# imm_gen_pipe_flat

Figure 1. Register map, names as in the netlist (imm_gen_pipe_flat).
The bar under the picture is 20 µm long. Other sequential cells in the stronger gray, the rest of the logic in the fainter gray.
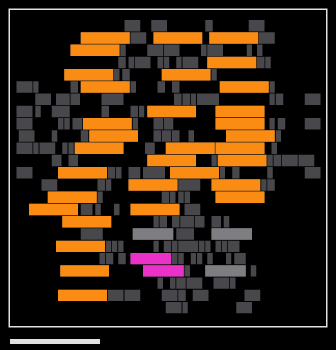

### src/rtl/imm_gen_pipe_if.sv
// -----------------------------------------------------------------------------
// imm_gen_pipe_if
//   Handshake bundle between decode (master) and the immediate generator
//   (slave).
//
//   Decode -> generator : inst, mode, in_valid, out_ready
//   Generator -> decode : in_ready, out, out_valid, count
// -----------------------------------------------------------------------------
interface imm_gen_pipe_if #(
    parameter int DATA_W = 16
);
    logic [DATA_W-1:0] inst;
    logic [1:0]        mode;
    logic              in_valid;
    logic              in_ready;
    logic [DATA_W-1:0] out;
    logic              out_valid;
    logic              out_ready;
    logic [1:0]        count;

    modport master (
        output inst, mode, in_valid, out_ready,
        input  in_ready, out, out_valid, count
    );

    modport slave (
        input  inst, mode, in_valid, out_ready,
        output in_ready, out, out_valid, count
    );
endinterface

### src/rtl/imm_gen_pipe.sv
// -----------------------------------------------------------------------------
// imm_gen_pipe
//   Registered immediate generator. Extracts
//   inst[FIELD_LSB+FIELD_W-1:FIELD_LSB] and formats it by mode
//   (00 sign-extend, 01 zero-extend, 10 upper-place, 11 sign-extend + shift),
//   then holds results in a 2-entry FIFO with valid/ready on both sides.
//
//   clock : system clock, rising edge
//   reset : asynchronous, active-low
//   flush : synchronous clear of the buffer (wins over a same-cycle push)
//   bus   : imm_gen_pipe_if.slave (inst, mode, in_valid, in_ready,
//           out, out_valid, out_ready, count)
// -----------------------------------------------------------------------------
module imm_gen_pipe #(
    parameter int DATA_W      = 16,
    parameter int FIELD_W     = 8,
    parameter int FIELD_LSB   = 8,
    parameter int SHAMT_SX    = 1,
    parameter int UPPER_SHIFT = 8
) (
    input  logic               clock,
    input  logic               reset,
    input  logic               flush,
    imm_gen_pipe_if.slave      bus
);

    function automatic logic signed [DATA_W-1:0] sign_ext(input logic [FIELD_W-1:0] f);
        return {{(DATA_W-FIELD_W){f[FIELD_W-1]}}, f};
    endfunction

    function automatic logic [DATA_W-1:0] zero_ext(input logic [FIELD_W-1:0] f);
        return {{(DATA_W-FIELD_W){1'b0}}, f};
    endfunction

    // Shifts keep only the low DATA_W bits; overflow is silently dropped.
    function automatic logic signed [DATA_W-1:0] format_imm(input logic [FIELD_W-1:0] f,
                                                            input logic [1:0]         m);
        logic signed [DATA_W-1:0] r;
        case (m)
            2'b00:   r = sign_ext(f);
            2'b01:   r = zero_ext(f);
            2'b10:   r = zero_ext(f) << UPPER_SHIFT;
            default: r = sign_ext(f) << SHAMT_SX;
        endcase
        return r;
    endfunction

    // ---- stage p0: field extraction and formatting (combinational) ----
    logic [FIELD_W-1:0]       field_p0;
    logic signed [DATA_W-1:0] imm_p0;
    logic                     vld_p0;

    assign field_p0 = bus.inst[FIELD_LSB +: FIELD_W];
    assign imm_p0   = format_imm(field_p0, bus.mode);

    // ---- stage p1: 2-entry output buffer ----
    logic signed [DATA_W-1:0] mem_p1 [2];
    logic                     head_p1;
    logic                     tail_p1;
    logic [1:0]               count_p1;
    logic [1:0]               count_nxt;
    logic                     rdy_p1;
    logic                     vld_p1;
    logic                     pop;

    // in_ready is a register so out_ready never reaches it combinationally;
    // it also reads 0 while reset is held.
    assign vld_p0 = bus.in_valid && rdy_p1;
    assign vld_p1 = (count_p1 != 2'd0);
    assign pop    = vld_p1 && bus.out_ready;

    always_comb begin
        count_nxt = count_p1;
        case ({vld_p0, pop})
            2'b10:   count_nxt = count_p1 + 2'd1;
            2'b01:   count_nxt = count_p1 - 2'd1;
            default: count_nxt = count_p1;
        endcase
    end

    always_ff @(posedge clock or negedge reset) begin
        if (!reset) begin
            count_p1 <= 2'd0;
            head_p1  <= 1'b0;
            tail_p1  <= 1'b0;
            rdy_p1   <= 1'b0;
        end else if (flush) begin
            count_p1 <= 2'd0;
            head_p1  <= 1'b0;
            tail_p1  <= 1'b0;
            rdy_p1   <= 1'b1;
        end else begin
            if (vld_p0) tail_p1 <= ~tail_p1;
            if (pop)    head_p1 <= ~head_p1;
            count_p1 <= count_nxt;
            rdy_p1   <= (count_nxt != 2'd2);
        end
    end

    // Storage is never cleared; out is masked instead when the buffer is empty.
    always_ff @(posedge clock) begin
        if (vld_p0 && !flush) mem_p1[tail_p1] <= imm_p0;
    end

    assign bus.in_ready  = rdy_p1;
    assign bus.out_valid = vld_p1;
    assign bus.count     = count_p1;
    assign bus.out       = vld_p1 ? mem_p1[head_p1] : '0;

endmodule

### src/flat_wrapper.sv
// flat-port wrapper written by rule: the top's interface ports become plain ports
module imm_gen_pipe_flat 
#(
    parameter int DATA_W      = 16,
    parameter int FIELD_W     = 8,
    parameter int FIELD_LSB   = 8,
    parameter int SHAMT_SX    = 1,
    parameter int UPPER_SHIFT = 8
)
  (clock, reset, flush, bus_inst, bus_mode, bus_in_valid, bus_out_ready, bus_in_ready, bus_out, bus_out_valid, bus_count);
  imm_gen_pipe_if #(.DATA_W(DATA_W)) bus_i ();
  input  logic clock;
  input  logic reset;
  input  logic flush;
  input wire logic [$bits(bus_i.inst)-1:0] bus_inst;
  input wire logic [$bits(bus_i.mode)-1:0] bus_mode;
  input wire logic [$bits(bus_i.in_valid)-1:0] bus_in_valid;
  input wire logic [$bits(bus_i.out_ready)-1:0] bus_out_ready;
  output wire logic [$bits(bus_i.in_ready)-1:0] bus_in_ready;
  output wire logic [$bits(bus_i.out)-1:0] bus_out;
  output wire logic [$bits(bus_i.out_valid)-1:0] bus_out_valid;
  output wire logic [$bits(bus_i.count)-1:0] bus_count;
  assign bus_i.inst = bus_inst;
  assign bus_i.mode = bus_mode;
  assign bus_i.in_valid = bus_in_valid;
  assign bus_i.out_ready = bus_out_ready;
  assign bus_in_ready = bus_i.in_ready;
  assign bus_out = bus_i.out;
  assign bus_out_valid = bus_i.out_valid;
  assign bus_count = bus_i.count;
  imm_gen_pipe #(.DATA_W(DATA_W), .FIELD_W(FIELD_W), .FIELD_LSB(FIELD_LSB), .SHAMT_SX(SHAMT_SX), .UPPER_SHIFT(UPPER_SHIFT)) u_core (.clock(clock), .reset(reset), .flush(flush), .bus(bus_i));
endmodule
### config.mk
export PLATFORM = sky130hd
export DESIGN_NAME = imm_gen_pipe_flat
export DESIGN_NICKNAME = d
export VERILOG_FILES = /design/src/rtl/imm_gen_pipe_if.sv /design/src/rtl/imm_gen_pipe.sv /design/src/flat_wrapper.sv
export SDC_FILE = /design/constraint.sdc
export NUM_CORES = 1
export LEC_CHECK = 0
export ABC_AREA = 1
export CAP_MARGIN = 20
export CORE_UTILIZATION = 35
export DETAILED_ROUTE_END_ITERATION = 10
export SLEW_MARGIN = 5
export SYNTH_ARGS = -nofsm -noshare
export SYNTH_HDL_FRONTEND = slang
export SYNTH_SLANG_ARGS = --single-unit
### constraint.sdc
create_clock -name clock -period 3.4 [get_ports clock]
set_clock_uncertainty 0.2 [all_clocks]
set_input_delay 0.51 -clock clock [delete_from_list [all_inputs] [get_ports clock]]
set_output_delay 0.51 -clock clock [all_outputs]
set_load 0.05 [all_outputs]
# muldiv_unit_flat

$ cat src/rtl/muldiv_if.sv
// muldiv_if: request, HI/LO write and result signals of the multiply/divide unit.
interface muldiv_if;
   logic        start;
   logic [1:0]  op;
   logic [31:0] operand_a;
   logic [31:0] operand_b;
   logic        hi_write;
   logic        lo_write;
   logic [31:0] write_data;
   logic        busy;
   logic        done;
   logic [31:0] hi;
   logic [31:0] lo;
   modport master (
      output start, op, operand_a, operand_b, hi_write, lo_write, write_data,
      input  busy, done, hi, lo
   );
   modport slave (
      input  start, op, operand_a, operand_b, hi_write, lo_write, write_data,
      output busy, done, hi, lo
   );
endinterface

$ cat src/rtl/muldiv_unit.sv
// muldiv_unit: iterative 32-bit MULT/MULTU/DIV/DIVU with HI/LO registers, 33-cycle latency.
module muldiv_unit (
   input logic     clock,
   input logic     reset,
   muldiv_if.slave bus
);
   typedef enum logic [1:0] {IDLE, CALC, FIX} state_t;
   state_t      state_q;
   logic [1:0]  op_q;
   logic        sa_q, sb_q, bz_q, busy_q, done_q;
   logic [31:0] acc_q, sh_q, b_q, hi_q, lo_q;
   logic [4:0]  cnt_q;
   logic        is_div, is_sgn, in_sgn;
   logic [32:0] mul_s, div_r, div_t;
   logic [31:0] acc_d, sh_d, hi_d, lo_d, q_f, r_f, mag_a, mag_b;
   logic [63:0] prod, prod_f;
   assign is_div = op_q[1];
   assign is_sgn = ~op_q[0];
   assign in_sgn = ~bus.op[0];
   assign mag_a  = in_sgn && bus.operand_a[31] ? -bus.operand_a : bus.operand_a;
   assign mag_b  = in_sgn && bus.operand_b[31] ? -bus.operand_b : bus.operand_b;
   // acc holds the product high half (multiply) or partial remainder (divide);
   // sh holds the multiplier/product low half or dividend/quotient bits.
   assign mul_s  = {1'b0, acc_q} + (sh_q[0] ? {1'b0, b_q} : 33'd0);
   assign div_r  = {acc_q, sh_q[31]};
   assign div_t  = div_r - {1'b0, b_q};
   assign acc_d  = is_div ? (div_t[32] ? div_r[31:0] : div_t[31:0]) : mul_s[32:1];
   assign sh_d   = is_div ? {sh_q[30:0], ~div_t[32]} : {mul_s[0], sh_q[31:1]};
   assign prod   = {acc_q, sh_q};
   assign prod_f = is_sgn && (sa_q ^ sb_q) ? -prod : prod;
   assign q_f    = bz_q ? '1 : (is_sgn && (sa_q ^ sb_q) ? -sh_q : sh_q);
   assign r_f    = is_sgn && sa_q ? -acc_q : acc_q;
   assign hi_d   = is_div ? r_f : prod_f[63:32];
   assign lo_d   = is_div ? q_f : prod_f[31:0];
   always_ff @(posedge clock) begin
      if (reset) begin
         state_q <= IDLE;
         cnt_q   <= '0;
         busy_q  <= 1'b0;
         done_q  <= 1'b0;
         hi_q    <= '0;
         lo_q    <= '0;
      end else begin
         done_q <= 1'b0;
         case (state_q)
            IDLE: begin
               if (bus.start) begin
                  op_q    <= bus.op;
                  sa_q    <= bus.operand_a[31];
                  sb_q    <= bus.operand_b[31];
                  bz_q    <= bus.operand_b == '0;
                  acc_q   <= '0;
                  sh_q    <= mag_a;
                  b_q     <= mag_b;
                  cnt_q   <= '0;
                  busy_q  <= 1'b1;
                  state_q <= CALC;
               end else begin
                  if (bus.hi_write) hi_q <= bus.write_data;
                  if (bus.lo_write) lo_q <= bus.write_data;
               end
            end
            CALC: begin
               acc_q <= acc_d;
               sh_q  <= sh_d;
               cnt_q <= cnt_q + 5'd1;
               if (cnt_q == 5'd31) state_q <= FIX;
            end
            FIX: begin
               hi_q    <= hi_d;
               lo_q    <= lo_d;
               done_q  <= 1'b1;
               busy_q  <= 1'b0;
               state_q <= IDLE;
            end
            default: state_q <= IDLE;
         endcase
      end
   end
   assign bus.busy = busy_q;
   assign bus.done = done_q;
   assign bus.hi   = hi_q;
   assign bus.lo   = lo_q;
endmodule

$ cat src/flat_wrapper.sv
// flat-port wrapper written by rule: the top's interface ports become plain ports
module muldiv_unit_flat 
  (clock, reset, bus_start, bus_op, bus_operand_a, bus_operand_b, bus_hi_write, bus_lo_write, bus_write_data, bus_busy, bus_done, bus_hi, bus_lo);
  muldiv_if bus_i ();
  input logic clock;
  input logic reset;
  input wire logic [$bits(bus_i.start)-1:0] bus_start;
  input wire logic [$bits(bus_i.op)-1:0] bus_op;
  input wire logic [$bits(bus_i.operand_a)-1:0] bus_operand_a;
  input wire logic [$bits(bus_i.operand_b)-1:0] bus_operand_b;
  input wire logic [$bits(bus_i.hi_write)-1:0] bus_hi_write;
  input wire logic [$bits(bus_i.lo_write)-1:0] bus_lo_write;
  input wire logic [$bits(bus_i.write_data)-1:0] bus_write_data;
  output wire logic [$bits(bus_i.busy)-1:0] bus_busy;
  output wire logic [$bits(bus_i.done)-1:0] bus_done;
  output wire logic [$bits(bus_i.hi)-1:0] bus_hi;
  output wire logic [$bits(bus_i.lo)-1:0] bus_lo;
  assign bus_i.start = bus_start;
  assign bus_i.op = bus_op;
  assign bus_i.operand_a = bus_operand_a;
  assign bus_i.operand_b = bus_operand_b;
  assign bus_i.hi_write = bus_hi_write;
  assign bus_i.lo_write = bus_lo_write;
  assign bus_i.write_data = bus_write_data;
  assign bus_busy = bus_i.busy;
  assign bus_done = bus_i.done;
  assign bus_hi = bus_i.hi;
  assign bus_lo = bus_i.lo;
  muldiv_unit u_core (.clock(clock), .reset(reset), .bus(bus_i));
endmodule
$ cat config.mk
export PLATFORM = sky130hd
export DESIGN_NAME = muldiv_unit_flat
export DESIGN_NICKNAME = d
export VERILOG_FILES = /design/src/rtl/muldiv_if.sv /design/src/rtl/muldiv_unit.sv /design/src/flat_wrapper.sv
export SDC_FILE = /design/constraint.sdc
export NUM_CORES = 1
export LEC_CHECK = 0
export ABC_AREA = 0
export CELL_PAD_IN_SITES_DETAIL_PLACEMENT = 1
export CELL_PAD_IN_SITES_GLOBAL_PLACEMENT = 1
export CORE_MARGIN = 10
export CORE_UTILIZATION = 47
export DETAILED_ROUTE_END_ITERATION = 12
export PLACE_DENSITY_LB_ADDON = 0.1
export REMOVE_ABC_BUFFERS = 1
export SLEW_MARGIN = 40
export SYNTH_ARGS = -nofsm -noshare
export SYNTH_HDL_FRONTEND = slang
export SYNTH_SLANG_ARGS = --single-unit
$ cat constraint.sdc
create_clock -name clock -period 11.8 [get_ports clock]
set_clock_uncertainty 0.15 [all_clocks]
set_input_delay 2.36 -clock clock [delete_from_list [all_inputs] [get_ports clock]]
set_output_delay 2.36 -clock clock [all_outputs]
set_load 0.01 [all_outputs]
# alu_add_arbiter

[config.mk]
export PLATFORM = sky130hd
export DESIGN_NAME = alu_add_arbiter
export DESIGN_NICKNAME = d
export VERILOG_FILES = /design/src/rtl/alu_add_arbiter.sv
export SDC_FILE = /design/constraint.sdc
export NUM_CORES = 1
export LEC_CHECK = 0
export CAP_MARGIN = 40
export CORE_MARGIN = 2
export CORE_UTILIZATION = 45
export DETAILED_ROUTE_END_ITERATION = 10
export GPL_TIMING_DRIVEN = 0
export PLACE_DENSITY = 0.86
export SLEW_MARGIN = 20
export SYNTH_ARGS = -nofsm -noshare
export SYNTH_HDL_FRONTEND = slang
export SYNTH_SLANG_ARGS = --single-unit
[constraint.sdc]
create_clock -name clk -period 3 [get_ports clk]
set_input_delay 0.45 -clock clk [delete_from_list [all_inputs] [get_ports clk]]
set_output_delay 0.45 -clock clk [all_outputs]
set_load 0.05 [all_outputs]
[src/rtl/alu_add_arbiter.sv]
// alu_add_arbiter: shares one registered adder between two requesters.
// Round-robin grant in IDLE, operands registered toward the adder, the
// adder latency is waited out, then the tagged sum is returned on a single
// response channel that honours backpressure.
//
// state | meaning
// IDLE  | no op in flight; grant and operand handshake allowed
// WAIT  | operands held stable while the adder register latency elapses
// CAPT  | adder output valid; sum captured into rsp_data
// RESP  | response held on rsp_* until the consumer takes it
//
// ADD_LAT legal range is 1..7 (fits the 3-bit wait counter).
module alu_add_arbiter #(
  parameter int DATA_W  = 8,
  parameter int RES_W   = 13,
  parameter int ADD_LAT = 1
) (
  input  logic              clk,
  input  logic              rst_n,
  input  logic              req0_valid,
  input  logic [DATA_W-1:0] req0_x,
  input  logic [DATA_W-1:0] req0_y,
  output logic              req0_ready,
  input  logic              req1_valid,
  input  logic [DATA_W-1:0] req1_x,
  input  logic [DATA_W-1:0] req1_y,
  output logic              req1_ready,
  output logic [DATA_W-1:0] add_x,
  output logic [DATA_W-1:0] add_y,
  input  logic [RES_W-1:0]  add_result,
  output logic              rsp_valid,
  output logic              rsp_id,
  output logic [RES_W-1:0]  rsp_data,
  input  logic              rsp_ready,
  output logic              busy
);

  localparam int CNT_W = 3;

  typedef enum logic [1:0] {
    IDLE = 2'd0,
    WAIT = 2'd1,
    CAPT = 2'd2,
    RESP = 2'd3
  } state_t;

  state_t           state;
  logic             last_grant;
  logic [CNT_W-1:0] wait_cnt;
  logic             grant_vld;
  logic             grant_id;

  // Round-robin grant, only offered while IDLE; a tie goes to the requester
  // that was not served last.
  always_comb begin
    grant_vld = 1'b0;
    grant_id  = 1'b0;
    if (state == IDLE) begin
      if (req0_valid && req1_valid) begin
        grant_vld = 1'b1;
        grant_id  = ~last_grant;
      end else if (req0_valid) begin
        grant_vld = 1'b1;
        grant_id  = 1'b0;
      end else if (req1_valid) begin
        grant_vld = 1'b1;
        grant_id  = 1'b1;
      end
    end
  end

  assign req0_ready = grant_vld & ~grant_id;
  assign req1_ready = grant_vld &  grant_id;
  assign busy       = (state != IDLE);

  // Sequencer: operand load, latency countdown, capture and response hold.
  always_ff @(posedge clk or negedge rst_n) begin
    if (!rst_n) begin
      state      <= IDLE;
      add_x      <= '0;
      add_y      <= '0;
      rsp_valid  <= 1'b0;
      rsp_id     <= 1'b0;
      rsp_data   <= '0;
      last_grant <= 1'b1;
      wait_cnt   <= '0;
    end else begin
      case (state)
        IDLE: begin
          if (grant_vld) begin
            add_x      <= grant_id ? req1_x : req0_x;
            add_y      <= grant_id ? req1_y : req0_y;
            rsp_id     <= grant_id;
            last_grant <= grant_id;
            wait_cnt   <= CNT_W'(ADD_LAT);
            state      <= WAIT;
          end
        end
        WAIT: begin
          wait_cnt <= wait_cnt - CNT_W'(1);
          if (wait_cnt == CNT_W'(1)) begin
            state <= CAPT;
          end
        end
        CAPT: begin
          // add_result is passed through untouched; upper bits are the
          // adder's responsibility.
          rsp_data  <= add_result;
          rsp_valid <= 1'b1;
          state     <= RESP;
        end
        RESP: begin
          if (rsp_ready) begin
            rsp_valid <= 1'b0;
            state     <= IDLE;
          end
        end
        default: state <= IDLE;
      endcase
    end
  end

endmodule
# powlib_ipramx

File: config.mk
export PLATFORM = sky130hd
export DESIGN_NAME = powlib_ipramx
export DESIGN_NICKNAME = d
export VERILOG_FILES = /design/src/rtl/powlib_ipramx.sv
export SDC_FILE = /design/constraint.sdc
export NUM_CORES = 2
export LEC_CHECK = 0
export CAP_MARGIN = 10
export CORE_MARGIN = 1.5
export CORE_UTILIZATION = 58
export DETAILED_ROUTE_END_ITERATION = 10
export PLACE_DENSITY = 0.74
export SETUP_SLACK_MARGIN = 0.1
export SKIP_CTS_REPAIR_TIMING = 1
export SYNTH_ARGS = -nofsm -noshare
export SYNTH_HDL_FRONTEND = slang
export SYNTH_SLANG_ARGS = --single-unit
File: constraint.sdc
create_clock -name clk -period 10.53 [get_ports clk]
set_input_delay 1.5795 -clock clk [delete_from_list [all_inputs] [get_ports clk]]
set_output_delay 1.5795 -clock clk [all_outputs]
set_load 0.005 [all_outputs]
File: src/rtl/powlib_ipramx.sv
// powlib_ipramx: bus-addressable byte-laned RAM slave with credit flow control.
// Optional saturating errcnt port: define POWLIB_IPRAMX_ERRCNT_EN.
`ifndef POWLIB_BW
`define POWLIB_BW 8
`endif
`ifndef POWLIB_OPW
`define POWLIB_OPW 4
`endif

module powlib_ipramx #(
   parameter string       ID     = "IPRAMX",
   parameter int          EDBG   = 0,
   parameter int          B_BPD  = 4,
   parameter int          B_AW   = `POWLIB_BW*B_BPD,
   parameter int unsigned B_BASE = 0,
   parameter int unsigned B_SIZE = 255,
   parameter int          IN_D   = 8,
   parameter int          OUT_D  = 8,
   localparam int         BW     = `POWLIB_BW,
   localparam int         OPW    = `POWLIB_OPW,
   localparam int         B_DW   = BW*B_BPD,
   localparam int         B_WW   = OPW+B_BPD+B_DW
) (
   input  logic            clk,
   input  logic            rst,
   input  logic [B_AW-1:0] wraddr,
   input  logic [B_WW-1:0] wrdata,
   input  logic            wrvld,
   output logic            wrrdy,
   output logic [B_AW-1:0] rdaddr,
   output logic [B_WW-1:0] rddata,
   output logic            rdvld,
   input  logic            rdrdy
`ifdef POWLIB_IPRAMX_ERRCNT_EN
   ,
   output logic [15:0]     errcnt
`endif
);

   localparam int RAM_D = int'((B_SIZE+1)/B_BPD);
   localparam int IW    = (RAM_D > 1) ? $clog2(RAM_D) : 1;
   localparam int LW    = (B_BPD > 1) ? $clog2(B_BPD) : 0;
   localparam int IPW   = (IN_D > 1) ? $clog2(IN_D) : 1;
   localparam int ICW   = $clog2(IN_D+1);
   localparam int QPW   = (OUT_D > 1) ? $clog2(OUT_D) : 1;
   localparam int CW    = $clog2(OUT_D+1);
   localparam int FW    = B_AW+B_WW;
   localparam int QW    = B_AW+B_DW;

   localparam logic [OPW-1:0] OP_WRITE = OPW'(0);
   localparam logic [OPW-1:0] OP_READ  = OPW'(1);

   localparam logic [B_AW:0] LO = (B_AW+1)'(B_BASE);
   localparam logic [B_AW:0] HI = LO + (B_AW+1)'(B_SIZE);

   // Elaboration-time sanity checks on the configuration.
   if (B_BPD < 1 || (B_BPD & (B_BPD-1)) != 0) begin : g_bad_bpd
      $error("%s: B_BPD must be a power of two", ID);
   end
   if (B_AW > B_DW) begin : g_bad_aw
      $error("%s: B_AW must not exceed the data width", ID);
   end
   if ((B_BASE % B_BPD) != 0 || ((B_SIZE+1) % B_BPD) != 0) begin : g_bad_win
      $error("%s: RAM window must be word aligned", ID);
   end
   if (EDBG != 0 && EDBG != 1) begin : g_bad_edbg
      $error("%s: EDBG must be 0 or 1", ID);
   end

   logic [FW-1:0]   ifq [IN_D];
   logic [IPW-1:0]  iwp, irp;
   logic [ICW-1:0]  icnt;
   logic            push_i, vld_h, pop_h, rd_h, wr_h, rd_pop;
   logic [FW-1:0]   head;
   logic [B_AW-1:0] addr_h;
   logic [OPW-1:0]  op_h;
   logic [B_BPD-1:0] be_h;
   logic [B_DW-1:0] data_h;
   logic [CW-1:0]   credit;

   assign wrrdy  = icnt != ICW'(IN_D);
   assign push_i = wrvld && wrrdy;
   assign vld_h  = icnt != '0;
   assign head   = ifq[irp];
   assign addr_h = head[FW-1 -: B_AW];
   assign op_h   = head[B_WW-1 -: OPW];
   assign be_h   = head[B_DW +: B_BPD];
   assign data_h = head[B_DW-1:0];
   assign rd_h   = op_h == OP_READ;
   assign wr_h   = op_h == OP_WRITE;
   assign pop_h  = vld_h && (!rd_h || credit != '0);
   assign rd_pop = pop_h && rd_h;

   // Input FIFO storage.
   always_ff @(posedge clk) begin
      if (push_i) ifq[iwp] <= {wraddr, wrdata};
   end

   // Input FIFO pointers and occupancy.
   always_ff @(posedge clk or negedge rst) begin
      if (!rst) begin
         iwp  <= '0;
         irp  <= '0;
         icnt <= '0;
      end else begin
         if (push_i)
            iwp <= (iwp == IPW'(IN_D-1)) ? '0 : iwp + 1'b1;
         if (pop_h)
            irp <= (irp == IPW'(IN_D-1)) ? '0 : irp + 1'b1;
         case ({push_i, pop_h})
            2'b10:   icnt <= icnt + 1'b1;
            2'b01:   icnt <= icnt - 1'b1;
            default: icnt <= icnt;
         endcase
      end
   end

   logic             s0_rd, s0_wr, hit0;
   logic [B_AW-1:0]  s0_addr;
   logic [B_BPD-1:0] s0_be;
   logic [B_DW-1:0]  s0_data;
   logic [B_AW:0]    ax;
   logic [IW-1:0]    idx0;

   // Stage 0 valid bits; discarded ops set neither.
   always_ff @(posedge clk or negedge rst) begin
      if (!rst) begin
         s0_rd <= 1'b0;
         s0_wr <= 1'b0;
      end else begin
         s0_rd <= rd_pop;
         s0_wr <= pop_h && wr_h;
      end
   end

   // Stage 0 request payload.
   always_ff @(posedge clk) begin
      if (pop_h) begin
         s0_addr <= addr_h;
         s0_be   <= be_h;
         s0_data <= data_h;
      end
   end

   assign ax   = {1'b0, s0_addr};
   assign hit0 = (ax >= LO) && (ax <= HI);
   assign idx0 = IW'((ax - LO) >> LW);

   logic [B_DW-1:0] rdq;

   for (genvar g = 0; g < B_BPD; g++) begin : g_lane
      logic [BW-1:0] ram [RAM_D];
      logic [BW-1:0] q;
      // Lane write under its byte enable; read issued every cycle.
      always_ff @(posedge clk) begin
         if (s0_wr && hit0 && s0_be[g])
            ram[idx0] <= s0_data[g*BW +: BW];
         q <= ram[idx0];
      end
      assign rdq[g*BW +: BW] = q;
   end

   logic            s1_vld, s1_hit, s2_vld;
   logic [B_AW-1:0] s1_ret, s2_ret;
   logic [B_DW-1:0] s2_dat;

   // Stage 1/2 valid bits; only reads travel past stage 0.
   always_ff @(posedge clk or negedge rst) begin
      if (!rst) begin
         s1_vld <= 1'b0;
         s2_vld <= 1'b0;
      end else begin
         s1_vld <= s0_rd;
         s2_vld <= s1_vld;
      end
   end

   // Stage 1/2 payload; misses return zero data.
   always_ff @(posedge clk) begin
      s1_hit <= hit0;
      s1_ret <= s0_data[B_AW-1:0];
      s2_ret <= s1_ret;
      s2_dat <= s1_hit ? rdq : '0;
   end

   logic [QW-1:0]   ofq [OUT_D];
   logic [QPW-1:0]  owp, orp;
   logic [CW-1:0]   ocnt;
   logic            o_pop;
   logic [B_DW-1:0] rd_d;

   assign rdvld  = ocnt != '0;
   assign o_pop  = rdvld && rdrdy;
   assign {rdaddr, rd_d} = ofq[orp];
   assign rddata = {OP_WRITE, {B_BPD{1'b1}}, rd_d};

   // Output FIFO storage; credits guarantee it never overflows.
   always_ff @(posedge clk) begin
      if (s2_vld) ofq[owp] <= {s2_ret, s2_dat};
   end

   // Output FIFO pointers and occupancy.
   always_ff @(posedge clk or negedge rst) begin
      if (!rst) begin
         owp  <= '0;
         orp  <= '0;
         ocnt <= '0;
      end else begin
         if (s2_vld)
            owp <= (owp == QPW'(OUT_D-1)) ? '0 : owp + 1'b1;
         if (o_pop)
            orp <= (orp == QPW'(OUT_D-1)) ? '0 : orp + 1'b1;
         case ({s2_vld, o_pop})
            2'b10:   ocnt <= ocnt + 1'b1;
            2'b01:   ocnt <= ocnt - 1'b1;
            default: ocnt <= ocnt;
         endcase
      end
   end

   // Credits: one per free output slot, reserved at read pop.
   always_ff @(posedge clk or negedge rst) begin
      if (!rst) begin
         credit <= CW'(OUT_D);
      end else begin
         case ({rd_pop, o_pop})
            2'b10:   credit <= credit - 1'b1;
            2'b01:   credit <= credit + 1'b1;
            default: credit <= credit;
         endcase
      end
   end

`ifdef POWLIB_IPRAMX_ERRCNT_EN
   logic miss0;
   assign miss0 = (s0_rd || s0_wr) && !hit0;

   // Saturating count of out-of-range reads and writes.
   always_ff @(posedge clk or negedge rst) begin
      if (!rst)
         errcnt <= '0;
      else if (miss0 && errcnt != 16'hFFFF)
         errcnt <= errcnt + 1'b1;
   end
`endif

endmodule

Figure 2. Zoomed window (muldiv_unit_flat).
The bar under the picture is 20 µm long. Region (72, 111) to (122, 161) µm. Cells in gray, sequential cells in the stronger gray; small squares are vias.
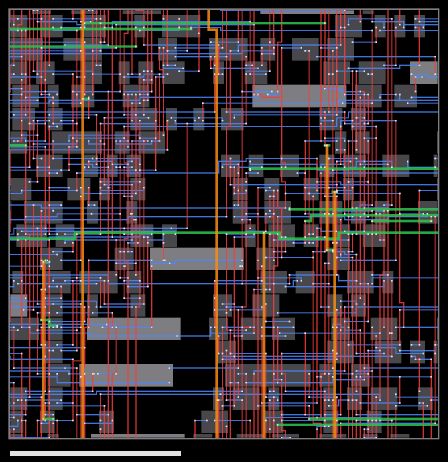
| color | layer |
|---|---|
| red | metal 2 |
| blue | metal 1 |
| green | metal 3 |
| orange | metal 4 |
most frequent: nor2_1 (15), a21oi_1 (15), o21ai_0 (10)
netlist names of flops here include: u_core.acc_q (4)
sequential cells in the window: 4
cells with their middle in the window: 136

==> flow_metrics.tcl, muldiv_unit_flat <==
# implementation run metrics
set metrics [dict create \
    final_cells 2202 \
    ir_drop_mv 0.09866 \
    path_delay_family "simple AND/OR/NAND/NOR gates" \
    hpwl_um 38670 \
    design_area_mm2 0.01676 \
    area_leaders "edfxtp_1 21%, dfxtp_1 10%, a21oi_1 6.5%" \
    grt_use_met1_pct 33.20 \
    async_flop_share_pct 0 \
    grt.overflow.total 0 \
    p_clk_uw 572 \
    period_needed_ps 5142 \
    dieArea_mm2 0.03763 \
    yosys_warnings 0 \
    synth_cells 1683 \
    status "completed" \
    rsz0062_at_grt "no" \
    fin_hold_ws_ps 301.6 \
    layout_top_cell "nor2_1" \
    drive_gt1_share_pct 5.687 \
    synthTopLogicFamily "AND-OR/OR-AND gates" \
    met3_usage_pct 4.115 \
    ys_types 91 \
    num-multi-input-gates 1358 \
    r2r-start "u_core.sh_q[31]" \
]
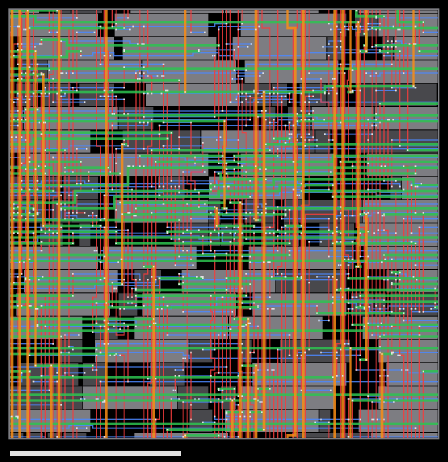
Figure 3: powlib_ipramx, zoomed window.
The bar under the picture is 20 µm long. Region (210, 304) to (260, 354) µm. Cells in gray, sequential cells in the stronger gray; small squares are vias.
| color | layer |
|---|---|
| blue | metal 1 |
| orange | metal 4 |
| red | metal 2 |
| green | metal 3 |
netlist names of flops here include: g_lane.ram (47), g_lane.q (1)
most frequent: edfxtp_1 (47), nor2_1 (14)
cells with their middle in the window: 112
sequential cells in the window: 48

==> flow_metrics.tcl, powlib_ipramx <==
# implementation run metrics
set metrics [dict create \
    dieArea_mm2 0.2209 \
    top_regs "g_lane.ram: 2048 flops, ifq: 560 flops, ofq: 512 flops" \
    edf_count 3186 \
    viasPerCell 6.840 \
    grt.overflow.total 0 \
    power_uw 41500 \
    simple_gate_share_pct 2.496 \
    clock-sinks 3343 \
    status "completed" \
    maxCapViolations 0 \
    startpoint "orp[1]" \
    pre_cts_slack_ps 5505 \
    pin_count 150 \
    fill_cells 13830 \
    cp_num_buf_inv 3 \
    yosysMostFrequentCell "edfxtp_1" \
    num-nonclk-buffers 281 \
    cp_max_fo 66 \
    combinationalPower_uw 12200 \
    r2r-end "g_lane[3].ram[30][4]" \
    power_frac_comb_pct 29.3 \
    num-multi-input-gates 2628 \
    finalSetupTns_ps 0 \
    cell_internal_pwr_uw 27960 \
    grt_pass1_wl_um 470400 \
    rsz0062_at_grt "no" \
    grt_max_degree 117 \
    syn_to_final_growth_pct 11.81 \
    end_kind "output port" \
    critPathArrivalTime_ps 4270 \
]
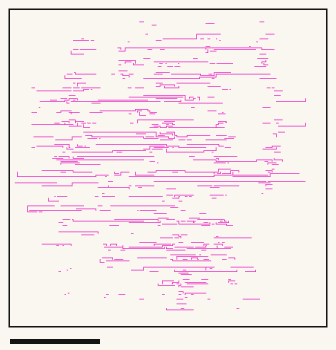
Figure 4: imm_gen_pipe_flat, signal wires on met1.
The bar under the picture is 20 µm long.
longest straight run: 30.4 µm
main direction: horizontal

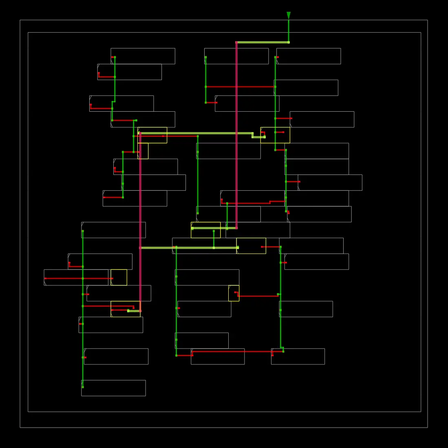
Figure 5: imm_gen_pipe_flat, clock nets.
flop count: 37
clock latency (worst-skew pair): 280 ps
TritonCTS Buffers: 5

About Figure 1:
| color | signal | sequential cells |
|---|---|---|
| orange | u_core.mem_p1 | 32 |
| magenta | u_core.bus.count | 2 |

==> flow_metrics.tcl, imm_gen_pipe_flat <==
# implementation run metrics
set metrics [dict create \
    tap_cells 52 \
    status "completed" \
    top_area_share_pct 59.12 \
    grt.overflow.total 0 \
    rsz0062_at_grt "no" \
    num-multi-input-gates 89 \
    cp_max_fo 17 \
    ys_seq_share_pct 66.82 \
    critPathArrivalTime_ps 2120 \
    seq_area_share_pct 51.73 \
    clock-sinks 37 \
    highest_layer "met4" \
    r2r_slack_ps 1410 \
    grt_pass1_wl_um 5257 \
    pre_cts_slack_ps 859.8 \
]
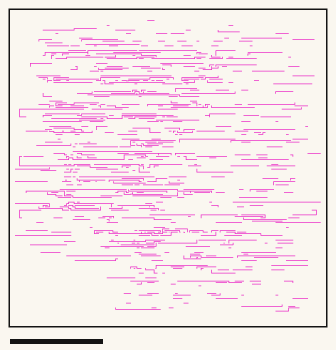
Figure 6: alu_add_arbiter, signal wires on met1.
The bar under the picture is 20 µm long.
share of all routed wire: 44%
nets with wire on the layer: 266
longest straight run: 19.8 µm
wire length on this layer: 2070 µm
main direction: horizontal

==> flow_metrics.tcl, alu_add_arbiter <==
# implementation run metrics
set metrics [dict create \
    aoi_share_pct 22.19 \
    wl_per_cell_um 14.85 \
    avgSynthCellArea_um2 10.57 \
    yosys_warnings 0 \
    hold_viol 0 \
    syn_to_final_growth_pct 54.47 \
    postLayoutCoreUtil_pct 71.93 \
    fin_hold_ws_ps 90.42 \
    dpl_cell_area_mm2 0.002765 \
    synth_cells 175 \
    ys_sh_mux_pct 9.066 \
    critPathArrivalTime_ps 2050 \
    hold_buffers 0 \
    finalSetupTns_ps 0 \
    wl_um 4692 \
    grt_pass1_vias 1558 \
    comb_share_pct 28.52 \
    xor_area_share_pct 0.4736 \
    finalCritPeriodShare_pct 83.39 \
    crit_type "flip-flop to output port" \
    status "completed" \
]

# debounce_edge_fsm

Figure 7. Pin placement (debounce_edge_fsm).
The bar under the picture is 10 µm long. Pins as bars across the die edge, other pins in gray.
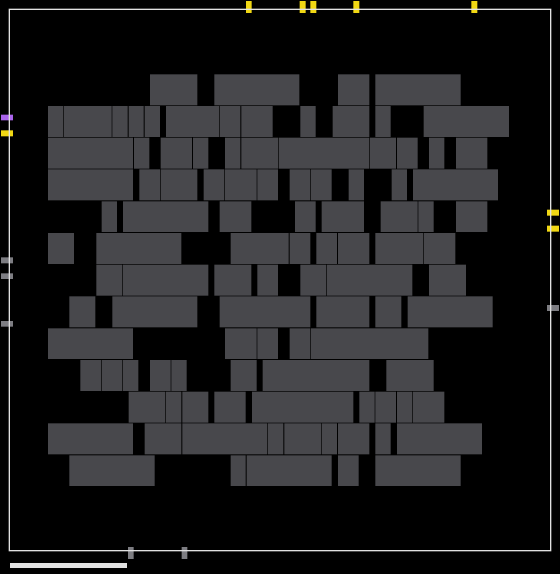

==> src/rtl/debounce_edge_fsm_pkg.sv <==
// Shared state encoding for the debounce FSM and for any downstream FSM stages
// that need to decode its states.
package debounce_edge_fsm_pkg;

    localparam int STATE_W = 2;

    typedef enum logic [STATE_W-1:0] {
        ZERO  = 2'd0,
        WAIT1 = 2'd1,
        ONE   = 2'd2,
        WAIT0 = 2'd3
    } state_t;

    // The level is high in ONE and while a release is still unconfirmed.
    function automatic logic level_of(input state_t s);
        return (s == ONE) || (s == WAIT0);
    endfunction

endpackage

==> src/rtl/sync_2ff.sv <==
// Two-flop synchronizer that brings the asynchronous switch into the clk domain.
module sync_2ff (
    input  logic clk,
    input  logic reset,
    input  logic d,
    output logic q
);

    logic meta;

    // NOTE: non-blocking assignments make meta and q two separate flops; with
    // blocking assignments d would fall straight through to q in one cycle.
    always_ff @(posedge clk) begin
        if (reset) begin
            meta <= 1'b0;
            q    <= 1'b0;
        end else begin
            meta <= d;
            q    <= meta;
        end
    end

endmodule

==> src/rtl/debounce_edge_fsm.sv <==
// Debounces a raw switch, reports accepted edges as one-cycle ticks and counts presses.
module debounce_edge_fsm
    import debounce_edge_fsm_pkg::*;
#(
    parameter int STABLE_CYCLES = 20,
    parameter int CNT_W         = 8
) (
    input  logic             clk,
    input  logic             reset,
    input  logic             sw,
    input  logic             clear,
    output logic             db_level,
    output logic             rise_tick,
    output logic             fall_tick,
    output logic [CNT_W-1:0] press_count
);

    localparam int TIMER_W = $clog2(STABLE_CYCLES);
    localparam logic [TIMER_W-1:0] TIMER_LAST = TIMER_W'(STABLE_CYCLES - 1);

    logic               sync_in;
    state_t             state, state_next;
    logic [TIMER_W-1:0] timer, timer_next;
    logic               rise_next, fall_next;

    sync_2ff u_sync (
        .clk   (clk),
        .reset (reset),
        .d     (sw),
        .q     (sync_in)
    );

    // NOTE: every output of this block gets a default before the case, so no
    // path leaves a variable unassigned and no latch is inferred.
    always_comb begin
        state_next = state;
        timer_next = '0;
        rise_next  = 1'b0;
        fall_next  = 1'b0;
        unique case (state)
            ZERO: if (sync_in) state_next = WAIT1;
            WAIT1: begin
                if (!sync_in) begin
                    state_next = ZERO;
                end else if (timer == TIMER_LAST) begin
                    state_next = ONE;
                    rise_next  = 1'b1;
                end else begin
                    timer_next = timer + 1'b1;
                end
            end
            ONE: if (!sync_in) state_next = WAIT0;
            WAIT0: begin
                if (sync_in) begin
                    state_next = ONE;
                end else if (timer == TIMER_LAST) begin
                    state_next = ZERO;
                    fall_next  = 1'b1;
                end else begin
                    timer_next = timer + 1'b1;
                end
            end
            default: state_next = ZERO;
        endcase
    end

    // Outputs are registered from next-state values so they move with the state.
    always_ff @(posedge clk) begin
        if (reset) begin
            state       <= ZERO;
            timer       <= '0;
            db_level    <= 1'b0;
            rise_tick   <= 1'b0;
            fall_tick   <= 1'b0;
            press_count <= '0;
        end else begin
            state     <= state_next;
            timer     <= timer_next;
            db_level  <= level_of(state_next);
            rise_tick <= rise_next;
            fall_tick <= fall_next;
            if (clear) begin
                press_count <= '0;
            end else if (rise_next) begin
                press_count <= press_count + 1'b1;
            end
        end
    end

endmodule

==> config.mk <==
export PLATFORM = sky130hd
export DESIGN_NAME = debounce_edge_fsm
export DESIGN_NICKNAME = d
export VERILOG_FILES = /design/src/rtl/debounce_edge_fsm_pkg.sv /design/src/rtl/sync_2ff.sv /design/src/rtl/debounce_edge_fsm.sv
export SDC_FILE = /design/constraint.sdc
export NUM_CORES = 1
export LEC_CHECK = 0
export CAP_MARGIN = 20
export CORE_MARGIN = 3
export CORE_UTILIZATION = 53
export DETAILED_ROUTE_END_ITERATION = 7
export DONT_BUFFER_PORTS = 1
export PLACE_DENSITY = 0.71
export SKIP_LAST_GASP = 1
export SYNTH_ARGS = -nofsm -noshare
export SYNTH_HDL_FRONTEND = slang
export SYNTH_SLANG_ARGS = --single-unit
==> constraint.sdc <==
create_clock -name clk -period 1.44 [get_ports clk]
set_input_delay 0.288 -clock clk [delete_from_list [all_inputs] [get_ports clk]]
set_output_delay 0.288 -clock clk [all_outputs]
set_load 0.03 [all_outputs]
# fifo_reader

$ cat config.mk
export PLATFORM = sky130hd
export DESIGN_NAME = fifo_reader
export DESIGN_NICKNAME = d
export VERILOG_FILES = /design/src/rtl/fifo_reader_pkg.sv /design/src/rtl/fifo_rd_buf.sv /design/src/rtl/fifo_reader.sv
export SDC_FILE = /design/constraint.sdc
export NUM_CORES = 1
export LEC_CHECK = 0
export ABC_CLOCK_PERIOD_IN_PS = 8750
export CAP_MARGIN = 0
export CELL_PAD_IN_SITES_DETAIL_PLACEMENT = 0
export CELL_PAD_IN_SITES_GLOBAL_PLACEMENT = 1
export CORE_ASPECT_RATIO = 0.6
export CORE_MARGIN = 3
export CORE_UTILIZATION = 43
export CTS_BUF_LIST = sky130_fd_sc_hd__clkbuf_8 sky130_fd_sc_hd__clkbuf_16
export DETAILED_ROUTE_END_ITERATION = 8
export PLACE_DENSITY_LB_ADDON = 0.1
export SYNTH_ARGS = -nofsm -noshare
export SYNTH_HDL_FRONTEND = slang
export SYNTH_SLANG_ARGS = --single-unit
$ cat constraint.sdc
create_clock -name clk -period 8.75 [get_ports clk]
set_input_delay 1.75 -clock clk [delete_from_list [all_inputs] [get_ports clk]]
set_output_delay 1.75 -clock clk [all_outputs]
set_load 0.005 [all_outputs]
$ cat src/rtl/fifo_reader_pkg.sv
// fifo_reader_pkg: shared FSM encoding and FIFO read timing for the FIFO read-side controller.
package fifo_reader_pkg;
    typedef enum logic [1:0] {RD_IDLE, RD_STREAM, RD_BURST} rd_state_t;
    localparam int FIFO_RD_LATENCY = 1;
endpackage

$ cat src/rtl/fifo_rd_buf.sv
// fifo_rd_buf: 2-entry in-order valid/ready output buffer; head entry always sits in slot 0.
module fifo_rd_buf #(
    parameter int DATA_WIDTH = 8
) (
    input  logic                  clk,
    input  logic                  reset,
    input  logic                  i_push,
    input  logic [DATA_WIDTH-1:0] i_push_data,
    input  logic                  i_flush,
    input  logic                  i_pop,
    output logic [DATA_WIDTH-1:0] o_data,
    output logic                  o_valid,
    output logic [1:0]            o_occ
);
    logic [DATA_WIDTH-1:0] r_mem [2];
    logic [1:0]            r_occ;
    logic [1:0]            w_slot;
    // a push lands behind whatever survives this cycle's pop
    assign w_slot  = r_occ - {1'b0, i_pop};
    assign o_data  = r_mem[0];
    assign o_valid = r_occ != 2'd0;
    assign o_occ   = r_occ;
    always_ff @(posedge clk) begin
        if (reset) begin
            r_mem[0] <= '0;
            r_mem[1] <= '0;
            r_occ    <= '0;
        end else if (i_flush) begin
            r_occ <= '0;
        end else begin
            if (i_pop) r_mem[0] <= r_mem[1];
            if (i_push) r_mem[w_slot[0]] <= i_push_data;
            r_occ <= r_occ + {1'b0, i_push} - {1'b0, i_pop};
        end
    end
endmodule

$ cat src/rtl/fifo_reader.sv
// fifo_reader: drains a synchronous FIFO in stream or burst mode onto a valid/ready stream.
module fifo_reader
    import fifo_reader_pkg::*;
#(
    parameter int DATA_WIDTH = 8,
    parameter int BURST_LEN  = 4
) (
    input  logic                  clk,
    input  logic                  reset,
    input  logic                  fifo_empty,
    input  logic                  fifo_thresh,
    input  logic                  fifo_underflow,
    input  logic [DATA_WIDTH-1:0] fifo_data,
    output logic                  fifo_rd,
    input  logic                  burst_en,
    input  logic                  flush,
    output logic [DATA_WIDTH-1:0] m_data,
    output logic                  m_valid,
    input  logic                  m_ready,
    output logic                  burst_done,
    output logic                  err,
    output logic [15:0]           words_read
);
    rd_state_t                  r_state;
    logic [7:0]                 r_burst_cnt;
    logic [FIFO_RD_LATENCY-1:0] r_rd_pipe;
    logic                       r_burst_done;
    logic                       r_err;
    logic [15:0]                r_words;
    logic [1:0]                 w_occ;
    logic                       w_inflight;
    logic                       w_pop;
    logic                       w_push;
    logic [2:0]                 w_need;
    assign w_inflight = r_rd_pipe[FIFO_RD_LATENCY-1];
    assign w_pop      = m_valid && m_ready && !flush;
    assign w_push     = w_inflight && !flush;
    // buffer slots already claimed once this cycle's pop is accounted for
    assign w_need     = {1'b0, w_occ} + {2'b0, w_inflight} - {2'b0, w_pop};
    assign fifo_rd    = !fifo_empty && !flush && r_state != RD_IDLE && w_need < 3'd2;
    assign burst_done = r_burst_done;
    assign err        = r_err;
    assign words_read = r_words;
    fifo_rd_buf #(.DATA_WIDTH(DATA_WIDTH)) u_buf (
        .clk         (clk),
        .reset       (reset),
        .i_push      (w_push),
        .i_push_data (fifo_data),
        .i_flush     (flush),
        .i_pop       (w_pop),
        .o_data      (m_data),
        .o_valid     (m_valid),
        .o_occ       (w_occ)
    );
    always_ff @(posedge clk) begin
        if (reset) begin
            r_state      <= RD_IDLE;
            r_burst_cnt  <= '0;
            r_rd_pipe    <= '0;
            r_burst_done <= 1'b0;
            r_err        <= 1'b0;
            r_words      <= '0;
        end else begin
            r_rd_pipe    <= FIFO_RD_LATENCY'({r_rd_pipe, fifo_rd});
            r_err        <= r_err || fifo_underflow || (fifo_rd && fifo_empty);
            r_words      <= r_words + {15'd0, w_pop};
            r_burst_done <= 1'b0;
            if (flush) begin
                r_state <= RD_IDLE;
            end else begin
                unique case (r_state)
                    RD_IDLE: begin
                        if (!burst_en) begin
                            r_state <= RD_STREAM;
                        end else if (fifo_thresh) begin
                            r_state     <= RD_BURST;
                            r_burst_cnt <= 8'(BURST_LEN);
                        end
                    end
                    RD_STREAM: if (burst_en) r_state <= RD_IDLE;
                    RD_BURST: begin
                        if (fifo_rd) begin
                            r_burst_cnt <= r_burst_cnt - 8'd1;
                            if (r_burst_cnt == 8'd1) begin
                                r_state      <= RD_IDLE;
                                r_burst_done <= 1'b1;
                            end
                        end else if (fifo_empty) begin
                            r_state      <= RD_IDLE;
                            r_burst_done <= 1'b1;
                        end
                    end
                    default: r_state <= RD_IDLE;
                endcase
            end
        end
    end
endmodule
# pp_accumulator_flat

**src/rtl/pp_accumulator_if.sv**
```systemverilog
// Handshake bundle between a partial-product producer and pp_accumulator.
// The producer uses the master modport; the accumulator uses the slave modport.
interface pp_accumulator_if;
  logic       in_valid;
  logic       in_ready;
  logic [3:0] in_pp;
  logic [5:0] in_exp;
  logic       in_last;
  logic       out_valid;
  logic       out_ready;
  logic [7:0] out_data;

  modport master (
    output in_valid, in_pp, in_exp, in_last, out_ready,
    input  in_ready, out_valid, out_data
  );

  modport slave (
    input  in_valid, in_pp, in_exp, in_last, out_ready,
    output in_ready, out_valid, out_data
  );
endinterface

```
**src/rtl/pp_accumulator.sv**
```systemverilog
// Sums signed, exponent-shifted partial products of a group into a 72-bit register,
// then normalizes the sum into a packed {sign, exp[4:0], mant[1:0]} result.
module pp_accumulator #(
  parameter int signed EXP_OFFSET = 0
) (
  input  logic              clk,
  input  logic              rst_n,
  pp_accumulator_if.slave   bus
);

  typedef enum logic [1:0] {
    ACC  = 2'd0,
    NORM = 2'd1,
    OUT  = 2'd2
  } state_e;

  state_e             state_q, state_d;
  logic [71:0]        acc_q, acc_d;
  logic               out_valid_q, out_valid_d;
  logic [7:0]         out_data_q, out_data_d;

  logic [71:0]        mag_s;
  logic [71:0]        term_s;
  logic [71:0]        abs_s;
  logic [71:0]        norm_s;
  logic [6:0]         lead_s;
  logic signed [31:0] exp_s;
  logic [7:0]         packed_s;

  // Signed term of the current beat; a cleared leading-one bit means a zero term.
  always_comb begin
    mag_s = {69'd0, bus.in_pp[2:0]} << bus.in_exp;
    if (!bus.in_pp[2]) begin
      term_s = 72'd0;
    end else if (bus.in_pp[3]) begin
      term_s = 72'd0 - mag_s;
    end else begin
      term_s = mag_s;
    end
  end

  // Normalization of acc; shifting the leading one to bit 71 yields the truncated mantissa.
  always_comb begin
    abs_s  = acc_q[71] ? (72'd0 - acc_q) : acc_q;
    lead_s = 7'd0;
    for (int i = 0; i < 72; i++) begin
      lead_s = abs_s[i] ? 7'(i) : lead_s;
    end
    norm_s = abs_s << (7'd71 - lead_s);
    exp_s  = int'(lead_s) - 32'sd2 - EXP_OFFSET;
    if (abs_s == 72'd0) begin
      packed_s = 8'h00;
    end else if (exp_s < 32'sd0) begin
      packed_s = 8'h00;
    end else if (exp_s > 32'sd31) begin
      packed_s = {acc_q[71], 5'b11111, 2'b11};
    end else begin
      packed_s = {acc_q[71], exp_s[4:0], norm_s[70:69]};
    end
  end

  // Next-state and datapath updates for the ACC/NORM/OUT sequence.
  always_comb begin
    state_d     = state_q;
    acc_d       = acc_q;
    out_valid_d = out_valid_q;
    out_data_d  = out_data_q;
    case (state_q)
      ACC: begin
        if (bus.in_valid) begin
          acc_d   = acc_q + term_s;
          state_d = bus.in_last ? NORM : ACC;
        end else begin
          state_d = ACC;
        end
      end
      NORM: begin
        out_data_d  = packed_s;
        out_valid_d = 1'b1;
        state_d     = OUT;
      end
      OUT: begin
        if (bus.out_ready) begin
          out_valid_d = 1'b0;
          acc_d       = 72'd0;
          state_d     = ACC;
        end else begin
          state_d = OUT;
        end
      end
      default: begin
        out_valid_d = 1'b0;
        acc_d       = 72'd0;
        state_d     = ACC;
      end
    endcase
  end

  // State and datapath registers; reset discards any partial sum or pending result.
  always_ff @(posedge clk or negedge rst_n) begin
    if (!rst_n) begin
      state_q     <= ACC;
      acc_q       <= 72'd0;
      out_valid_q <= 1'b0;
      out_data_q  <= 8'h00;
    end else begin
      state_q     <= state_d;
      acc_q       <= acc_d;
      out_valid_q <= out_valid_d;
      out_data_q  <= out_data_d;
    end
  end

  assign bus.in_ready  = (state_q == ACC);
  assign bus.out_valid = out_valid_q;
  assign bus.out_data  = out_data_q;

endmodule

```
**src/flat_wrapper.sv**
```systemverilog
// flat-port wrapper written by rule: the top's interface ports become plain ports
module pp_accumulator_flat 
#(
  parameter int signed EXP_OFFSET = 0
)
  (clk, rst_n, bus_in_valid, bus_in_pp, bus_in_exp, bus_in_last, bus_out_ready, bus_in_ready, bus_out_valid, bus_out_data);
  pp_accumulator_if bus_i ();
  input  logic clk;
  input  logic rst_n;
  input wire logic [$bits(bus_i.in_valid)-1:0] bus_in_valid;
  input wire logic [$bits(bus_i.in_pp)-1:0] bus_in_pp;
  input wire logic [$bits(bus_i.in_exp)-1:0] bus_in_exp;
  input wire logic [$bits(bus_i.in_last)-1:0] bus_in_last;
  input wire logic [$bits(bus_i.out_ready)-1:0] bus_out_ready;
  output wire logic [$bits(bus_i.in_ready)-1:0] bus_in_ready;
  output wire logic [$bits(bus_i.out_valid)-1:0] bus_out_valid;
  output wire logic [$bits(bus_i.out_data)-1:0] bus_out_data;
  assign bus_i.in_valid = bus_in_valid;
  assign bus_i.in_pp = bus_in_pp;
  assign bus_i.in_exp = bus_in_exp;
  assign bus_i.in_last = bus_in_last;
  assign bus_i.out_ready = bus_out_ready;
  assign bus_in_ready = bus_i.in_ready;
  assign bus_out_valid = bus_i.out_valid;
  assign bus_out_data = bus_i.out_data;
  pp_accumulator #(.EXP_OFFSET(EXP_OFFSET)) u_core (.clk(clk), .rst_n(rst_n), .bus(bus_i));
endmodule
```
**config.mk**
```make
export PLATFORM = sky130hd
export DESIGN_NAME = pp_accumulator_flat
export DESIGN_NICKNAME = d
export VERILOG_FILES = /design/src/rtl/pp_accumulator_if.sv /design/src/rtl/pp_accumulator.sv /design/src/flat_wrapper.sv
export SDC_FILE = /design/constraint.sdc
export NUM_CORES = 1
export LEC_CHECK = 0
export CAP_MARGIN = 0
export CORE_MARGIN = 5
export CORE_UTILIZATION = 35
export CTS_CLUSTER_DIAMETER = 120
export DETAILED_ROUTE_END_ITERATION = 6
export PLACE_DENSITY = 0.54
export SLEW_MARGIN = 40
export SYNTH_ARGS = -nofsm -noshare
export SYNTH_HDL_FRONTEND = slang
export SYNTH_SLANG_ARGS = --single-unit
```
**constraint.sdc**
```tcl
create_clock -name clk -period 4.7 [get_ports clk]
set_input_delay 0.705 -clock clk [delete_from_list [all_inputs] [get_ports clk]]
set_output_delay 0.705 -clock clk [all_outputs]
set_load 0.005 [all_outputs]
```
# rr_arb4

**config.mk**
```make
export PLATFORM = sky130hd
export DESIGN_NAME = rr_arb4
export DESIGN_NICKNAME = d
export VERILOG_FILES = /design/src/rtl/arb_pkg.sv /design/src/rtl/decoder2_4.sv /design/src/rtl/rr_arb4.sv
export SDC_FILE = /design/constraint.sdc
export NUM_CORES = 1
export LEC_CHECK = 0
export ABC_AREA = 1
export CAP_MARGIN = 20
export CORE_ASPECT_RATIO = 1.4
export CORE_UTILIZATION = 50
export DETAILED_ROUTE_END_ITERATION = 8
export PLACE_DENSITY = 0.82
export SLEW_MARGIN = 20
export SYNTH_ARGS = -nofsm -noshare
export SYNTH_HDL_FRONTEND = slang
export SYNTH_HIERARCHICAL = 1
export SYNTH_SLANG_ARGS = --single-unit
```
**constraint.sdc**
```tcl
create_clock -name clk -period 1.8 [get_ports clk]
set_input_delay 0.27 -clock clk [delete_from_list [all_inputs] [get_ports clk]]
set_output_delay 0.27 -clock clk [all_outputs]
set_load 0.03 [all_outputs]
```
**src/rtl/arb_pkg.sv**
```systemverilog
// ============================================================
// arb_pkg : shared sizes, state type and round-robin pick
// Revision: 1.0
// ============================================================
`default_nettype none

package arb_pkg;

  localparam int NREQ   = 4;
  localparam int IDX_W  = 2;
  localparam int HCNT_W = 4;

  typedef enum logic {IDLE, BUSY} arb_state_t;

  typedef struct packed {
    logic             found;
    logic [IDX_W-1:0] idx;
  } pick_t;

  // Scanned from the far end so the last hit is the first index in search order.
  function automatic pick_t rr_pick(input logic [NREQ-1:0] req,
                                    input logic [IDX_W-1:0] ptr);
    pick_t            res;
    logic [IDX_W-1:0] cand;
    res = '0;
    for (int k = NREQ - 1; k >= 0; k--) begin
      cand = ptr + IDX_W'(k);
      if (req[cand]) begin
        res.found = 1'b1;
        res.idx   = cand;
      end
    end
    return res;
  endfunction

endpackage

`default_nettype wire

```
**src/rtl/decoder2_4.sv**
```systemverilog
// ============================================================
// decoder2_4 : 2-to-4 one-hot decoder
// Revision: 1.0
// ============================================================
`default_nettype none

module decoder2_4 (
  input  logic [1:0] i,
  output logic [3:0] d
);

  assign d = 4'b0001 << i;

endmodule

`default_nettype wire

```
**src/rtl/rr_arb4.sv**
```systemverilog
// ============================================================
// rr_arb4 : four-requester round-robin arbiter with bounded hold
// Revision: 1.0
// ============================================================
`default_nettype none

module rr_arb4
  import arb_pkg::*;
#(
  parameter int MAX_HOLD = 4
) (
  input  logic                 clk,
  input  logic                 rst,
  input  logic [NREQ-1:0]      req,
  output logic                 gnt_vld,
  output logic [IDX_W-1:0]     gnt_idx,
  output logic [NREQ-1:0]      gnt,
  output logic [HCNT_W-1:0]    hold_cnt
);

  localparam logic [HCNT_W-1:0] HOLD_LAST = HCNT_W'(MAX_HOLD - 1);
  localparam logic [HCNT_W-1:0] HOLD_SAT  = {HCNT_W{1'b1}};

  arb_state_t        state, nxt_state;
  logic [IDX_W-1:0]  ptr, nxt_ptr;
  logic [IDX_W-1:0]  nxt_idx;
  logic              nxt_vld;
  logic [HCNT_W-1:0] nxt_hold;

  logic [IDX_W-1:0]  succ;
  logic [NREQ-1:0]   others;
  logic [NREQ-1:0]   dec;
  pick_t             pick_idle, pick_next, pick_rot;

  assign succ      = gnt_idx + IDX_W'(1);
  assign others    = req & ~(NREQ'(1) << gnt_idx);
  assign pick_idle = rr_pick(req, ptr);
  assign pick_next = rr_pick(req, succ);
  assign pick_rot  = rr_pick(others, succ);

  always_comb begin
    nxt_state = state;
    nxt_ptr   = ptr;
    nxt_vld   = gnt_vld;
    nxt_idx   = gnt_idx;
    nxt_hold  = hold_cnt;
    case (state)
      IDLE: begin
        if (pick_idle.found) begin
          nxt_state = BUSY;
          nxt_vld   = 1'b1;
          nxt_idx   = pick_idle.idx;
          nxt_hold  = '0;
        end
      end
      BUSY: begin
        if (!req[gnt_idx]) begin
          // Owner bit is already clear in req, so the pick cannot return it.
          nxt_ptr = succ;
          if (pick_next.found) begin
            nxt_idx  = pick_next.idx;
            nxt_hold = '0;
          end else begin
            nxt_state = IDLE;
            nxt_vld   = 1'b0;
          end
        end else if ((hold_cnt >= HOLD_LAST) && (others != '0)) begin
          // >= so an owner that ran long while alone still yields once contended.
          nxt_ptr  = succ;
          nxt_idx  = pick_rot.idx;
          nxt_hold = '0;
        end else if (hold_cnt != HOLD_SAT) begin
          nxt_hold = hold_cnt + HCNT_W'(1);
        end
      end
      default: nxt_state = IDLE;
    endcase
  end

  always_ff @(posedge clk or posedge rst) begin
    if (rst) begin
      state    <= IDLE;
      ptr      <= '0;
      gnt_vld  <= 1'b0;
      gnt_idx  <= '0;
      hold_cnt <= '0;
    end else begin
      state    <= nxt_state;
      ptr      <= nxt_ptr;
      gnt_vld  <= nxt_vld;
      gnt_idx  <= nxt_idx;
      hold_cnt <= nxt_hold;
    end
  end

  decoder2_4 u_dec (
    .i (gnt_idx),
    .d (dec)
  );

  assign gnt = dec & {NREQ{gnt_vld}};

endmodule

`default_nettype wire

```
Figure 8. Clock nets (rr_arb4).
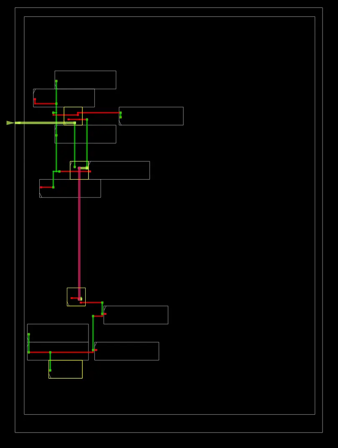
TritonCTS Buffers: 3
Clk power: 199 µW
clock sink total: 10
flop count: 10

==> flow_metrics.tcl, rr_arb4 <==
# implementation run metrics
set metrics [dict create \
    power_frac_seq_pct 11.5 \
    violations "setup timing" \
    cpMostUsedCell "nand2_1" \
    startpoint "gnt_idx[0]" \
    status "finished, violations left" \
    comb_area_um2 988.4 \
    regMostFlops "hold_cnt" \
    insertion_delay_ps 260 \
    p_leak_uw 0.001052 \
    cts_tree "built" \
    drive_gt1_share_pct 28.36 \
    top_area_share_pct 27.15 \
    report.final.setup_viol 1 \
    pre_cts_slack_ps -165.7 \
    cp.required_ps 1960 \
    ir_drop_mv 1.375 \
    final_cells 311 \
    end_kind "flip-flop" \
    synth_cells 235 \
    setup_slack_ps -1.206 \
    warning_count 31 \
]
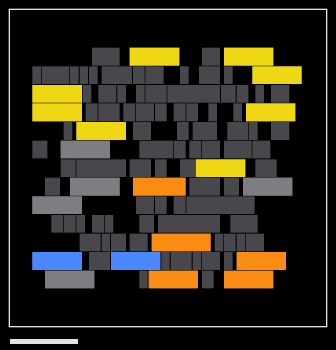
Figure 9: debounce_edge_fsm, register map, names as in the netlist.
The bar under the picture is 10 µm long. Other sequential cells in the stronger gray, the rest of the logic in the fainter gray.
| color | signal | sequential cells |
|---|---|---|
| blue | state | 2 |
| yellow | press_count | 8 |
| orange | timer | 5 |
not colored: 5

Notes on Figure 7 above:
| color | port | pins | direction | edge |
|---|---|---|---|---|
| purple | clk | 1 | input | left |
| yellow | press_count | 8 | output | 5 top, 2 right, 1 left |

==> flow_metrics.tcl, debounce_edge_fsm <==
# implementation run metrics
set metrics [dict create \
    num-nonclk-buffers 11 \
    highest_layer "met4" \
    dr_wl_met3_um 77 \
    ir_drop_mv 0.5607 \
    path_delay_family "simple AND/OR/NAND/NOR gates" \
    synth_cells 90 \
    inv_count 2 \
    die_height_um 46.27 \
    dominant_cells "multi-input combinational cells" \
    hold_viol 0 \
    final-seq-area_um2 405.4 \
    drive_gt1_share_pct 26.21 \
    finalSetupTns_ps 0 \
    top_area_share_pct 46.58 \
    worstRegToRegCells 6 \
    critPathArrivalTime_ps 1540 \
    r2r-start "timer[0]" \
    ys_ff 20 \
    status "completed" \
]
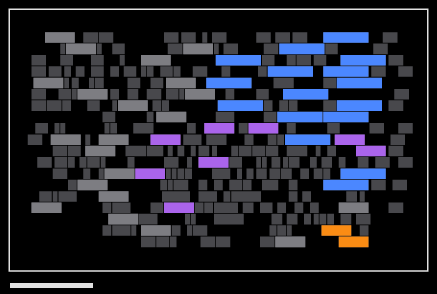
Figure 10: fifo_reader, register map, names as in the netlist.
The bar under the picture is 20 µm long. Other sequential cells in the stronger gray, the rest of the logic in the fainter gray.
| color | signal | sequential cells |
|---|---|---|
| purple | r_burst_cnt | 8 |
| blue | u_buf.r_mem | 16 |
| orange | r_state | 2 |

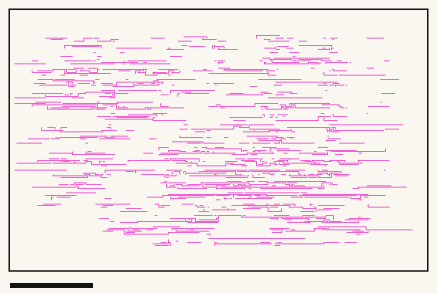
Figure 11: fifo_reader, signal wires on met1.
The bar under the picture is 20 µm long.
main direction: horizontal
nets with wire on the layer: 258
longest straight run: 23.9 µm
wire length on this layer: 2540 µm
share of all routed wire: 52%

==> flow_metrics.tcl, fifo_reader <==
# implementation run metrics
set metrics [dict create \
    routabilityCongestion 0.8707 \
    power_frac_comb_pct 7.8 \
    highest_layer "met4" \
    cp_cell_sequence "clkdlybuf4s50_1 -> nor3b_2 -> ha_1 -> nand2b_1 -> fa_1 -> xnor2_2 -> nand3b_1 -> nor3_1 -> clkdlybuf4s50_1" \
    startpoint "flush" \
    clk_pin_slew_ps 90 \
    r2r-end "r_burst_cnt[1]" \
    pre_cts_slack_ps 2063 \
    max_freq_mhz 150.1 \
    numPortBuffers 43 \
    endpoint "fifo_rd" \
    xor_area_share_pct 6.102 \
    synth.cell_area_mm2 0.002276 \
    ir_drop_mv 0.06962 \
    comb_area_mm2 0.001105 \
    vias 1759 \
    worstHoldEndpoint "err" \
    dominant_cells "multi-input combinational cells" \
    cell_internal_pwr_uw 300.3 \
    aoi_share_pct 10.23 \
    seq_area_share_pct 38.90 \
    p_switching_uw 92.20 \
    wl_per_cell_um 14.91 \
    status "completed" \
    fin_hold_ws_ps 471.6 \
    grtUsageTotal_pct 16.30 \
]
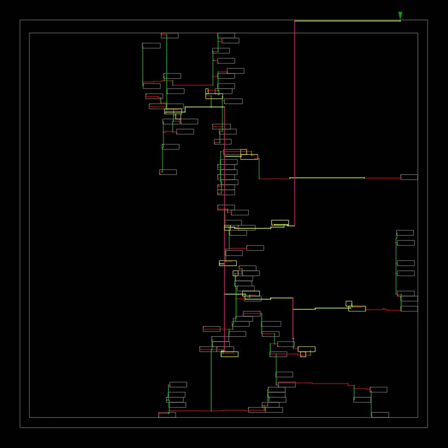
Figure 12: pp_accumulator_flat, clock nets.
Fin Clk Skew: 18.23 ps
clock latency (worst-skew pair): 370 ps
flop count: 83
Clock Buffer Count: 10
Clk power: 701 µW

==> flow_metrics.tcl, pp_accumulator_flat <==
# implementation run metrics
set metrics [dict create \
    comb_share_pct 58.82 \
    violations "setup timing" \
    drive_gt1_share_pct 40.94 \
    p_leak_uw 0.01099 \
    status "finished, violations left" \
    setup_slack_ps -1337 \
    pre_cts_slack_ps -2360 \
    busiest_layer "met2" \
    grtUsageTotal_pct 26.09 \
    report.final.setup_viol 43 \
    grt_use_met2_pct 44.70 \
    fill_cells 4066 \
    met1_length_um 28830 \
    max_freq_mhz 165.6 \
    grt_pass1_vias 18690 \
    warning_count 30 \
    die_x_um 219.2 \
    endpoint "u_core.acc_q[70]" \
    ys_cells 2137 \
]

# shreg_universal

Figure 13. Signal wires on met1 (shreg_universal).
The bar under the picture is 20 µm long.
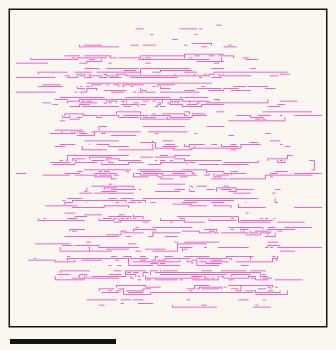

### config.mk
export PLATFORM = sky130hd
export DESIGN_NAME = shreg_universal
export DESIGN_NICKNAME = d
export VERILOG_FILES = /design/src/rtl/shreg_pkg.sv /design/src/rtl/shreg_step.sv /design/src/rtl/shreg_universal.sv
export SDC_FILE = /design/constraint.sdc
export NUM_CORES = 1
export LEC_CHECK = 0
export CORE_MARGIN = 2
export CORE_UTILIZATION = 50
export CTS_CLUSTER_SIZE = 40
export DETAILED_ROUTE_END_ITERATION = 6
export GPL_ROUTABILITY_DRIVEN = 1
export PLACE_DENSITY = 0.8
export SYNTH_ARGS = -nofsm -noshare
export SYNTH_HDL_FRONTEND = slang
export SYNTH_HIERARCHICAL = 1
export SYNTH_SLANG_ARGS = --single-unit
### constraint.sdc
create_clock -name c -period 2.55 [get_ports c]
set_input_delay 0.51 -clock c [delete_from_list [all_inputs] [get_ports c]]
set_output_delay 0.51 -clock c [all_outputs]
set_load 0.05 [all_outputs]
### src/rtl/shreg_pkg.sv
// Shared types and helpers for the universal shift register.
// Holds the operation and FSM enums plus the shift-count clamp.
package shreg_pkg;

   typedef enum logic [2:0] {
      HOLD = 3'd0,
      LOAD = 3'd1,
      SHL  = 3'd2,
      SHR  = 3'd3,
      ROL  = 3'd4,
      ROR  = 3'd5,
      ASR  = 3'd6,
      RSVD = 3'd7
   } mode_e;

   typedef enum logic {
      IDLE = 1'b0,
      RUN  = 1'b1
   } state_e;

   // Shifting more than the register width is pointless, so saturate.
   function automatic int clamp_amt(input int amt, input int width);
      return (amt > width) ? width : amt;
   endfunction

   function automatic logic is_shift(input mode_e m);
      return (m == SHL) || (m == SHR) || (m == ROL) || (m == ROR) || (m == ASR);
   endfunction

endpackage

### src/rtl/shreg_step.sv
// Combinational single-step next-value calculator.
// Non-shift modes pass q through; their sout value is ignored by the top.
module shreg_step
   import shreg_pkg::*;
#(
   parameter int WIDTH = 8
) (
   input  logic [WIDTH-1:0] q,
   input  mode_e            mode,
   input  logic             sin,
   output logic [WIDTH-1:0] q_next,
   output logic             sout_next
);

   always_comb begin
      q_next    = q;
      sout_next = 1'b0;
      case (mode)
         SHL: begin
            q_next    = {q[WIDTH-2:0], sin};
            sout_next = q[WIDTH-1];
         end
         SHR: begin
            q_next    = {sin, q[WIDTH-1:1]};
            sout_next = q[0];
         end
         ROL: begin
            q_next    = {q[WIDTH-2:0], q[WIDTH-1]};
            sout_next = q[WIDTH-1];
         end
         ROR: begin
            q_next    = {q[0], q[WIDTH-1:1]};
            sout_next = q[0];
         end
         ASR: begin
            q_next    = {q[WIDTH-1], q[WIDTH-1:1]};
            sout_next = q[0];
         end
         default: begin
            q_next    = q;
            sout_next = 1'b0;
         end
      endcase
   end

endmodule

### src/rtl/shreg_universal.sv
// Universal shift register with start/busy/done handshake and abort.
// The first step happens on the accepting edge; RUN covers the remaining steps.
module shreg_universal
   import shreg_pkg::*;
#(
   parameter int WIDTH = 8,
   parameter int AW    = $clog2(WIDTH) + 1
) (
   input  logic             c,
   input  logic             rst_n,
   input  logic             start,
   input  logic [2:0]       mode,
   input  logic [AW-1:0]    amt,
   input  logic [WIDTH-1:0] d,
   input  logic             sin,
   input  logic             abort,
   output logic [WIDTH-1:0] q,
   output logic             sout,
   output logic             busy,
   output logic             done
);

   state_e          state;
   mode_e           run_mode;
   mode_e           in_mode;
   mode_e           step_mode;
   logic [AW-1:0]   remaining;
   logic [AW-1:0]   n_amt;
   logic [WIDTH-1:0] step_q;
   logic            step_sout;

   assign in_mode   = mode_e'(mode);
   assign n_amt     = AW'(clamp_amt(int'(amt), WIDTH));
   // The step unit sees the live mode when accepting, the latched one while running.
   assign step_mode = (state == IDLE) ? in_mode : run_mode;

   shreg_step #(.WIDTH(WIDTH)) u_step (
      .q         (q),
      .mode      (step_mode),
      .sin       (sin),
      .q_next    (step_q),
      .sout_next (step_sout)
   );

   always_ff @(posedge c) begin
      if (!rst_n) begin
         q         <= '0;
         sout      <= 1'b0;
         busy      <= 1'b0;
         done      <= 1'b0;
         remaining <= '0;
         run_mode  <= HOLD;
         state     <= IDLE;
      end else begin
         done <= 1'b0;
         case (state)
            IDLE: begin
               if (start) begin
                  if (in_mode == LOAD) begin
                     q    <= d;
                     done <= 1'b1;
                  end else if (is_shift(in_mode) && (n_amt != '0)) begin
                     q        <= step_q;
                     sout     <= step_sout;
                     run_mode <= in_mode;
                     if (n_amt == AW'(1)) begin
                        done <= 1'b1;
                     end else begin
                        remaining <= n_amt - AW'(1);
                        busy      <= 1'b1;
                        state     <= RUN;
                     end
                  end else begin
                     done <= 1'b1;
                  end
               end
            end
            RUN: begin
               if (abort) begin
                  busy      <= 1'b0;
                  remaining <= '0;
                  state     <= IDLE;
               end else begin
                  q    <= step_q;
                  sout <= step_sout;
                  if (remaining == AW'(1)) begin
                     remaining <= '0;
                     busy      <= 1'b0;
                     done      <= 1'b1;
                     state     <= IDLE;
                  end else begin
                     remaining <= remaining - AW'(1);
                  end
               end
            end
            default: state <= IDLE;
         endcase
      end
   end

endmodule

# midi_parser_flat

==> src/rtl/midi_parser_if.sv <==
// Byte and message handshake bundle between the UART receiver, the MIDI
// parser and the downstream synth/control logic.
interface midi_parser_if;
  logic       rx_rdy;
  logic [7:0] rx_data;
  logic       clr_rdy;
  logic       msg_valid;
  logic       msg_ready;
  logic [7:0] msg_status;
  logic [6:0] msg_data1;
  logic [6:0] msg_data2;
  logic       rt_valid;
  logic [7:0] rt_byte;
  logic [7:0] drop_cnt;

  modport slave (
    input  rx_rdy, rx_data, msg_ready,
    output clr_rdy, msg_valid, msg_status, msg_data1, msg_data2,
           rt_valid, rt_byte, drop_cnt
  );

  modport master (
    output rx_rdy, rx_data, msg_ready,
    input  clr_rdy, msg_valid, msg_status, msg_data1, msg_data2,
           rt_valid, rt_byte, drop_cnt
  );
endinterface

==> src/rtl/midi_parser.sv <==
// MIDI byte parser: assembles channel-voice messages with running status,
// forwards real-time bytes immediately and counts orphaned data bytes.
module midi_parser (
  input  logic         clk,
  input  logic         rst,
  midi_parser_if.slave bus
);
  typedef enum logic [1:0] {IDLE, WAIT_D1, WAIT_D2} state_t;

  state_t     state_q;
  logic [7:0] run_status_q;
  logic [6:0] data1_q;
  logic       clr_rdy_q;
  logic       msg_valid_q;
  logic [7:0] msg_status_q;
  logic [6:0] msg_data1_q;
  logic [6:0] msg_data2_q;
  logic       rt_valid_q;
  logic [7:0] rt_byte_q;
  logic [7:0] drop_cnt_q;

  logic       stall;
  logic       accept;
  logic       one_data;
  logic [7:0] byte_in;

  assign byte_in  = bus.rx_data;
  assign stall    = msg_valid_q & ~bus.msg_ready;
  // ~clr_rdy_q keeps the byte from being taken twice while the UART drops rdy
  assign accept   = bus.rx_rdy & ~clr_rdy_q & ~stall;
  // Program change and channel pressure (0xC0-0xDF) carry one data byte
  assign one_data = (run_status_q[7:5] == 3'b110);

  always_ff @(posedge clk) begin
    if (rst) begin
      state_q      <= IDLE;
      run_status_q <= 8'h00;
      data1_q      <= 7'h00;
      clr_rdy_q    <= 1'b0;
      msg_valid_q  <= 1'b0;
      msg_status_q <= 8'h00;
      msg_data1_q  <= 7'h00;
      msg_data2_q  <= 7'h00;
      rt_valid_q   <= 1'b0;
      rt_byte_q    <= 8'h00;
      drop_cnt_q   <= 8'h00;
    end else begin
      clr_rdy_q  <= accept;
      rt_valid_q <= 1'b0;
      if (msg_valid_q && bus.msg_ready) msg_valid_q <= 1'b0;

      if (accept) begin
        if (byte_in >= 8'hF8) begin
          rt_valid_q <= 1'b1;
          rt_byte_q  <= byte_in;
        end else if (byte_in >= 8'hF0) begin
          run_status_q <= 8'h00;
          state_q      <= IDLE;
        end else if (byte_in[7]) begin
          run_status_q <= byte_in;
          state_q      <= WAIT_D1;
        end else begin
          case (state_q)
            IDLE: begin
              if (drop_cnt_q != 8'hFF) drop_cnt_q <= drop_cnt_q + 8'd1;
            end
            WAIT_D1: begin
              data1_q <= byte_in[6:0];
              if (one_data) begin
                msg_valid_q  <= 1'b1;
                msg_status_q <= run_status_q;
                msg_data1_q  <= byte_in[6:0];
                msg_data2_q  <= 7'h00;
              end else begin
                state_q <= WAIT_D2;
              end
            end
            WAIT_D2: begin
              msg_valid_q  <= 1'b1;
              msg_status_q <= run_status_q;
              msg_data1_q  <= data1_q;
              msg_data2_q  <= byte_in[6:0];
              state_q      <= WAIT_D1;
            end
            default: state_q <= IDLE;
          endcase
        end
      end
    end
  end

  assign bus.clr_rdy    = clr_rdy_q;
  assign bus.msg_valid  = msg_valid_q;
  assign bus.msg_status = msg_status_q;
  assign bus.msg_data1  = msg_data1_q;
  assign bus.msg_data2  = msg_data2_q;
  assign bus.rt_valid   = rt_valid_q;
  assign bus.rt_byte    = rt_byte_q;
  assign bus.drop_cnt   = drop_cnt_q;
endmodule

==> src/flat_wrapper.sv <==
// flat-port wrapper written by rule: the top's interface ports become plain ports
module midi_parser_flat 
  (clk, rst, bus_rx_rdy, bus_rx_data, bus_msg_ready, bus_clr_rdy, bus_msg_valid, bus_msg_status, bus_msg_data1, bus_msg_data2, bus_rt_valid, bus_rt_byte, bus_drop_cnt);
  midi_parser_if bus_i ();
  input  logic clk;
  input  logic rst;
  input wire logic [$bits(bus_i.rx_rdy)-1:0] bus_rx_rdy;
  input wire logic [$bits(bus_i.rx_data)-1:0] bus_rx_data;
  input wire logic [$bits(bus_i.msg_ready)-1:0] bus_msg_ready;
  output wire logic [$bits(bus_i.clr_rdy)-1:0] bus_clr_rdy;
  output wire logic [$bits(bus_i.msg_valid)-1:0] bus_msg_valid;
  output wire logic [$bits(bus_i.msg_status)-1:0] bus_msg_status;
  output wire logic [$bits(bus_i.msg_data1)-1:0] bus_msg_data1;
  output wire logic [$bits(bus_i.msg_data2)-1:0] bus_msg_data2;
  output wire logic [$bits(bus_i.rt_valid)-1:0] bus_rt_valid;
  output wire logic [$bits(bus_i.rt_byte)-1:0] bus_rt_byte;
  output wire logic [$bits(bus_i.drop_cnt)-1:0] bus_drop_cnt;
  assign bus_i.rx_rdy = bus_rx_rdy;
  assign bus_i.rx_data = bus_rx_data;
  assign bus_i.msg_ready = bus_msg_ready;
  assign bus_clr_rdy = bus_i.clr_rdy;
  assign bus_msg_valid = bus_i.msg_valid;
  assign bus_msg_status = bus_i.msg_status;
  assign bus_msg_data1 = bus_i.msg_data1;
  assign bus_msg_data2 = bus_i.msg_data2;
  assign bus_rt_valid = bus_i.rt_valid;
  assign bus_rt_byte = bus_i.rt_byte;
  assign bus_drop_cnt = bus_i.drop_cnt;
  midi_parser u_core (.clk(clk), .rst(rst), .bus(bus_i));
endmodule
==> config.mk <==
export PLATFORM = sky130hd
export DESIGN_NAME = midi_parser_flat
export DESIGN_NICKNAME = d
export VERILOG_FILES = /design/src/rtl/midi_parser_if.sv /design/src/rtl/midi_parser.sv /design/src/flat_wrapper.sv
export SDC_FILE = /design/constraint.sdc
export NUM_CORES = 1
export LEC_CHECK = 0
export CORE_MARGIN = 1.5
export CORE_UTILIZATION = 24
export CTS_CLUSTER_SIZE = 14
export DETAILED_ROUTE_END_ITERATION = 6
export GPL_TIMING_DRIVEN = 0
export MAX_ROUTING_LAYER = met4
export RECOVER_POWER = 100
export SYNTH_ARGS = -nofsm -noshare
export SYNTH_HDL_FRONTEND = slang
export SYNTH_SLANG_ARGS = --single-unit
==> constraint.sdc <==
create_clock -name clk -period 1.8 [get_ports clk]
set_clock_uncertainty 0.05 [all_clocks]
set_input_delay 0.54 -clock clk [delete_from_list [all_inputs] [get_ports clk]]
set_output_delay 0.54 -clock clk [all_outputs]
set_load 0.05 [all_outputs]
# bus_bridge_mux

## config.mk

```make
export PLATFORM = sky130hd
export DESIGN_NAME = bus_bridge_mux
export DESIGN_NICKNAME = d
export VERILOG_FILES = /design/src/rtl/bridge_pkg.sv /design/src/rtl/bridge_decode.sv /design/src/rtl/bus_bridge_mux.sv
export SDC_FILE = /design/constraint.sdc
export NUM_CORES = 1
export LEC_CHECK = 0
export CORE_UTILIZATION = 46
export DETAILED_ROUTE_END_ITERATION = 16
export PLACE_DENSITY = 0.86
export SLEW_MARGIN = 10
export SYNTH_ARGS = -nofsm -noshare
export SYNTH_HDL_FRONTEND = slang
export SYNTH_SLANG_ARGS = --single-unit
export TNS_END_PERCENT = 5
```

## constraint.sdc

```tcl
create_clock -name clk -period 5.9 [get_ports clk]
set_input_delay 0.885 -clock clk [delete_from_list [all_inputs] [get_ports clk]]
set_output_delay 0.885 -clock clk [all_outputs]
set_load 0.01 [all_outputs]
```

## src/rtl/bridge_pkg.sv

```systemverilog
// Shared types and default address map for the P-series CPU peripheral bridge.
package bridge_pkg;

    typedef enum logic [1:0] {
        BR_IDLE   = 2'd0,
        BR_ACCESS = 2'd1,
        BR_RESP   = 2'd2
    } br_state_t;

    localparam int N_DEV_MAX = 8;

    localparam logic [31:0] DM_LSA     = 32'h0000_0000;
    localparam logic [31:0] DM_MSA     = 32'h0000_2FFF;
    localparam logic [31:0] TIMER0_LSA = 32'h0000_7F00;
    localparam logic [31:0] TIMER0_MSA = 32'h0000_7F0B;
    localparam logic [31:0] TIMER1_LSA = 32'h0000_7F10;
    localparam logic [31:0] TIMER1_MSA = 32'h0000_7F1B;
    localparam logic [31:0] INT_LSA    = 32'h0000_7F20;
    localparam logic [31:0] INT_MSA    = 32'h0000_7F23;

endpackage

```

## src/rtl/bridge_decode.sv

```systemverilog
// Address window decoder: one-hot hit vector with lowest-index priority and a miss flag.
module bridge_decode
    import bridge_pkg::*;
#(
    parameter int                   N_DEV   = 4,
    parameter logic [N_DEV*32-1:0]  DEV_LSA = {INT_LSA, TIMER1_LSA, TIMER0_LSA, DM_LSA},
    parameter logic [N_DEV*32-1:0]  DEV_MSA = {INT_MSA, TIMER1_MSA, TIMER0_MSA, DM_MSA}
) (
    input  logic [31:0]      addr,
    output logic [N_DEV-1:0] hit,
    output logic             miss
);

    logic [31:0] lsa;
    logic [31:0] msa;
    logic        found;

    always_comb begin
        hit   = '0;
        found = 1'b0;
        lsa   = '0;
        msa   = '0;
        for (int i = 0; i < N_DEV; i++) begin
            lsa = DEV_LSA[i*32 +: 32];
            msa = DEV_MSA[i*32 +: 32];
            // Offset form of lsa <= addr <= msa; relies on msa >= lsa for every window.
            if (!found && ((addr - lsa) <= (msa - lsa))) begin
                hit[i] = 1'b1;
                found  = 1'b1;
            end
        end
        miss = !found;
    end

endmodule

```

## src/rtl/bus_bridge_mux.sv

```systemverilog
// Handshaked CPU-to-peripheral bridge: decodes an access, forwards it to one device
// channel, waits for its acknowledge (or a timeout) and returns a registered response.
module bus_bridge_mux
    import bridge_pkg::*;
#(
    parameter int                   N_DEV   = 4,
    parameter logic [N_DEV*32-1:0]  DEV_LSA = {INT_LSA, TIMER1_LSA, TIMER0_LSA, DM_LSA},
    parameter logic [N_DEV*32-1:0]  DEV_MSA = {INT_MSA, TIMER1_MSA, TIMER0_MSA, DM_MSA},
    parameter int                   TIMEOUT = 15
) (
    input  logic                  clk,
    input  logic                  reset_n,
    input  logic                  pr_req,
    input  logic [31:0]           pr_addr,
    input  logic [31:0]           pr_wd,
    input  logic [3:0]            pr_we,
    output logic                  pr_ready,
    output logic [31:0]           pr_rd,
    output logic                  pr_err,
    output logic [31:0]           err_addr,
    output logic [7:0]            err_cnt,
    output logic [31:0]           dev_addr,
    output logic [31:0]           dev_wd,
    output logic [3:0]            dev_we,
    output logic [N_DEV-1:0]      dev_sel,
    input  logic [N_DEV-1:0]      dev_ack,
    input  logic [N_DEV*32-1:0]   dev_rd
);

    localparam logic [7:0] TIMEOUT_W = 8'(TIMEOUT);

    br_state_t         state_q;
    br_state_t         state_d;
    logic [31:0]       addr_q;
    logic [31:0]       wd_q;
    logic [3:0]        we_q;
    logic [N_DEV-1:0]  sel_q;
    logic [31:0]       rd_q;
    logic              err_q;
    logic [7:0]        wait_q;
    logic [31:0]       err_addr_q;
    logic [7:0]        err_cnt_q;

    logic [N_DEV-1:0]  hit;
    logic              miss;
    logic              ack_sel;
    logic              expired;
    logic              in_access;
    logic [31:0]       rd_mux;

    function automatic logic [7:0] sat_inc(input logic [7:0] v);
        return (v == 8'hFF) ? v : v + 8'd1;
    endfunction

    bridge_decode #(
        .N_DEV   (N_DEV),
        .DEV_LSA (DEV_LSA),
        .DEV_MSA (DEV_MSA)
    ) u_decode (
        .addr (pr_addr),
        .hit  (hit),
        .miss (miss)
    );

    // sel_q is one-hot in ACCESS, so OR-ing the masked slices selects one channel.
    always_comb begin
        rd_mux = '0;
        for (int i = 0; i < N_DEV; i++) begin
            if (sel_q[i]) begin
                rd_mux = rd_mux | dev_rd[i*32 +: 32];
            end
        end
    end

    assign ack_sel   = |(dev_ack & sel_q);
    assign expired   = (wait_q == TIMEOUT_W);
    assign in_access = (state_q == BR_ACCESS);

    always_ff @(posedge clk or negedge reset_n) begin
        if (!reset_n) begin
            state_q <= BR_IDLE;
        end else begin
            state_q <= state_d;
        end
    end

    always_comb begin
        state_d = state_q;
        case (state_q)
            BR_IDLE:   if (pr_req) state_d = miss ? BR_RESP : BR_ACCESS;
            BR_ACCESS: if (ack_sel || expired) state_d = BR_RESP;
            BR_RESP:   state_d = BR_IDLE;
            default:   state_d = BR_IDLE;
        endcase
    end

    always_ff @(posedge clk or negedge reset_n) begin
        if (!reset_n) begin
            addr_q     <= '0;
            wd_q       <= '0;
            we_q       <= '0;
            sel_q      <= '0;
            rd_q       <= '0;
            err_q      <= 1'b0;
            wait_q     <= '0;
            err_addr_q <= '0;
            err_cnt_q  <= '0;
        end else begin
            case (state_q)
                BR_IDLE: begin
                    if (pr_req) begin
                        addr_q <= pr_addr;
                        wd_q   <= pr_wd;
                        we_q   <= pr_we;
                        sel_q  <= hit;
                        wait_q <= '0;
                        rd_q   <= '0;
                        err_q  <= miss;
                        if (miss) begin
                            err_addr_q <= pr_addr;
                            err_cnt_q  <= sat_inc(err_cnt_q);
                        end
                    end
                end
                BR_ACCESS: begin
                    if (ack_sel) begin
                        rd_q  <= (we_q == 4'b0000) ? rd_mux : 32'h0;
                        err_q <= 1'b0;
                    end else if (expired) begin
                        rd_q       <= '0;
                        err_q      <= 1'b1;
                        err_addr_q <= addr_q;
                        err_cnt_q  <= sat_inc(err_cnt_q);
                    end else begin
                        wait_q <= wait_q + 8'd1;
                    end
                end
                default: ;
            endcase
        end
    end

    assign pr_ready = (state_q == BR_RESP);
    assign pr_err   = pr_ready & err_q;
    assign pr_rd    = rd_q;
    assign err_addr = err_addr_q;
    assign err_cnt  = err_cnt_q;
    assign dev_addr = addr_q;
    assign dev_wd   = wd_q;
    assign dev_we   = in_access ? we_q : 4'b0000;
    assign dev_sel  = in_access ? sel_q : '0;

endmodule

```

# snake_tile_arbiter_flat

<file path="config.mk">
export PLATFORM = sky130hd
export DESIGN_NAME = snake_tile_arbiter_flat
export DESIGN_NICKNAME = d
export VERILOG_FILES = /design/src/rtl/snake_tile_arbiter_if.sv /design/src/rtl/snake_tile_arbiter.sv /design/src/flat_wrapper.sv
export SDC_FILE = /design/constraint.sdc
export NUM_CORES = 1
export LEC_CHECK = 0
export ABC_AREA = 0
export CAP_MARGIN = 20
export CORE_MARGIN = 1
export CORE_UTILIZATION = 46
export CTS_CLUSTER_DIAMETER = 80
export CTS_CLUSTER_SIZE = 30
export DETAILED_ROUTE_END_ITERATION = 12
export GPL_ROUTABILITY_DRIVEN = 0
export GPL_TIMING_DRIVEN = 0
export PLACE_DENSITY = 0.81
export SLEW_MARGIN = 20
export SYNTH_ARGS = -nofsm -noshare
export SYNTH_HDL_FRONTEND = slang
export SYNTH_SLANG_ARGS = --single-unit
export TNS_END_PERCENT = 5
</file>
<file path="constraint.sdc">
create_clock -name clk25 -period 3.1 [get_ports clk25]
set_clock_uncertainty 0.1 [all_clocks]
set_input_delay 0.465 -clock clk25 [delete_from_list [all_inputs] [get_ports clk25]]
set_output_delay 0.465 -clock clk25 [all_outputs]
set_load 0.005 [all_outputs]
</file>
<file path="src/rtl/snake_tile_arbiter_if.sv">
// Signal bundle between the tile arbiter, the VGA timing generator,
// the game-logic writer, the tile RAM and the display output stage.
interface snake_tile_arbiter_if;
  logic [9:0]  h_count;
  logic [9:0]  v_count;
  logic        wr_req;
  logic [5:0]  wr_x;
  logic [4:0]  wr_y;
  logic [11:0] wr_data;
  logic        wr_ack;
  logic [10:0] ram_addr;
  logic        ram_we;
  logic [11:0] ram_wdata;
  logic [11:0] ram_rdata;
  logic [11:0] rbg;

  modport slave (
    input  h_count, v_count, wr_req, wr_x, wr_y, wr_data, ram_rdata,
    output wr_ack, ram_addr, ram_we, ram_wdata, rbg
  );

  modport master (
    output h_count, v_count, wr_req, wr_x, wr_y, wr_data, ram_rdata,
    input  wr_ack, ram_addr, ram_we, ram_wdata, rbg
  );
endinterface

</file>
<file path="src/rtl/snake_tile_arbiter.sv">
// Shares the single-port tile RAM between display fetches (always win)
// and game-logic writes (fill idle cycles); drives the per-pixel colour.
module snake_tile_arbiter #(
  parameter int TILE_COLS = 40,
  parameter int TILE_ROWS = 30
) (
  input  logic                 clk25,
  input  logic                 rst,
  snake_tile_arbiter_if.slave  bus
);

  localparam logic [9:0] LAST_FETCH_H = 10'((TILE_COLS - 2) * 16 + 13);
  localparam logic [9:0] VIS_LINES    = 10'(TILE_ROWS * 16);
  localparam logic [9:0] BLANK_H      = 10'(TILE_COLS * 16 - 1);
  localparam logic [9:0] PREFETCH_H   = 10'd797;
  localparam logic [9:0] V_LAST       = 10'd524;

  function automatic logic [10:0] tile_addr(input logic [4:0] row, input logic [5:0] col);
    return 11'(row) * 11'(TILE_COLS) + 11'(col);
  endfunction

  logic        wr_ack_q,     wr_ack_d;
  logic        ram_we_q,     ram_we_d;
  logic [10:0] ram_addr_q,   ram_addr_d;
  logic [11:0] ram_wdata_q,  ram_wdata_d;
  logic [11:0] rbg_q,        rbg_d;
  logic        fetch_addr_q, fetch_addr_d;
  logic        fetch_data_q, fetch_data_d;

  logic [9:0]  v_next;
  logic        fetch_cur;
  logic        fetch_nxt;
  logic        fetch_dec;
  logic [10:0] fetch_addr;
  logic        wr_in_range;
  logic        wr_grant;

  always_comb begin
    v_next      = (bus.v_count == V_LAST) ? 10'd0 : bus.v_count + 10'd1;
    fetch_cur   = (bus.h_count[3:0] == 4'd13) && (bus.h_count <= LAST_FETCH_H) &&
                  (bus.v_count < VIS_LINES);
    // column 0 of the next line is fetched during h-blank of this one
    fetch_nxt   = (bus.h_count == PREFETCH_H) && (v_next < VIS_LINES);
    fetch_dec   = fetch_cur || fetch_nxt;
    fetch_addr  = fetch_nxt ? tile_addr(v_next[8:4], 6'd0)
                            : tile_addr(bus.v_count[8:4], bus.h_count[9:4] + 6'd1);
    wr_in_range = (bus.wr_x < 6'(TILE_COLS)) && (bus.wr_y < 5'(TILE_ROWS));
    wr_grant    = !fetch_dec && bus.wr_req && !wr_ack_q;
  end

  always_comb begin
    wr_ack_d     = 1'b0;
    ram_we_d     = 1'b0;
    ram_addr_d   = ram_addr_q;
    ram_wdata_d  = ram_wdata_q;
    rbg_d        = rbg_q;
    fetch_addr_d = fetch_dec;
    fetch_data_d = fetch_addr_q;

    if (fetch_dec) begin
      ram_addr_d = fetch_addr;
    end else if (wr_grant) begin
      wr_ack_d = 1'b1;
      if (wr_in_range) begin
        ram_we_d    = 1'b1;
        ram_addr_d  = tile_addr(bus.wr_y, bus.wr_x);
        ram_wdata_d = bus.wr_data;
      end
    end

    if (fetch_data_q) rbg_d = bus.ram_rdata;
    if (bus.h_count == BLANK_H) rbg_d = 12'h000;
  end

  always_ff @(posedge clk25) begin
    if (rst) begin
      wr_ack_q     <= 1'b0;
      ram_we_q     <= 1'b0;
      ram_addr_q   <= '0;
      ram_wdata_q  <= '0;
      rbg_q        <= '0;
      fetch_addr_q <= 1'b0;
      fetch_data_q <= 1'b0;
    end else begin
      wr_ack_q     <= wr_ack_d;
      ram_we_q     <= ram_we_d;
      ram_addr_q   <= ram_addr_d;
      ram_wdata_q  <= ram_wdata_d;
      rbg_q        <= rbg_d;
      fetch_addr_q <= fetch_addr_d;
      fetch_data_q <= fetch_data_d;
    end
  end

  assign bus.wr_ack    = wr_ack_q;
  assign bus.ram_we    = ram_we_q;
  assign bus.ram_addr  = ram_addr_q;
  assign bus.ram_wdata = ram_wdata_q;
  assign bus.rbg       = rbg_q;

endmodule

</file>
<file path="src/flat_wrapper.sv">
// flat-port wrapper written by rule: the top's interface ports become plain ports
module snake_tile_arbiter_flat 
#(
  parameter int TILE_COLS = 40,
  parameter int TILE_ROWS = 30
)
  (clk25, rst, bus_h_count, bus_v_count, bus_wr_req, bus_wr_x, bus_wr_y, bus_wr_data, bus_ram_rdata, bus_wr_ack, bus_ram_addr, bus_ram_we, bus_ram_wdata, bus_rbg);
  snake_tile_arbiter_if bus_i ();
  input  logic clk25;
  input  logic rst;
  input wire logic [$bits(bus_i.h_count)-1:0] bus_h_count;
  input wire logic [$bits(bus_i.v_count)-1:0] bus_v_count;
  input wire logic [$bits(bus_i.wr_req)-1:0] bus_wr_req;
  input wire logic [$bits(bus_i.wr_x)-1:0] bus_wr_x;
  input wire logic [$bits(bus_i.wr_y)-1:0] bus_wr_y;
  input wire logic [$bits(bus_i.wr_data)-1:0] bus_wr_data;
  input wire logic [$bits(bus_i.ram_rdata)-1:0] bus_ram_rdata;
  output wire logic [$bits(bus_i.wr_ack)-1:0] bus_wr_ack;
  output wire logic [$bits(bus_i.ram_addr)-1:0] bus_ram_addr;
  output wire logic [$bits(bus_i.ram_we)-1:0] bus_ram_we;
  output wire logic [$bits(bus_i.ram_wdata)-1:0] bus_ram_wdata;
  output wire logic [$bits(bus_i.rbg)-1:0] bus_rbg;
  assign bus_i.h_count = bus_h_count;
  assign bus_i.v_count = bus_v_count;
  assign bus_i.wr_req = bus_wr_req;
  assign bus_i.wr_x = bus_wr_x;
  assign bus_i.wr_y = bus_wr_y;
  assign bus_i.wr_data = bus_wr_data;
  assign bus_i.ram_rdata = bus_ram_rdata;
  assign bus_wr_ack = bus_i.wr_ack;
  assign bus_ram_addr = bus_i.ram_addr;
  assign bus_ram_we = bus_i.ram_we;
  assign bus_ram_wdata = bus_i.ram_wdata;
  assign bus_rbg = bus_i.rbg;
  snake_tile_arbiter #(.TILE_COLS(TILE_COLS), .TILE_ROWS(TILE_ROWS)) u_core (.clk25(clk25), .rst(rst), .bus(bus_i));
endmodule
</file>
Figure 14. Signal wires on met1 (bus_bridge_mux).
The bar under the picture is 50 µm long.
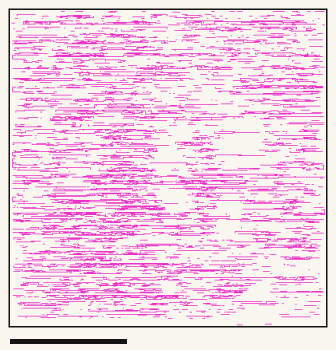
wire length on this layer: 11000 µm
nets with wire on the layer: 1240
longest straight run: 39.6 µm
main direction: horizontal
share of all routed wire: 39%

==> flow_metrics.tcl, bus_bridge_mux <==
# implementation run metrics
set metrics [dict create \
    min_path_cells 2 \
    antenna_found_initial 0 \
    finalSetupTns_ps 0 \
    critPathArrivalTime_ps 4670 \
    setup_slack_ps 1509 \
    busiest_layer "met2" \
    max_freq_mhz 227.7 \
    status "completed" \
    p_switching_uw 1745 \
    comb_share_pct 31.73 \
    synthTopCellsByCount "246 x nand2_1, 155 x dfrtp_1, 87 x o21ai_0" \
    hold_buffers 0 \
    p_clk_uw 1050 \
    ys_sh_mux_pct 4.559 \
    flops 155 \
    finalCritPeriodShare_pct 74.43 \
    clkPwrFrac_pct 21.9 \
]
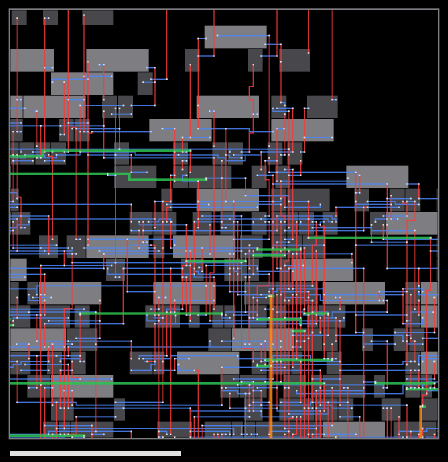
Figure 15: midi_parser_flat, zoomed window.
The bar under the picture is 20 µm long. Region (27, 47) to (77, 97) µm. Cells in gray, sequential cells in the stronger gray; small squares are vias.
| color | layer |
|---|---|
| blue | metal 1 |
| green | metal 3 |
| red | metal 2 |
| orange | metal 4 |
netlist names of flops here include: u_core.run_status_q (8), u_core.bus.msg_data2 (5), u_core.bus.msg_status (5)
most frequent: dfxtp_1 (22), a21oi_1 (18), o21ai_0 (16)
sequential cells in the window: 22
cells with their middle in the window: 142

==> flow_metrics.tcl, midi_parser_flat <==
# implementation run metrics
set metrics [dict create \
    status "completed" \
    met1_length_um 3340 \
    cp_num_buf_inv 1 \
    comb_share_pct 36.22 \
    period_needed_ps 1760 \
    async_flop_share_pct 0 \
    dpl_cell_area_mm2 0.003102 \
    adder_share_pct 2.581 \
    buffer_area_share_pct 15.80 \
    ys_sh_mux_pct 7.899 \
    avgSynthCellArea_um2 9.111 \
    aoi_share_pct 19.51 \
    worst_pin_slew_ps 568.7 \
    ys_cells 266 \
    final_cells 469 \
    yosys_area_mm2 0.002424 \
    num-multi-input-gates 177 \
    clkPwrFrac_pct 43.0 \
    power.density_mw_per_mm2 837.0 \
    cell_internal_pwr_uw 2049 \
]
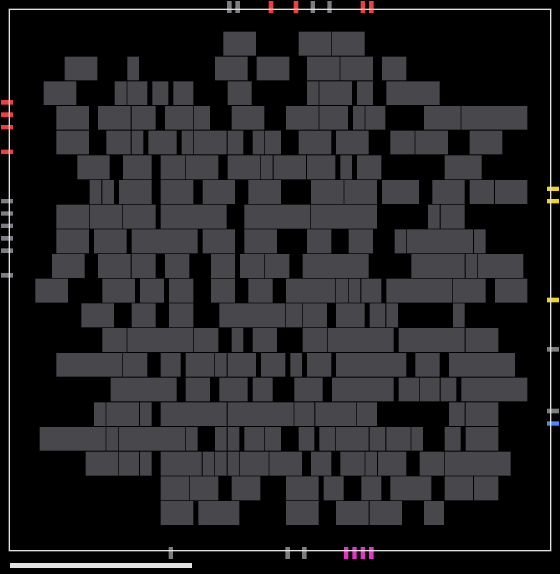
Figure 16: shreg_universal, pin placement.
The bar under the picture is 20 µm long. Pins as bars across the die edge, other pins in gray.
| color | port | pins | direction | edge |
|---|---|---|---|---|
| blue | busy | 1 | output | right |
| magenta | amt | 4 | input | bottom |
| red | q | 8 | output | 4 top, 4 left |
| yellow | mode | 3 | input | right |

Notes on Figure 13 above:
share of all routed wire: 45%
nets with wire on the layer: 212

==> flow_metrics.tcl, shreg_universal <==
# implementation run metrics
set metrics [dict create \
    ys_ff 19 \
    cts_setup_buffers 0 \
    cp.required_ps 2770 \
    pre_cts_slack_ps 55.44 \
    power_frac_seq_pct 38.6 \
    end_kind "flip-flop" \
    yosys_warnings 6 \
    status "completed" \
    ys_cells 173 \
    r2r-end "q[0]" \
    slew_headroom_pct 64.56 \
    yosysMostFrequentCell "mux2i_1" \
    path_delay_family "AND-OR/OR-AND gates" \
    synth_cells 173 \
    finalSetupTns_ps 0 \
    antenna_found_initial 0 \
    largest_register_ffs 8 \
    drtPass1Iterations 4 \
    core_mm2 0.002978 \
    dp.cells 237 \
]
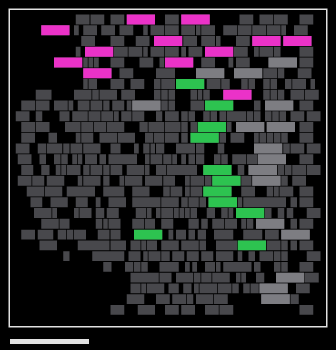
Figure 17: snake_tile_arbiter_flat, register map, names as in the netlist.
The bar under the picture is 20 µm long. Other sequential cells in the stronger gray, the rest of the logic in the fainter gray.
| color | signal | sequential cells |
|---|---|---|
| magenta | u_core.bus.rbg | 12 |
| green | u_core.bus.ram_addr | 11 |
not colored: 16

==> flow_metrics.tcl, snake_tile_arbiter_flat <==
# implementation run metrics
set metrics [dict create \
    worstRegToRegCells 6 \
    grt_pass1_vias 2511 \
    synth_cells 326 \
    power_frac_comb_pct 30.7 \
    cp_num_buf_inv 2 \
    fin_hold_ws_ps 369.9 \
    rsz0062_at_grt "yes" \
    seq_area_share_pct 19.61 \
    p_seq_uw 534 \
    maxCapViolations 0 \
    ys_types 53 \
    status "completed" \
    synthFlopType "dfxtp_1" \
    dominant_cells "multi-input combinational cells" \
    ys_sh_mux_pct 5.060 \
]

# rbm_vote_classifier

### src/rtl/rbm_vote_classifier_pkg.sv
// rtl/rbm_vote_classifier_pkg.sv - shared state encoding and width helper for the vote classifier
package rbm_vote_classifier_pkg;

    typedef enum logic [2:0] {
        ST_IDLE  = 3'd0,
        ST_CLEAR = 3'd1,
        ST_RUN   = 3'd2,
        ST_ACCUM = 3'd3,
        ST_SCAN  = 3'd4,
        ST_DONE  = 3'd5
    } state_t;

    // Ceiling log2; returns 0 for values of 0 or 1.
    function automatic int clog2(input int value);
        int r;
        int v;
        r = 0;
        v = value - 1;
        while (v > 0) begin
            r = r + 1;
            v = v >>> 1;
        end
        return r;
    endfunction

endpackage

### src/rtl/rbm_vote_classifier_vote_argmax.sv
// rtl/rbm_vote_classifier_vote_argmax.sv - sequential argmax over the per-class vote counters
module vote_argmax #(
    parameter int class_num       = 10,
    parameter int count_bitlength = 5,
    parameter int index_bitlength = 4
) (
    input  logic                                 clock,
    input  logic                                 reset,
    input  logic                                 i_start,
    input  logic [class_num*count_bitlength-1:0] i_counts,
    output logic [index_bitlength-1:0]           o_best_idx,
    output logic                                 o_done
);

    localparam logic [index_bitlength-1:0] LAST_IDX = index_bitlength'(class_num - 1);

    logic [count_bitlength-1:0] w_count [class_num];
    logic [count_bitlength-1:0] w_cur_cnt;
    logic                       w_take;

    logic                       r_active;
    logic [index_bitlength-1:0] r_idx;
    logic [index_bitlength-1:0] r_best_idx;
    logic [count_bitlength-1:0] r_best_cnt;

    for (genvar g = 0; g < class_num; g++) begin : g_unpack
        assign w_count[g] = i_counts[g*count_bitlength +: count_bitlength];
    end

    // Index 0 seeds the running best; later indices win only on a strictly larger count.
    assign w_cur_cnt  = w_count[r_idx];
    assign w_take     = (r_idx == '0) || (w_cur_cnt > r_best_cnt);
    assign o_best_idx = w_take ? r_idx : r_best_idx;
    assign o_done     = r_active && (r_idx == LAST_IDX);

    always_ff @(posedge clock) begin
        if (reset) begin
            r_active   <= 1'b0;
            r_idx      <= '0;
            r_best_idx <= '0;
            r_best_cnt <= '0;
        end else if (i_start) begin
            r_active <= 1'b1;
            r_idx    <= '0;
        end else if (r_active) begin
            if (w_take) begin
                r_best_idx <= r_idx;
                r_best_cnt <= w_cur_cnt;
            end
            if (o_done) begin
                r_active <= 1'b0;
            end else begin
                r_idx <= r_idx + 1'b1;
            end
        end
    end

endmodule

### src/rtl/rbm_vote_classifier.sv
// rtl/rbm_vote_classifier.sv - re-runs the class layer, tallies stochastic votes and reports the winner
module rbm_vote_classifier
    import rbm_vote_classifier_pkg::*;
#(
    parameter int class_num       = 10,
    parameter int num_samples     = 16,
    parameter int count_bitlength = 5,
    parameter int index_bitlength = 4
) (
    input  logic                       clock,
    input  logic                       reset,
    input  logic                       start,
    output logic                       layer_reset,
    output logic                       layer_valid,
    input  logic                       layer_finish,
    input  logic [class_num-1:0]       layer_data,
    output logic                       busy,
    output logic [index_bitlength-1:0] class_out,
    output logic                       class_valid
);

    localparam int SAMPLE_W = (clog2(num_samples) < 1) ? 1 : clog2(num_samples);
    localparam logic [SAMPLE_W-1:0] LAST_SAMPLE = SAMPLE_W'(num_samples - 1);

    if (num_samples > (2 ** count_bitlength) - 1) begin : g_bad_count_width
        $error("num_samples does not fit in count_bitlength bits");
    end
    if (clog2(class_num) > index_bitlength) begin : g_bad_index_width
        $error("index_bitlength too small for class_num");
    end

    state_t                               r_state;
    state_t                               w_next;
    logic [SAMPLE_W-1:0]                  r_sample;
    logic [class_num*count_bitlength-1:0] r_counts;
    logic                                 w_scan_start;
    logic                                 w_scan_done;
    logic [index_bitlength-1:0]           w_best_idx;

    always_comb begin
        w_next       = r_state;
        w_scan_start = 1'b0;
        case (r_state)
            ST_IDLE:  if (start) w_next = ST_CLEAR;
            ST_CLEAR: w_next = ST_RUN;
            ST_RUN:   if (layer_finish) w_next = ST_ACCUM;
            ST_ACCUM: begin
                if (r_sample == LAST_SAMPLE) begin
                    w_next       = ST_SCAN;
                    w_scan_start = 1'b1;
                end else begin
                    w_next = ST_CLEAR;
                end
            end
            ST_SCAN:  if (w_scan_done) w_next = ST_DONE;
            ST_DONE:  w_next = ST_IDLE;
            default:  w_next = ST_IDLE;
        endcase
    end

    always_ff @(posedge clock) begin
        if (reset) begin
            r_state <= ST_IDLE;
        end else begin
            r_state <= w_next;
        end
    end

    // Outputs are registered from the next state so they line up with the state they belong to.
    always_ff @(posedge clock) begin
        if (reset) begin
            r_sample    <= '0;
            r_counts    <= '0;
            layer_reset <= 1'b1;
            layer_valid <= 1'b0;
            busy        <= 1'b0;
            class_out   <= '0;
            class_valid <= 1'b0;
        end else begin
            layer_reset <= (w_next == ST_CLEAR);
            layer_valid <= (w_next == ST_RUN);
            busy        <= (w_next != ST_IDLE);
            class_valid <= (w_next == ST_DONE);
            if (w_next == ST_DONE) begin
                class_out <= w_best_idx;
            end
            case (r_state)
                ST_IDLE: begin
                    if (start) begin
                        r_sample <= '0;
                        r_counts <= '0;
                    end
                end
                ST_ACCUM: begin
                    for (int i = 0; i < class_num; i++) begin
                        r_counts[i*count_bitlength +: count_bitlength] <=
                            r_counts[i*count_bitlength +: count_bitlength]
                            + count_bitlength'(layer_data[i]);
                    end
                    if (r_sample != LAST_SAMPLE) begin
                        r_sample <= r_sample + 1'b1;
                    end
                end
                default: ;
            endcase
        end
    end

    vote_argmax #(
        .class_num      (class_num),
        .count_bitlength(count_bitlength),
        .index_bitlength(index_bitlength)
    ) u_argmax (
        .clock     (clock),
        .reset     (reset),
        .i_start   (w_scan_start),
        .i_counts  (r_counts),
        .o_best_idx(w_best_idx),
        .o_done    (w_scan_done)
    );

endmodule
### config.mk
export PLATFORM = sky130hd
export DESIGN_NAME = rbm_vote_classifier
export DESIGN_NICKNAME = d
export VERILOG_FILES = /design/src/rtl/rbm_vote_classifier_pkg.sv /design/src/rtl/rbm_vote_classifier_vote_argmax.sv /design/src/rtl/rbm_vote_classifier.sv
export SDC_FILE = /design/constraint.sdc
export NUM_CORES = 1
export LEC_CHECK = 0
export CORE_AREA = 2 2 98 100
export CTS_CLUSTER_SIZE = 24
export DETAILED_ROUTE_END_ITERATION = 6
export DIE_AREA = 0 0 100 102
export GPL_TIMING_DRIVEN = 0
export HOLD_SLACK_MARGIN = 0.15
export PLACE_DENSITY = 0.6
export SLEW_MARGIN = 0
export SYNTH_ARGS = -nofsm -noshare
export SYNTH_HDL_FRONTEND = slang
export SYNTH_SLANG_ARGS = --single-unit
### constraint.sdc
create_clock -name clock -period 9.35 [get_ports clock]
set_input_delay 1.87 -clock clock [delete_from_list [all_inputs] [get_ports clock]]
set_output_delay 1.87 -clock clock [all_outputs]
set_load 0.05 [all_outputs]
# message_sequencer

`src/rtl/msg_pkg.sv`:
```
`default_nettype none
// ============================================================================
//  Module  : msg_pkg
//  Brief   : Shared types and constants for the message sequencer.
//  Revision: 1.0  initial release
// ============================================================================
package msg_pkg;

    localparam int DATA_W_DEF = 8;
    localparam logic [DATA_W_DEF-1:0] TERM_CHAR = 8'h00;

    typedef enum logic [1:0] {
        IDLE = 2'd0,
        SEND = 2'd1,
        GAP  = 2'd2
    } state_t;

    function automatic int clog2_min1(input int n);
        return (n > 1) ? $clog2(n) : 1;
    endfunction

endpackage
`default_nettype wire

```
`src/rtl/msg_store.sv`:
```
`default_nettype none
// ============================================================================
//  Module  : msg_store
//  Brief   : NUM_MSG x MAX_LEN character register file, async clear,
//            one write port and one asynchronous read port.
//  Revision: 1.0  initial release
// ============================================================================
module msg_store
    import msg_pkg::*;
#(
    parameter int DATA_W  = DATA_W_DEF,
    parameter int MAX_LEN = 16,
    parameter int NUM_MSG = 2,
    parameter int MW      = 1,
    parameter int IW      = 4
) (
    input  logic              clk,
    input  logic              rst,
    input  logic              wr_en,
    input  logic [MW-1:0]     wr_msg,
    input  logic [IW-1:0]     wr_idx,
    input  logic [DATA_W-1:0] wr_data,
    input  logic [MW-1:0]     rd_msg,
    input  logic [IW-1:0]     rd_idx,
    output logic [DATA_W-1:0] rd_data
);

    logic [DATA_W-1:0] r_mem [NUM_MSG][MAX_LEN];
    logic              w_wr_ok;
    logic              w_rd_ok;

    assign w_wr_ok = wr_en && (32'(wr_msg) < NUM_MSG) && (32'(wr_idx) < MAX_LEN);
    assign w_rd_ok = (32'(rd_msg) < NUM_MSG) && (32'(rd_idx) < MAX_LEN);
    assign rd_data = w_rd_ok ? r_mem[rd_msg][rd_idx] : '0;

    always_ff @(posedge clk or negedge rst) begin
        if (!rst) begin
            for (int m = 0; m < NUM_MSG; m++) begin
                for (int c = 0; c < MAX_LEN; c++) begin
                    r_mem[m][c] <= '0;
                end
            end
        end else if (w_wr_ok) begin
            r_mem[wr_msg][wr_idx] <= wr_data;
        end
    end

endmodule
`default_nettype wire

```
`src/rtl/message_sequencer.sv`:
```
`default_nettype none
// ============================================================================
//  Module  : message_sequencer
//  Brief   : Streams a stored message one char per tx_ready handshake,
//            one-shot or periodic with an idle gap between passes.
//  Revision: 1.0  initial release
// ============================================================================
module message_sequencer
    import msg_pkg::*;
#(
    parameter  int DATA_W     = DATA_W_DEF,
    parameter  int MAX_LEN    = 16,
    parameter  int NUM_MSG    = 2,
    parameter  int GAP_CYCLES = 95969,
    localparam int MW         = clog2_min1(NUM_MSG),
    localparam int IW         = clog2_min1(MAX_LEN)
) (
    input  logic              clk,
    input  logic              rst,
    input  logic              enable,
    input  logic              repeat_md,
    input  logic [MW-1:0]     msg_sel,
    input  logic              wr_en,
    input  logic [MW-1:0]     wr_msg,
    input  logic [IW-1:0]     wr_idx,
    input  logic [DATA_W-1:0] wr_data,
    input  logic              tx_ready,
    output logic [DATA_W-1:0] word,
    output logic              word_valid,
    output logic              tx_en,
    output logic              busy,
    output logic              msg_done
);

    localparam int            XW       = $clog2(MAX_LEN + 1);
    localparam int            GW       = clog2_min1(GAP_CYCLES);
    localparam logic [GW-1:0] GAP_LAST = GW'(GAP_CYCLES - 1);
    localparam logic [XW-1:0] IDX_LAST = XW'(MAX_LEN - 1);

    state_t            r_state;
    logic [MW-1:0]     r_sel;
    logic [XW-1:0]     r_idx;
    logic [GW-1:0]     r_gap;
    logic              r_hold;

    logic [MW-1:0]     w_rd_msg;
    logic [IW-1:0]     w_rd_idx;
    logic [DATA_W-1:0] w_rd_data;
    logic              w_rd_term;
    logic              w_last;

    msg_store #(
        .DATA_W  (DATA_W),
        .MAX_LEN (MAX_LEN),
        .NUM_MSG (NUM_MSG),
        .MW      (MW),
        .IW      (IW)
    ) u_store (
        .clk     (clk),
        .rst     (rst),
        .wr_en   (wr_en && !busy),
        .wr_msg  (wr_msg),
        .wr_idx  (wr_idx),
        .wr_data (wr_data),
        .rd_msg  (w_rd_msg),
        .rd_idx  (w_rd_idx),
        .rd_data (w_rd_data)
    );

    // Outside SEND the port looks at char 0 of the requested message;
    // inside SEND it pre-fetches the char after the one on the wire.
    always_comb begin
        w_rd_msg = msg_sel;
        w_rd_idx = '0;
        if (r_state == SEND) begin
            w_rd_msg = r_sel;
            w_rd_idx = IW'(r_idx + XW'(1));
        end
    end

    assign w_rd_term = (w_rd_data == DATA_W'(TERM_CHAR));
    assign w_last    = (r_idx == IDX_LAST) || w_rd_term;

    always_ff @(posedge clk or negedge rst) begin
        if (!rst) begin
            r_state    <= IDLE;
            r_sel      <= '0;
            r_idx      <= '0;
            r_gap      <= '0;
            r_hold     <= 1'b0;
            word       <= '0;
            word_valid <= 1'b0;
            tx_en      <= 1'b0;
            busy       <= 1'b0;
            msg_done   <= 1'b0;
        end else begin
            msg_done <= 1'b0;
            if (!enable) begin
                r_hold <= 1'b0;
            end
            case (r_state)
                IDLE: begin
                    if (enable && !r_hold) begin
                        r_sel <= msg_sel;
                        r_idx <= '0;
                        word  <= w_rd_data;
                        if (!w_rd_term) begin
                            r_state    <= SEND;
                            word_valid <= 1'b1;
                            tx_en      <= 1'b1;
                            busy       <= 1'b1;
                        end else begin
                            msg_done <= 1'b1;
                            r_state  <= repeat_md ? GAP : IDLE;
                            busy     <= repeat_md;
                            r_hold   <= !repeat_md;
                            r_gap    <= '0;
                        end
                    end
                end
                SEND: begin
                    if (!enable) begin
                        r_state    <= IDLE;
                        word       <= '0;
                        word_valid <= 1'b0;
                        tx_en      <= 1'b0;
                        busy       <= 1'b0;
                    end else if (word_valid && tx_ready) begin
                        if (w_last) begin
                            word       <= '0;
                            word_valid <= 1'b0;
                            tx_en      <= 1'b0;
                            msg_done   <= 1'b1;
                            r_state    <= repeat_md ? GAP : IDLE;
                            busy       <= repeat_md;
                            r_hold     <= !repeat_md;
                            r_gap      <= '0;
                        end else begin
                            r_idx <= r_idx + XW'(1);
                            word  <= w_rd_data;
                        end
                    end
                end
                GAP: begin
                    // Terminal count drops to IDLE, which restarts on the next edge.
                    if (!enable) begin
                        r_state <= IDLE;
                        busy    <= 1'b0;
                    end else if (r_gap == GAP_LAST) begin
                        r_state <= IDLE;
                        busy    <= 1'b0;
                    end else begin
                        r_gap <= r_gap + GW'(1);
                    end
                end
                default: begin
                    r_state <= IDLE;
                    busy    <= 1'b0;
                end
            endcase
        end
    end

endmodule
`default_nettype wire

```
`config.mk`:
```
export PLATFORM = sky130hd
export DESIGN_NAME = message_sequencer
export DESIGN_NICKNAME = d
export VERILOG_FILES = /design/src/rtl/msg_pkg.sv /design/src/rtl/msg_store.sv /design/src/rtl/message_sequencer.sv
export SDC_FILE = /design/constraint.sdc
export NUM_CORES = 1
export LEC_CHECK = 0
export CELL_PAD_IN_SITES_DETAIL_PLACEMENT = 1
export CELL_PAD_IN_SITES_GLOBAL_PLACEMENT = 1
export CORE_MARGIN = 2
export CORE_UTILIZATION = 40
export CTS_CLUSTER_SIZE = 12
export DETAILED_ROUTE_END_ITERATION = 10
export GPL_ROUTABILITY_DRIVEN = 0
export PLACE_DENSITY = 0.7
export SYNTH_ARGS = -nofsm -noshare
export SYNTH_HDL_FRONTEND = slang
export SYNTH_SLANG_ARGS = --single-unit
```
`constraint.sdc`:
```
create_clock -name clk -period 3.45 [get_ports clk]
set_input_delay 0.345 -clock clk [delete_from_list [all_inputs] [get_ports clk]]
set_output_delay 0.345 -clock clk [all_outputs]
set_load 0.1 [all_outputs]
```

==> screenshots <==
Zoomed window.
shot_01.png
The bar under the picture is 20 µm long. Region (72, 111) to (122, 161) µm. Cells in gray, sequential cells in the stronger gray; small squares are vias.
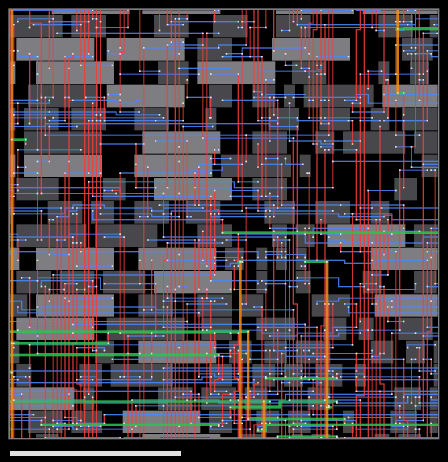
shot_02.png
The bar under the picture is 20 µm long. Region (25, 46) to (75, 96) µm. Cells in gray, sequential cells in the stronger gray; small squares are vias.
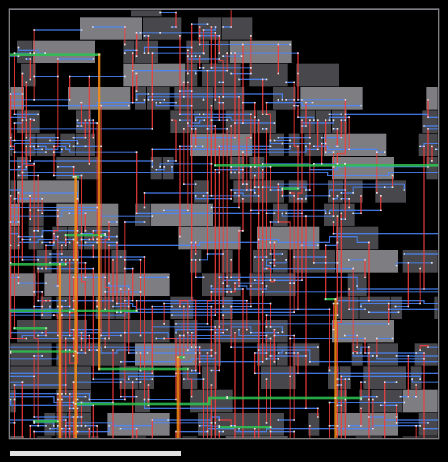
rbm_vote_classifier is shot_02.png.
message_sequencer is shot_01.png.
Of these, largest die: shot_01.png

Figure 18. Signal wires on met1 (rbm_vote_classifier).
The bar under the picture is 20 µm long.
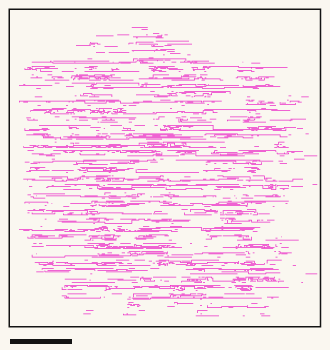
longest straight run: 35.9 µm
main direction: horizontal
wire length on this layer: 4690 µm
share of all routed wire: 48%
nets with wire on the layer: 477

==> flow_metrics.tcl, rbm_vote_classifier <==
# implementation run metrics
set metrics [dict create \
    critPathArrivalTime_ps 3800 \
    aoi_share_pct 16.96 \
    end_kind "flip-flop" \
    finalSetupTns_ps 0 \
    syn_to_final_growth_pct 13.94 \
    nNetsFinal 504 \
    ant_nets 0 \
    r2r-start "u_argmax.r_idx[0]" \
    worstRegToRegCells 12 \
    met2_length_um 4574 \
    comb_area_mm2 0.002265 \
    synth_cells 429 \
    synthTopLogicFamily "simple AND/OR/NAND/NOR gates" \
    grt_use_met1_pct 27.27 \
    report.final.setup_viol 0 \
    die_x_um 100 \
    simple_gate_share_pct 21.09 \
    status "completed" \
    met1_length_um 4690 \
    cp-start-kind "input port" \
    cp_max_fo 10 \
]
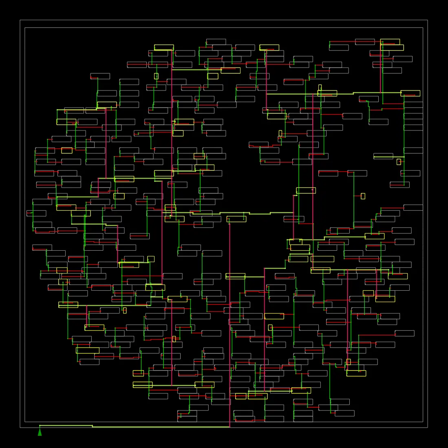
Figure 19: message_sequencer, clock nets.
Clk power: 3860 µW
clock latency (worst-skew pair): 530 ps
flop count: 293
Clock Buffer Count: 50

==> flow_metrics.tcl, message_sequencer <==
# implementation run metrics
set metrics [dict create \
    ant_nets 0 \
    met2_length_um 20580 \
    finalSetupTns_ps 0 \
    fill_cells 3633 \
    cp.depth 12 \
    top_regs "u_store.r_mem: 256 flops, r_gap: 17 flops, word: 8 flops" \
    grt_use_met1_pct 31.36 \
    pre_cts_slack_ps -136.0 \
    dominant_cells "registers" \
    adder_share_pct 0.3465 \
    power_leader "combinational cells" \
    yosys_warnings 0 \
    final-seq-area_mm2 0.007337 \
    status "completed" \
    cp_num_buf_inv 3 \
    startpoint "r_sel" \
    cp_cell_sequence "buf_12 -> buf_4 -> mux4_2 -> nand2_1 -> a21oi_1 -> a2111o_1 -> a222oi_1 -> buf_4 -> and3_4 -> a21oi_4 -> or4_1 -> a21oi_1" \
    synthTopLogicFamily "multiplexers" \
    drtPass1Iterations 6 \
    power_uw 15530 \
    fp_util_pct 40.61 \
    synth.cell_area_mm2 0.01445 \
    r2r_slack_ps 40 \
    ys_sh_mux_pct 29.81 \
]


## Gallery

Register map, names as in the netlist.
picture 1
The bar under the picture is 100 µm long. Other sequential cells in the stronger gray, the rest of the logic in the fainter gray.
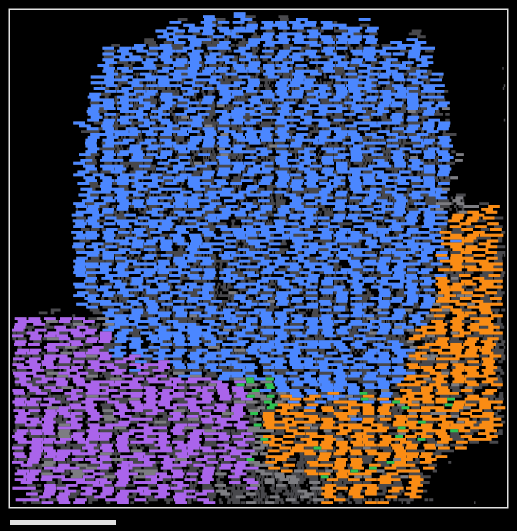
picture 2
The bar under the picture is 50 µm long. Other sequential cells in the stronger gray, the rest of the logic in the fainter gray.
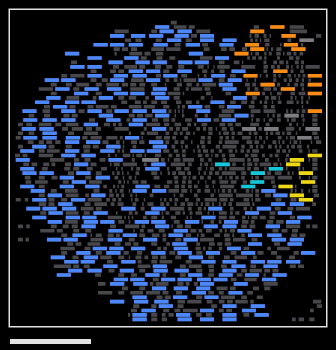
picture 3
The bar under the picture is 20 µm long. Other sequential cells in the stronger gray, the rest of the logic in the fainter gray.
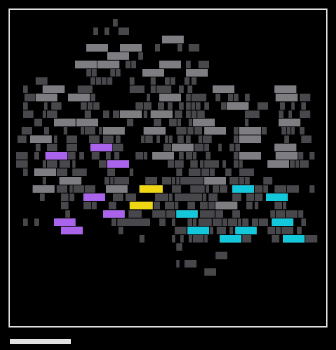
picture 4
The bar under the picture is 20 µm long. Other sequential cells in the stronger gray, the rest of the logic in the fainter gray.
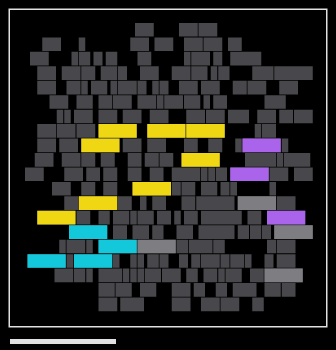
picture 5
The bar under the picture is 10 µm long. Other sequential cells in the stronger gray, the rest of the logic in the fainter gray.
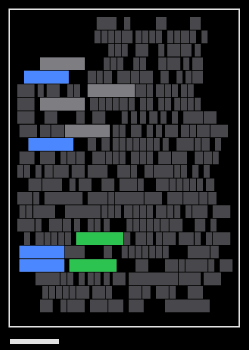
picture 6
The bar under the picture is 20 µm long. Other sequential cells in the stronger gray, the rest of the logic in the fainter gray.
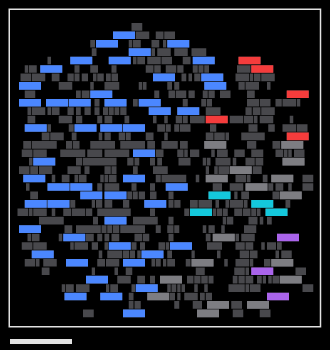
- rbm_vote_classifier = picture 6
- midi_parser_flat = picture 3
- shreg_universal = picture 4
- powlib_ipramx = picture 1
- message_sequencer = picture 2
- rr_arb4 = picture 5

Key to picture 6:
| color | signal | sequential cells |
|---|---|---|
| red | u_argmax.r_best_cnt | 5 |
| cyan | u_argmax.r_idx | 4 |
| purple | r_state | 3 |
| blue | r_counts | 50 |
not colored: 17


==> screenshots <==
Pin placement.
image #1
The bar under the picture is 20 µm long. Pins as bars across the die edge, other pins in gray.
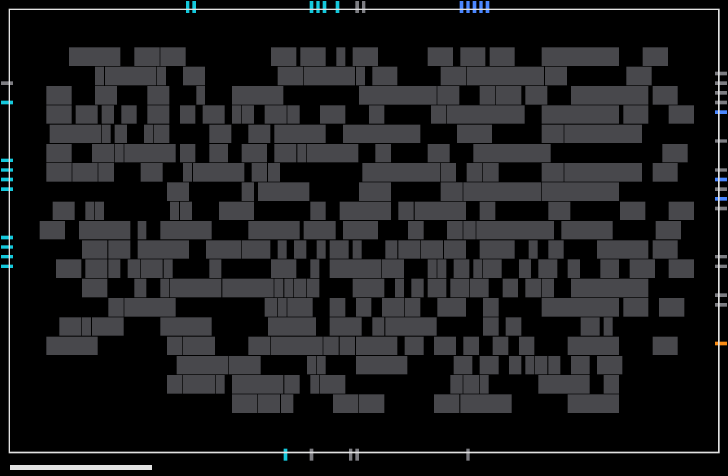
image #2
The bar under the picture is 20 µm long. Pins as bars across the die edge, other pins in gray.
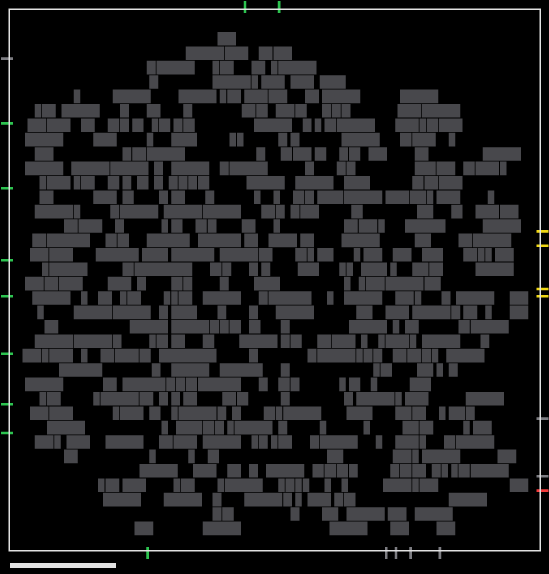
image #3
The bar under the picture is 50 µm long. Pins as bars across the die edge, other pins in gray.
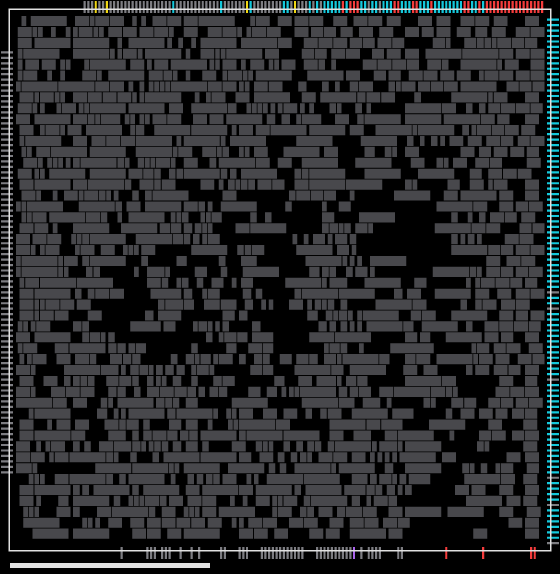
image #4
The bar under the picture is 50 µm long. Pins as bars across the die edge, other pins in gray.
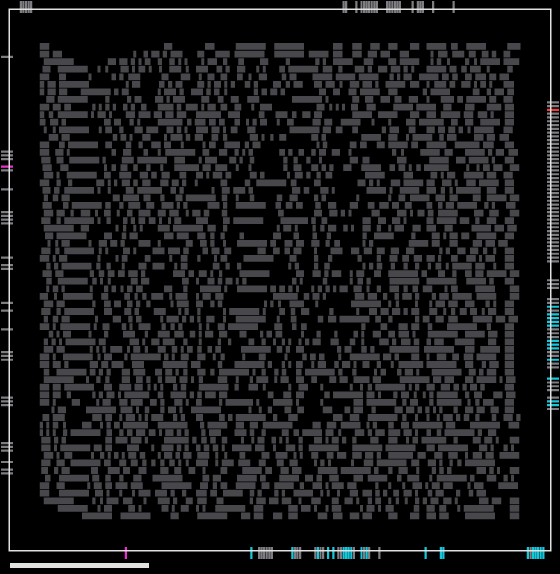
image #5
The bar under the picture is 50 µm long. Pins as bars across the die edge, other pins in gray.
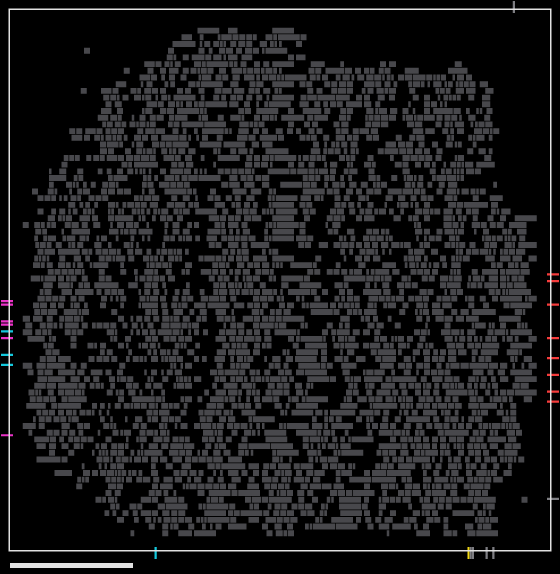
image #6
The bar under the picture is 100 µm long. Pins as bars across the die edge, other pins in gray.
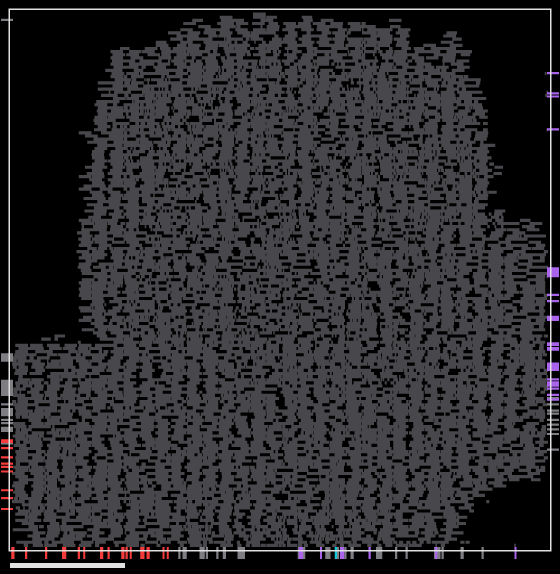
image #1: fifo_reader
image #5: pp_accumulator_flat
image #3: bus_bridge_mux
image #2: rbm_vote_classifier
image #4: muldiv_unit_flat
image #6: powlib_ipramx
- most pins: image #3
- largest die: image #6

Key to image #5:
| color | port | pins | direction | edge |
|---|---|---|---|---|
| red | bus_out_data | 8 | output | right |
| magenta | bus_in_exp | 6 | input | left |
| cyan | bus_in_pp | 4 | input | 3 left, 1 bottom |
| yellow | bus_in_last | 1 | input | bottom |
all pins by edge: 9 left, 9 right, 6 bottom, 1 top

Power and IR drop assume default switching activity.
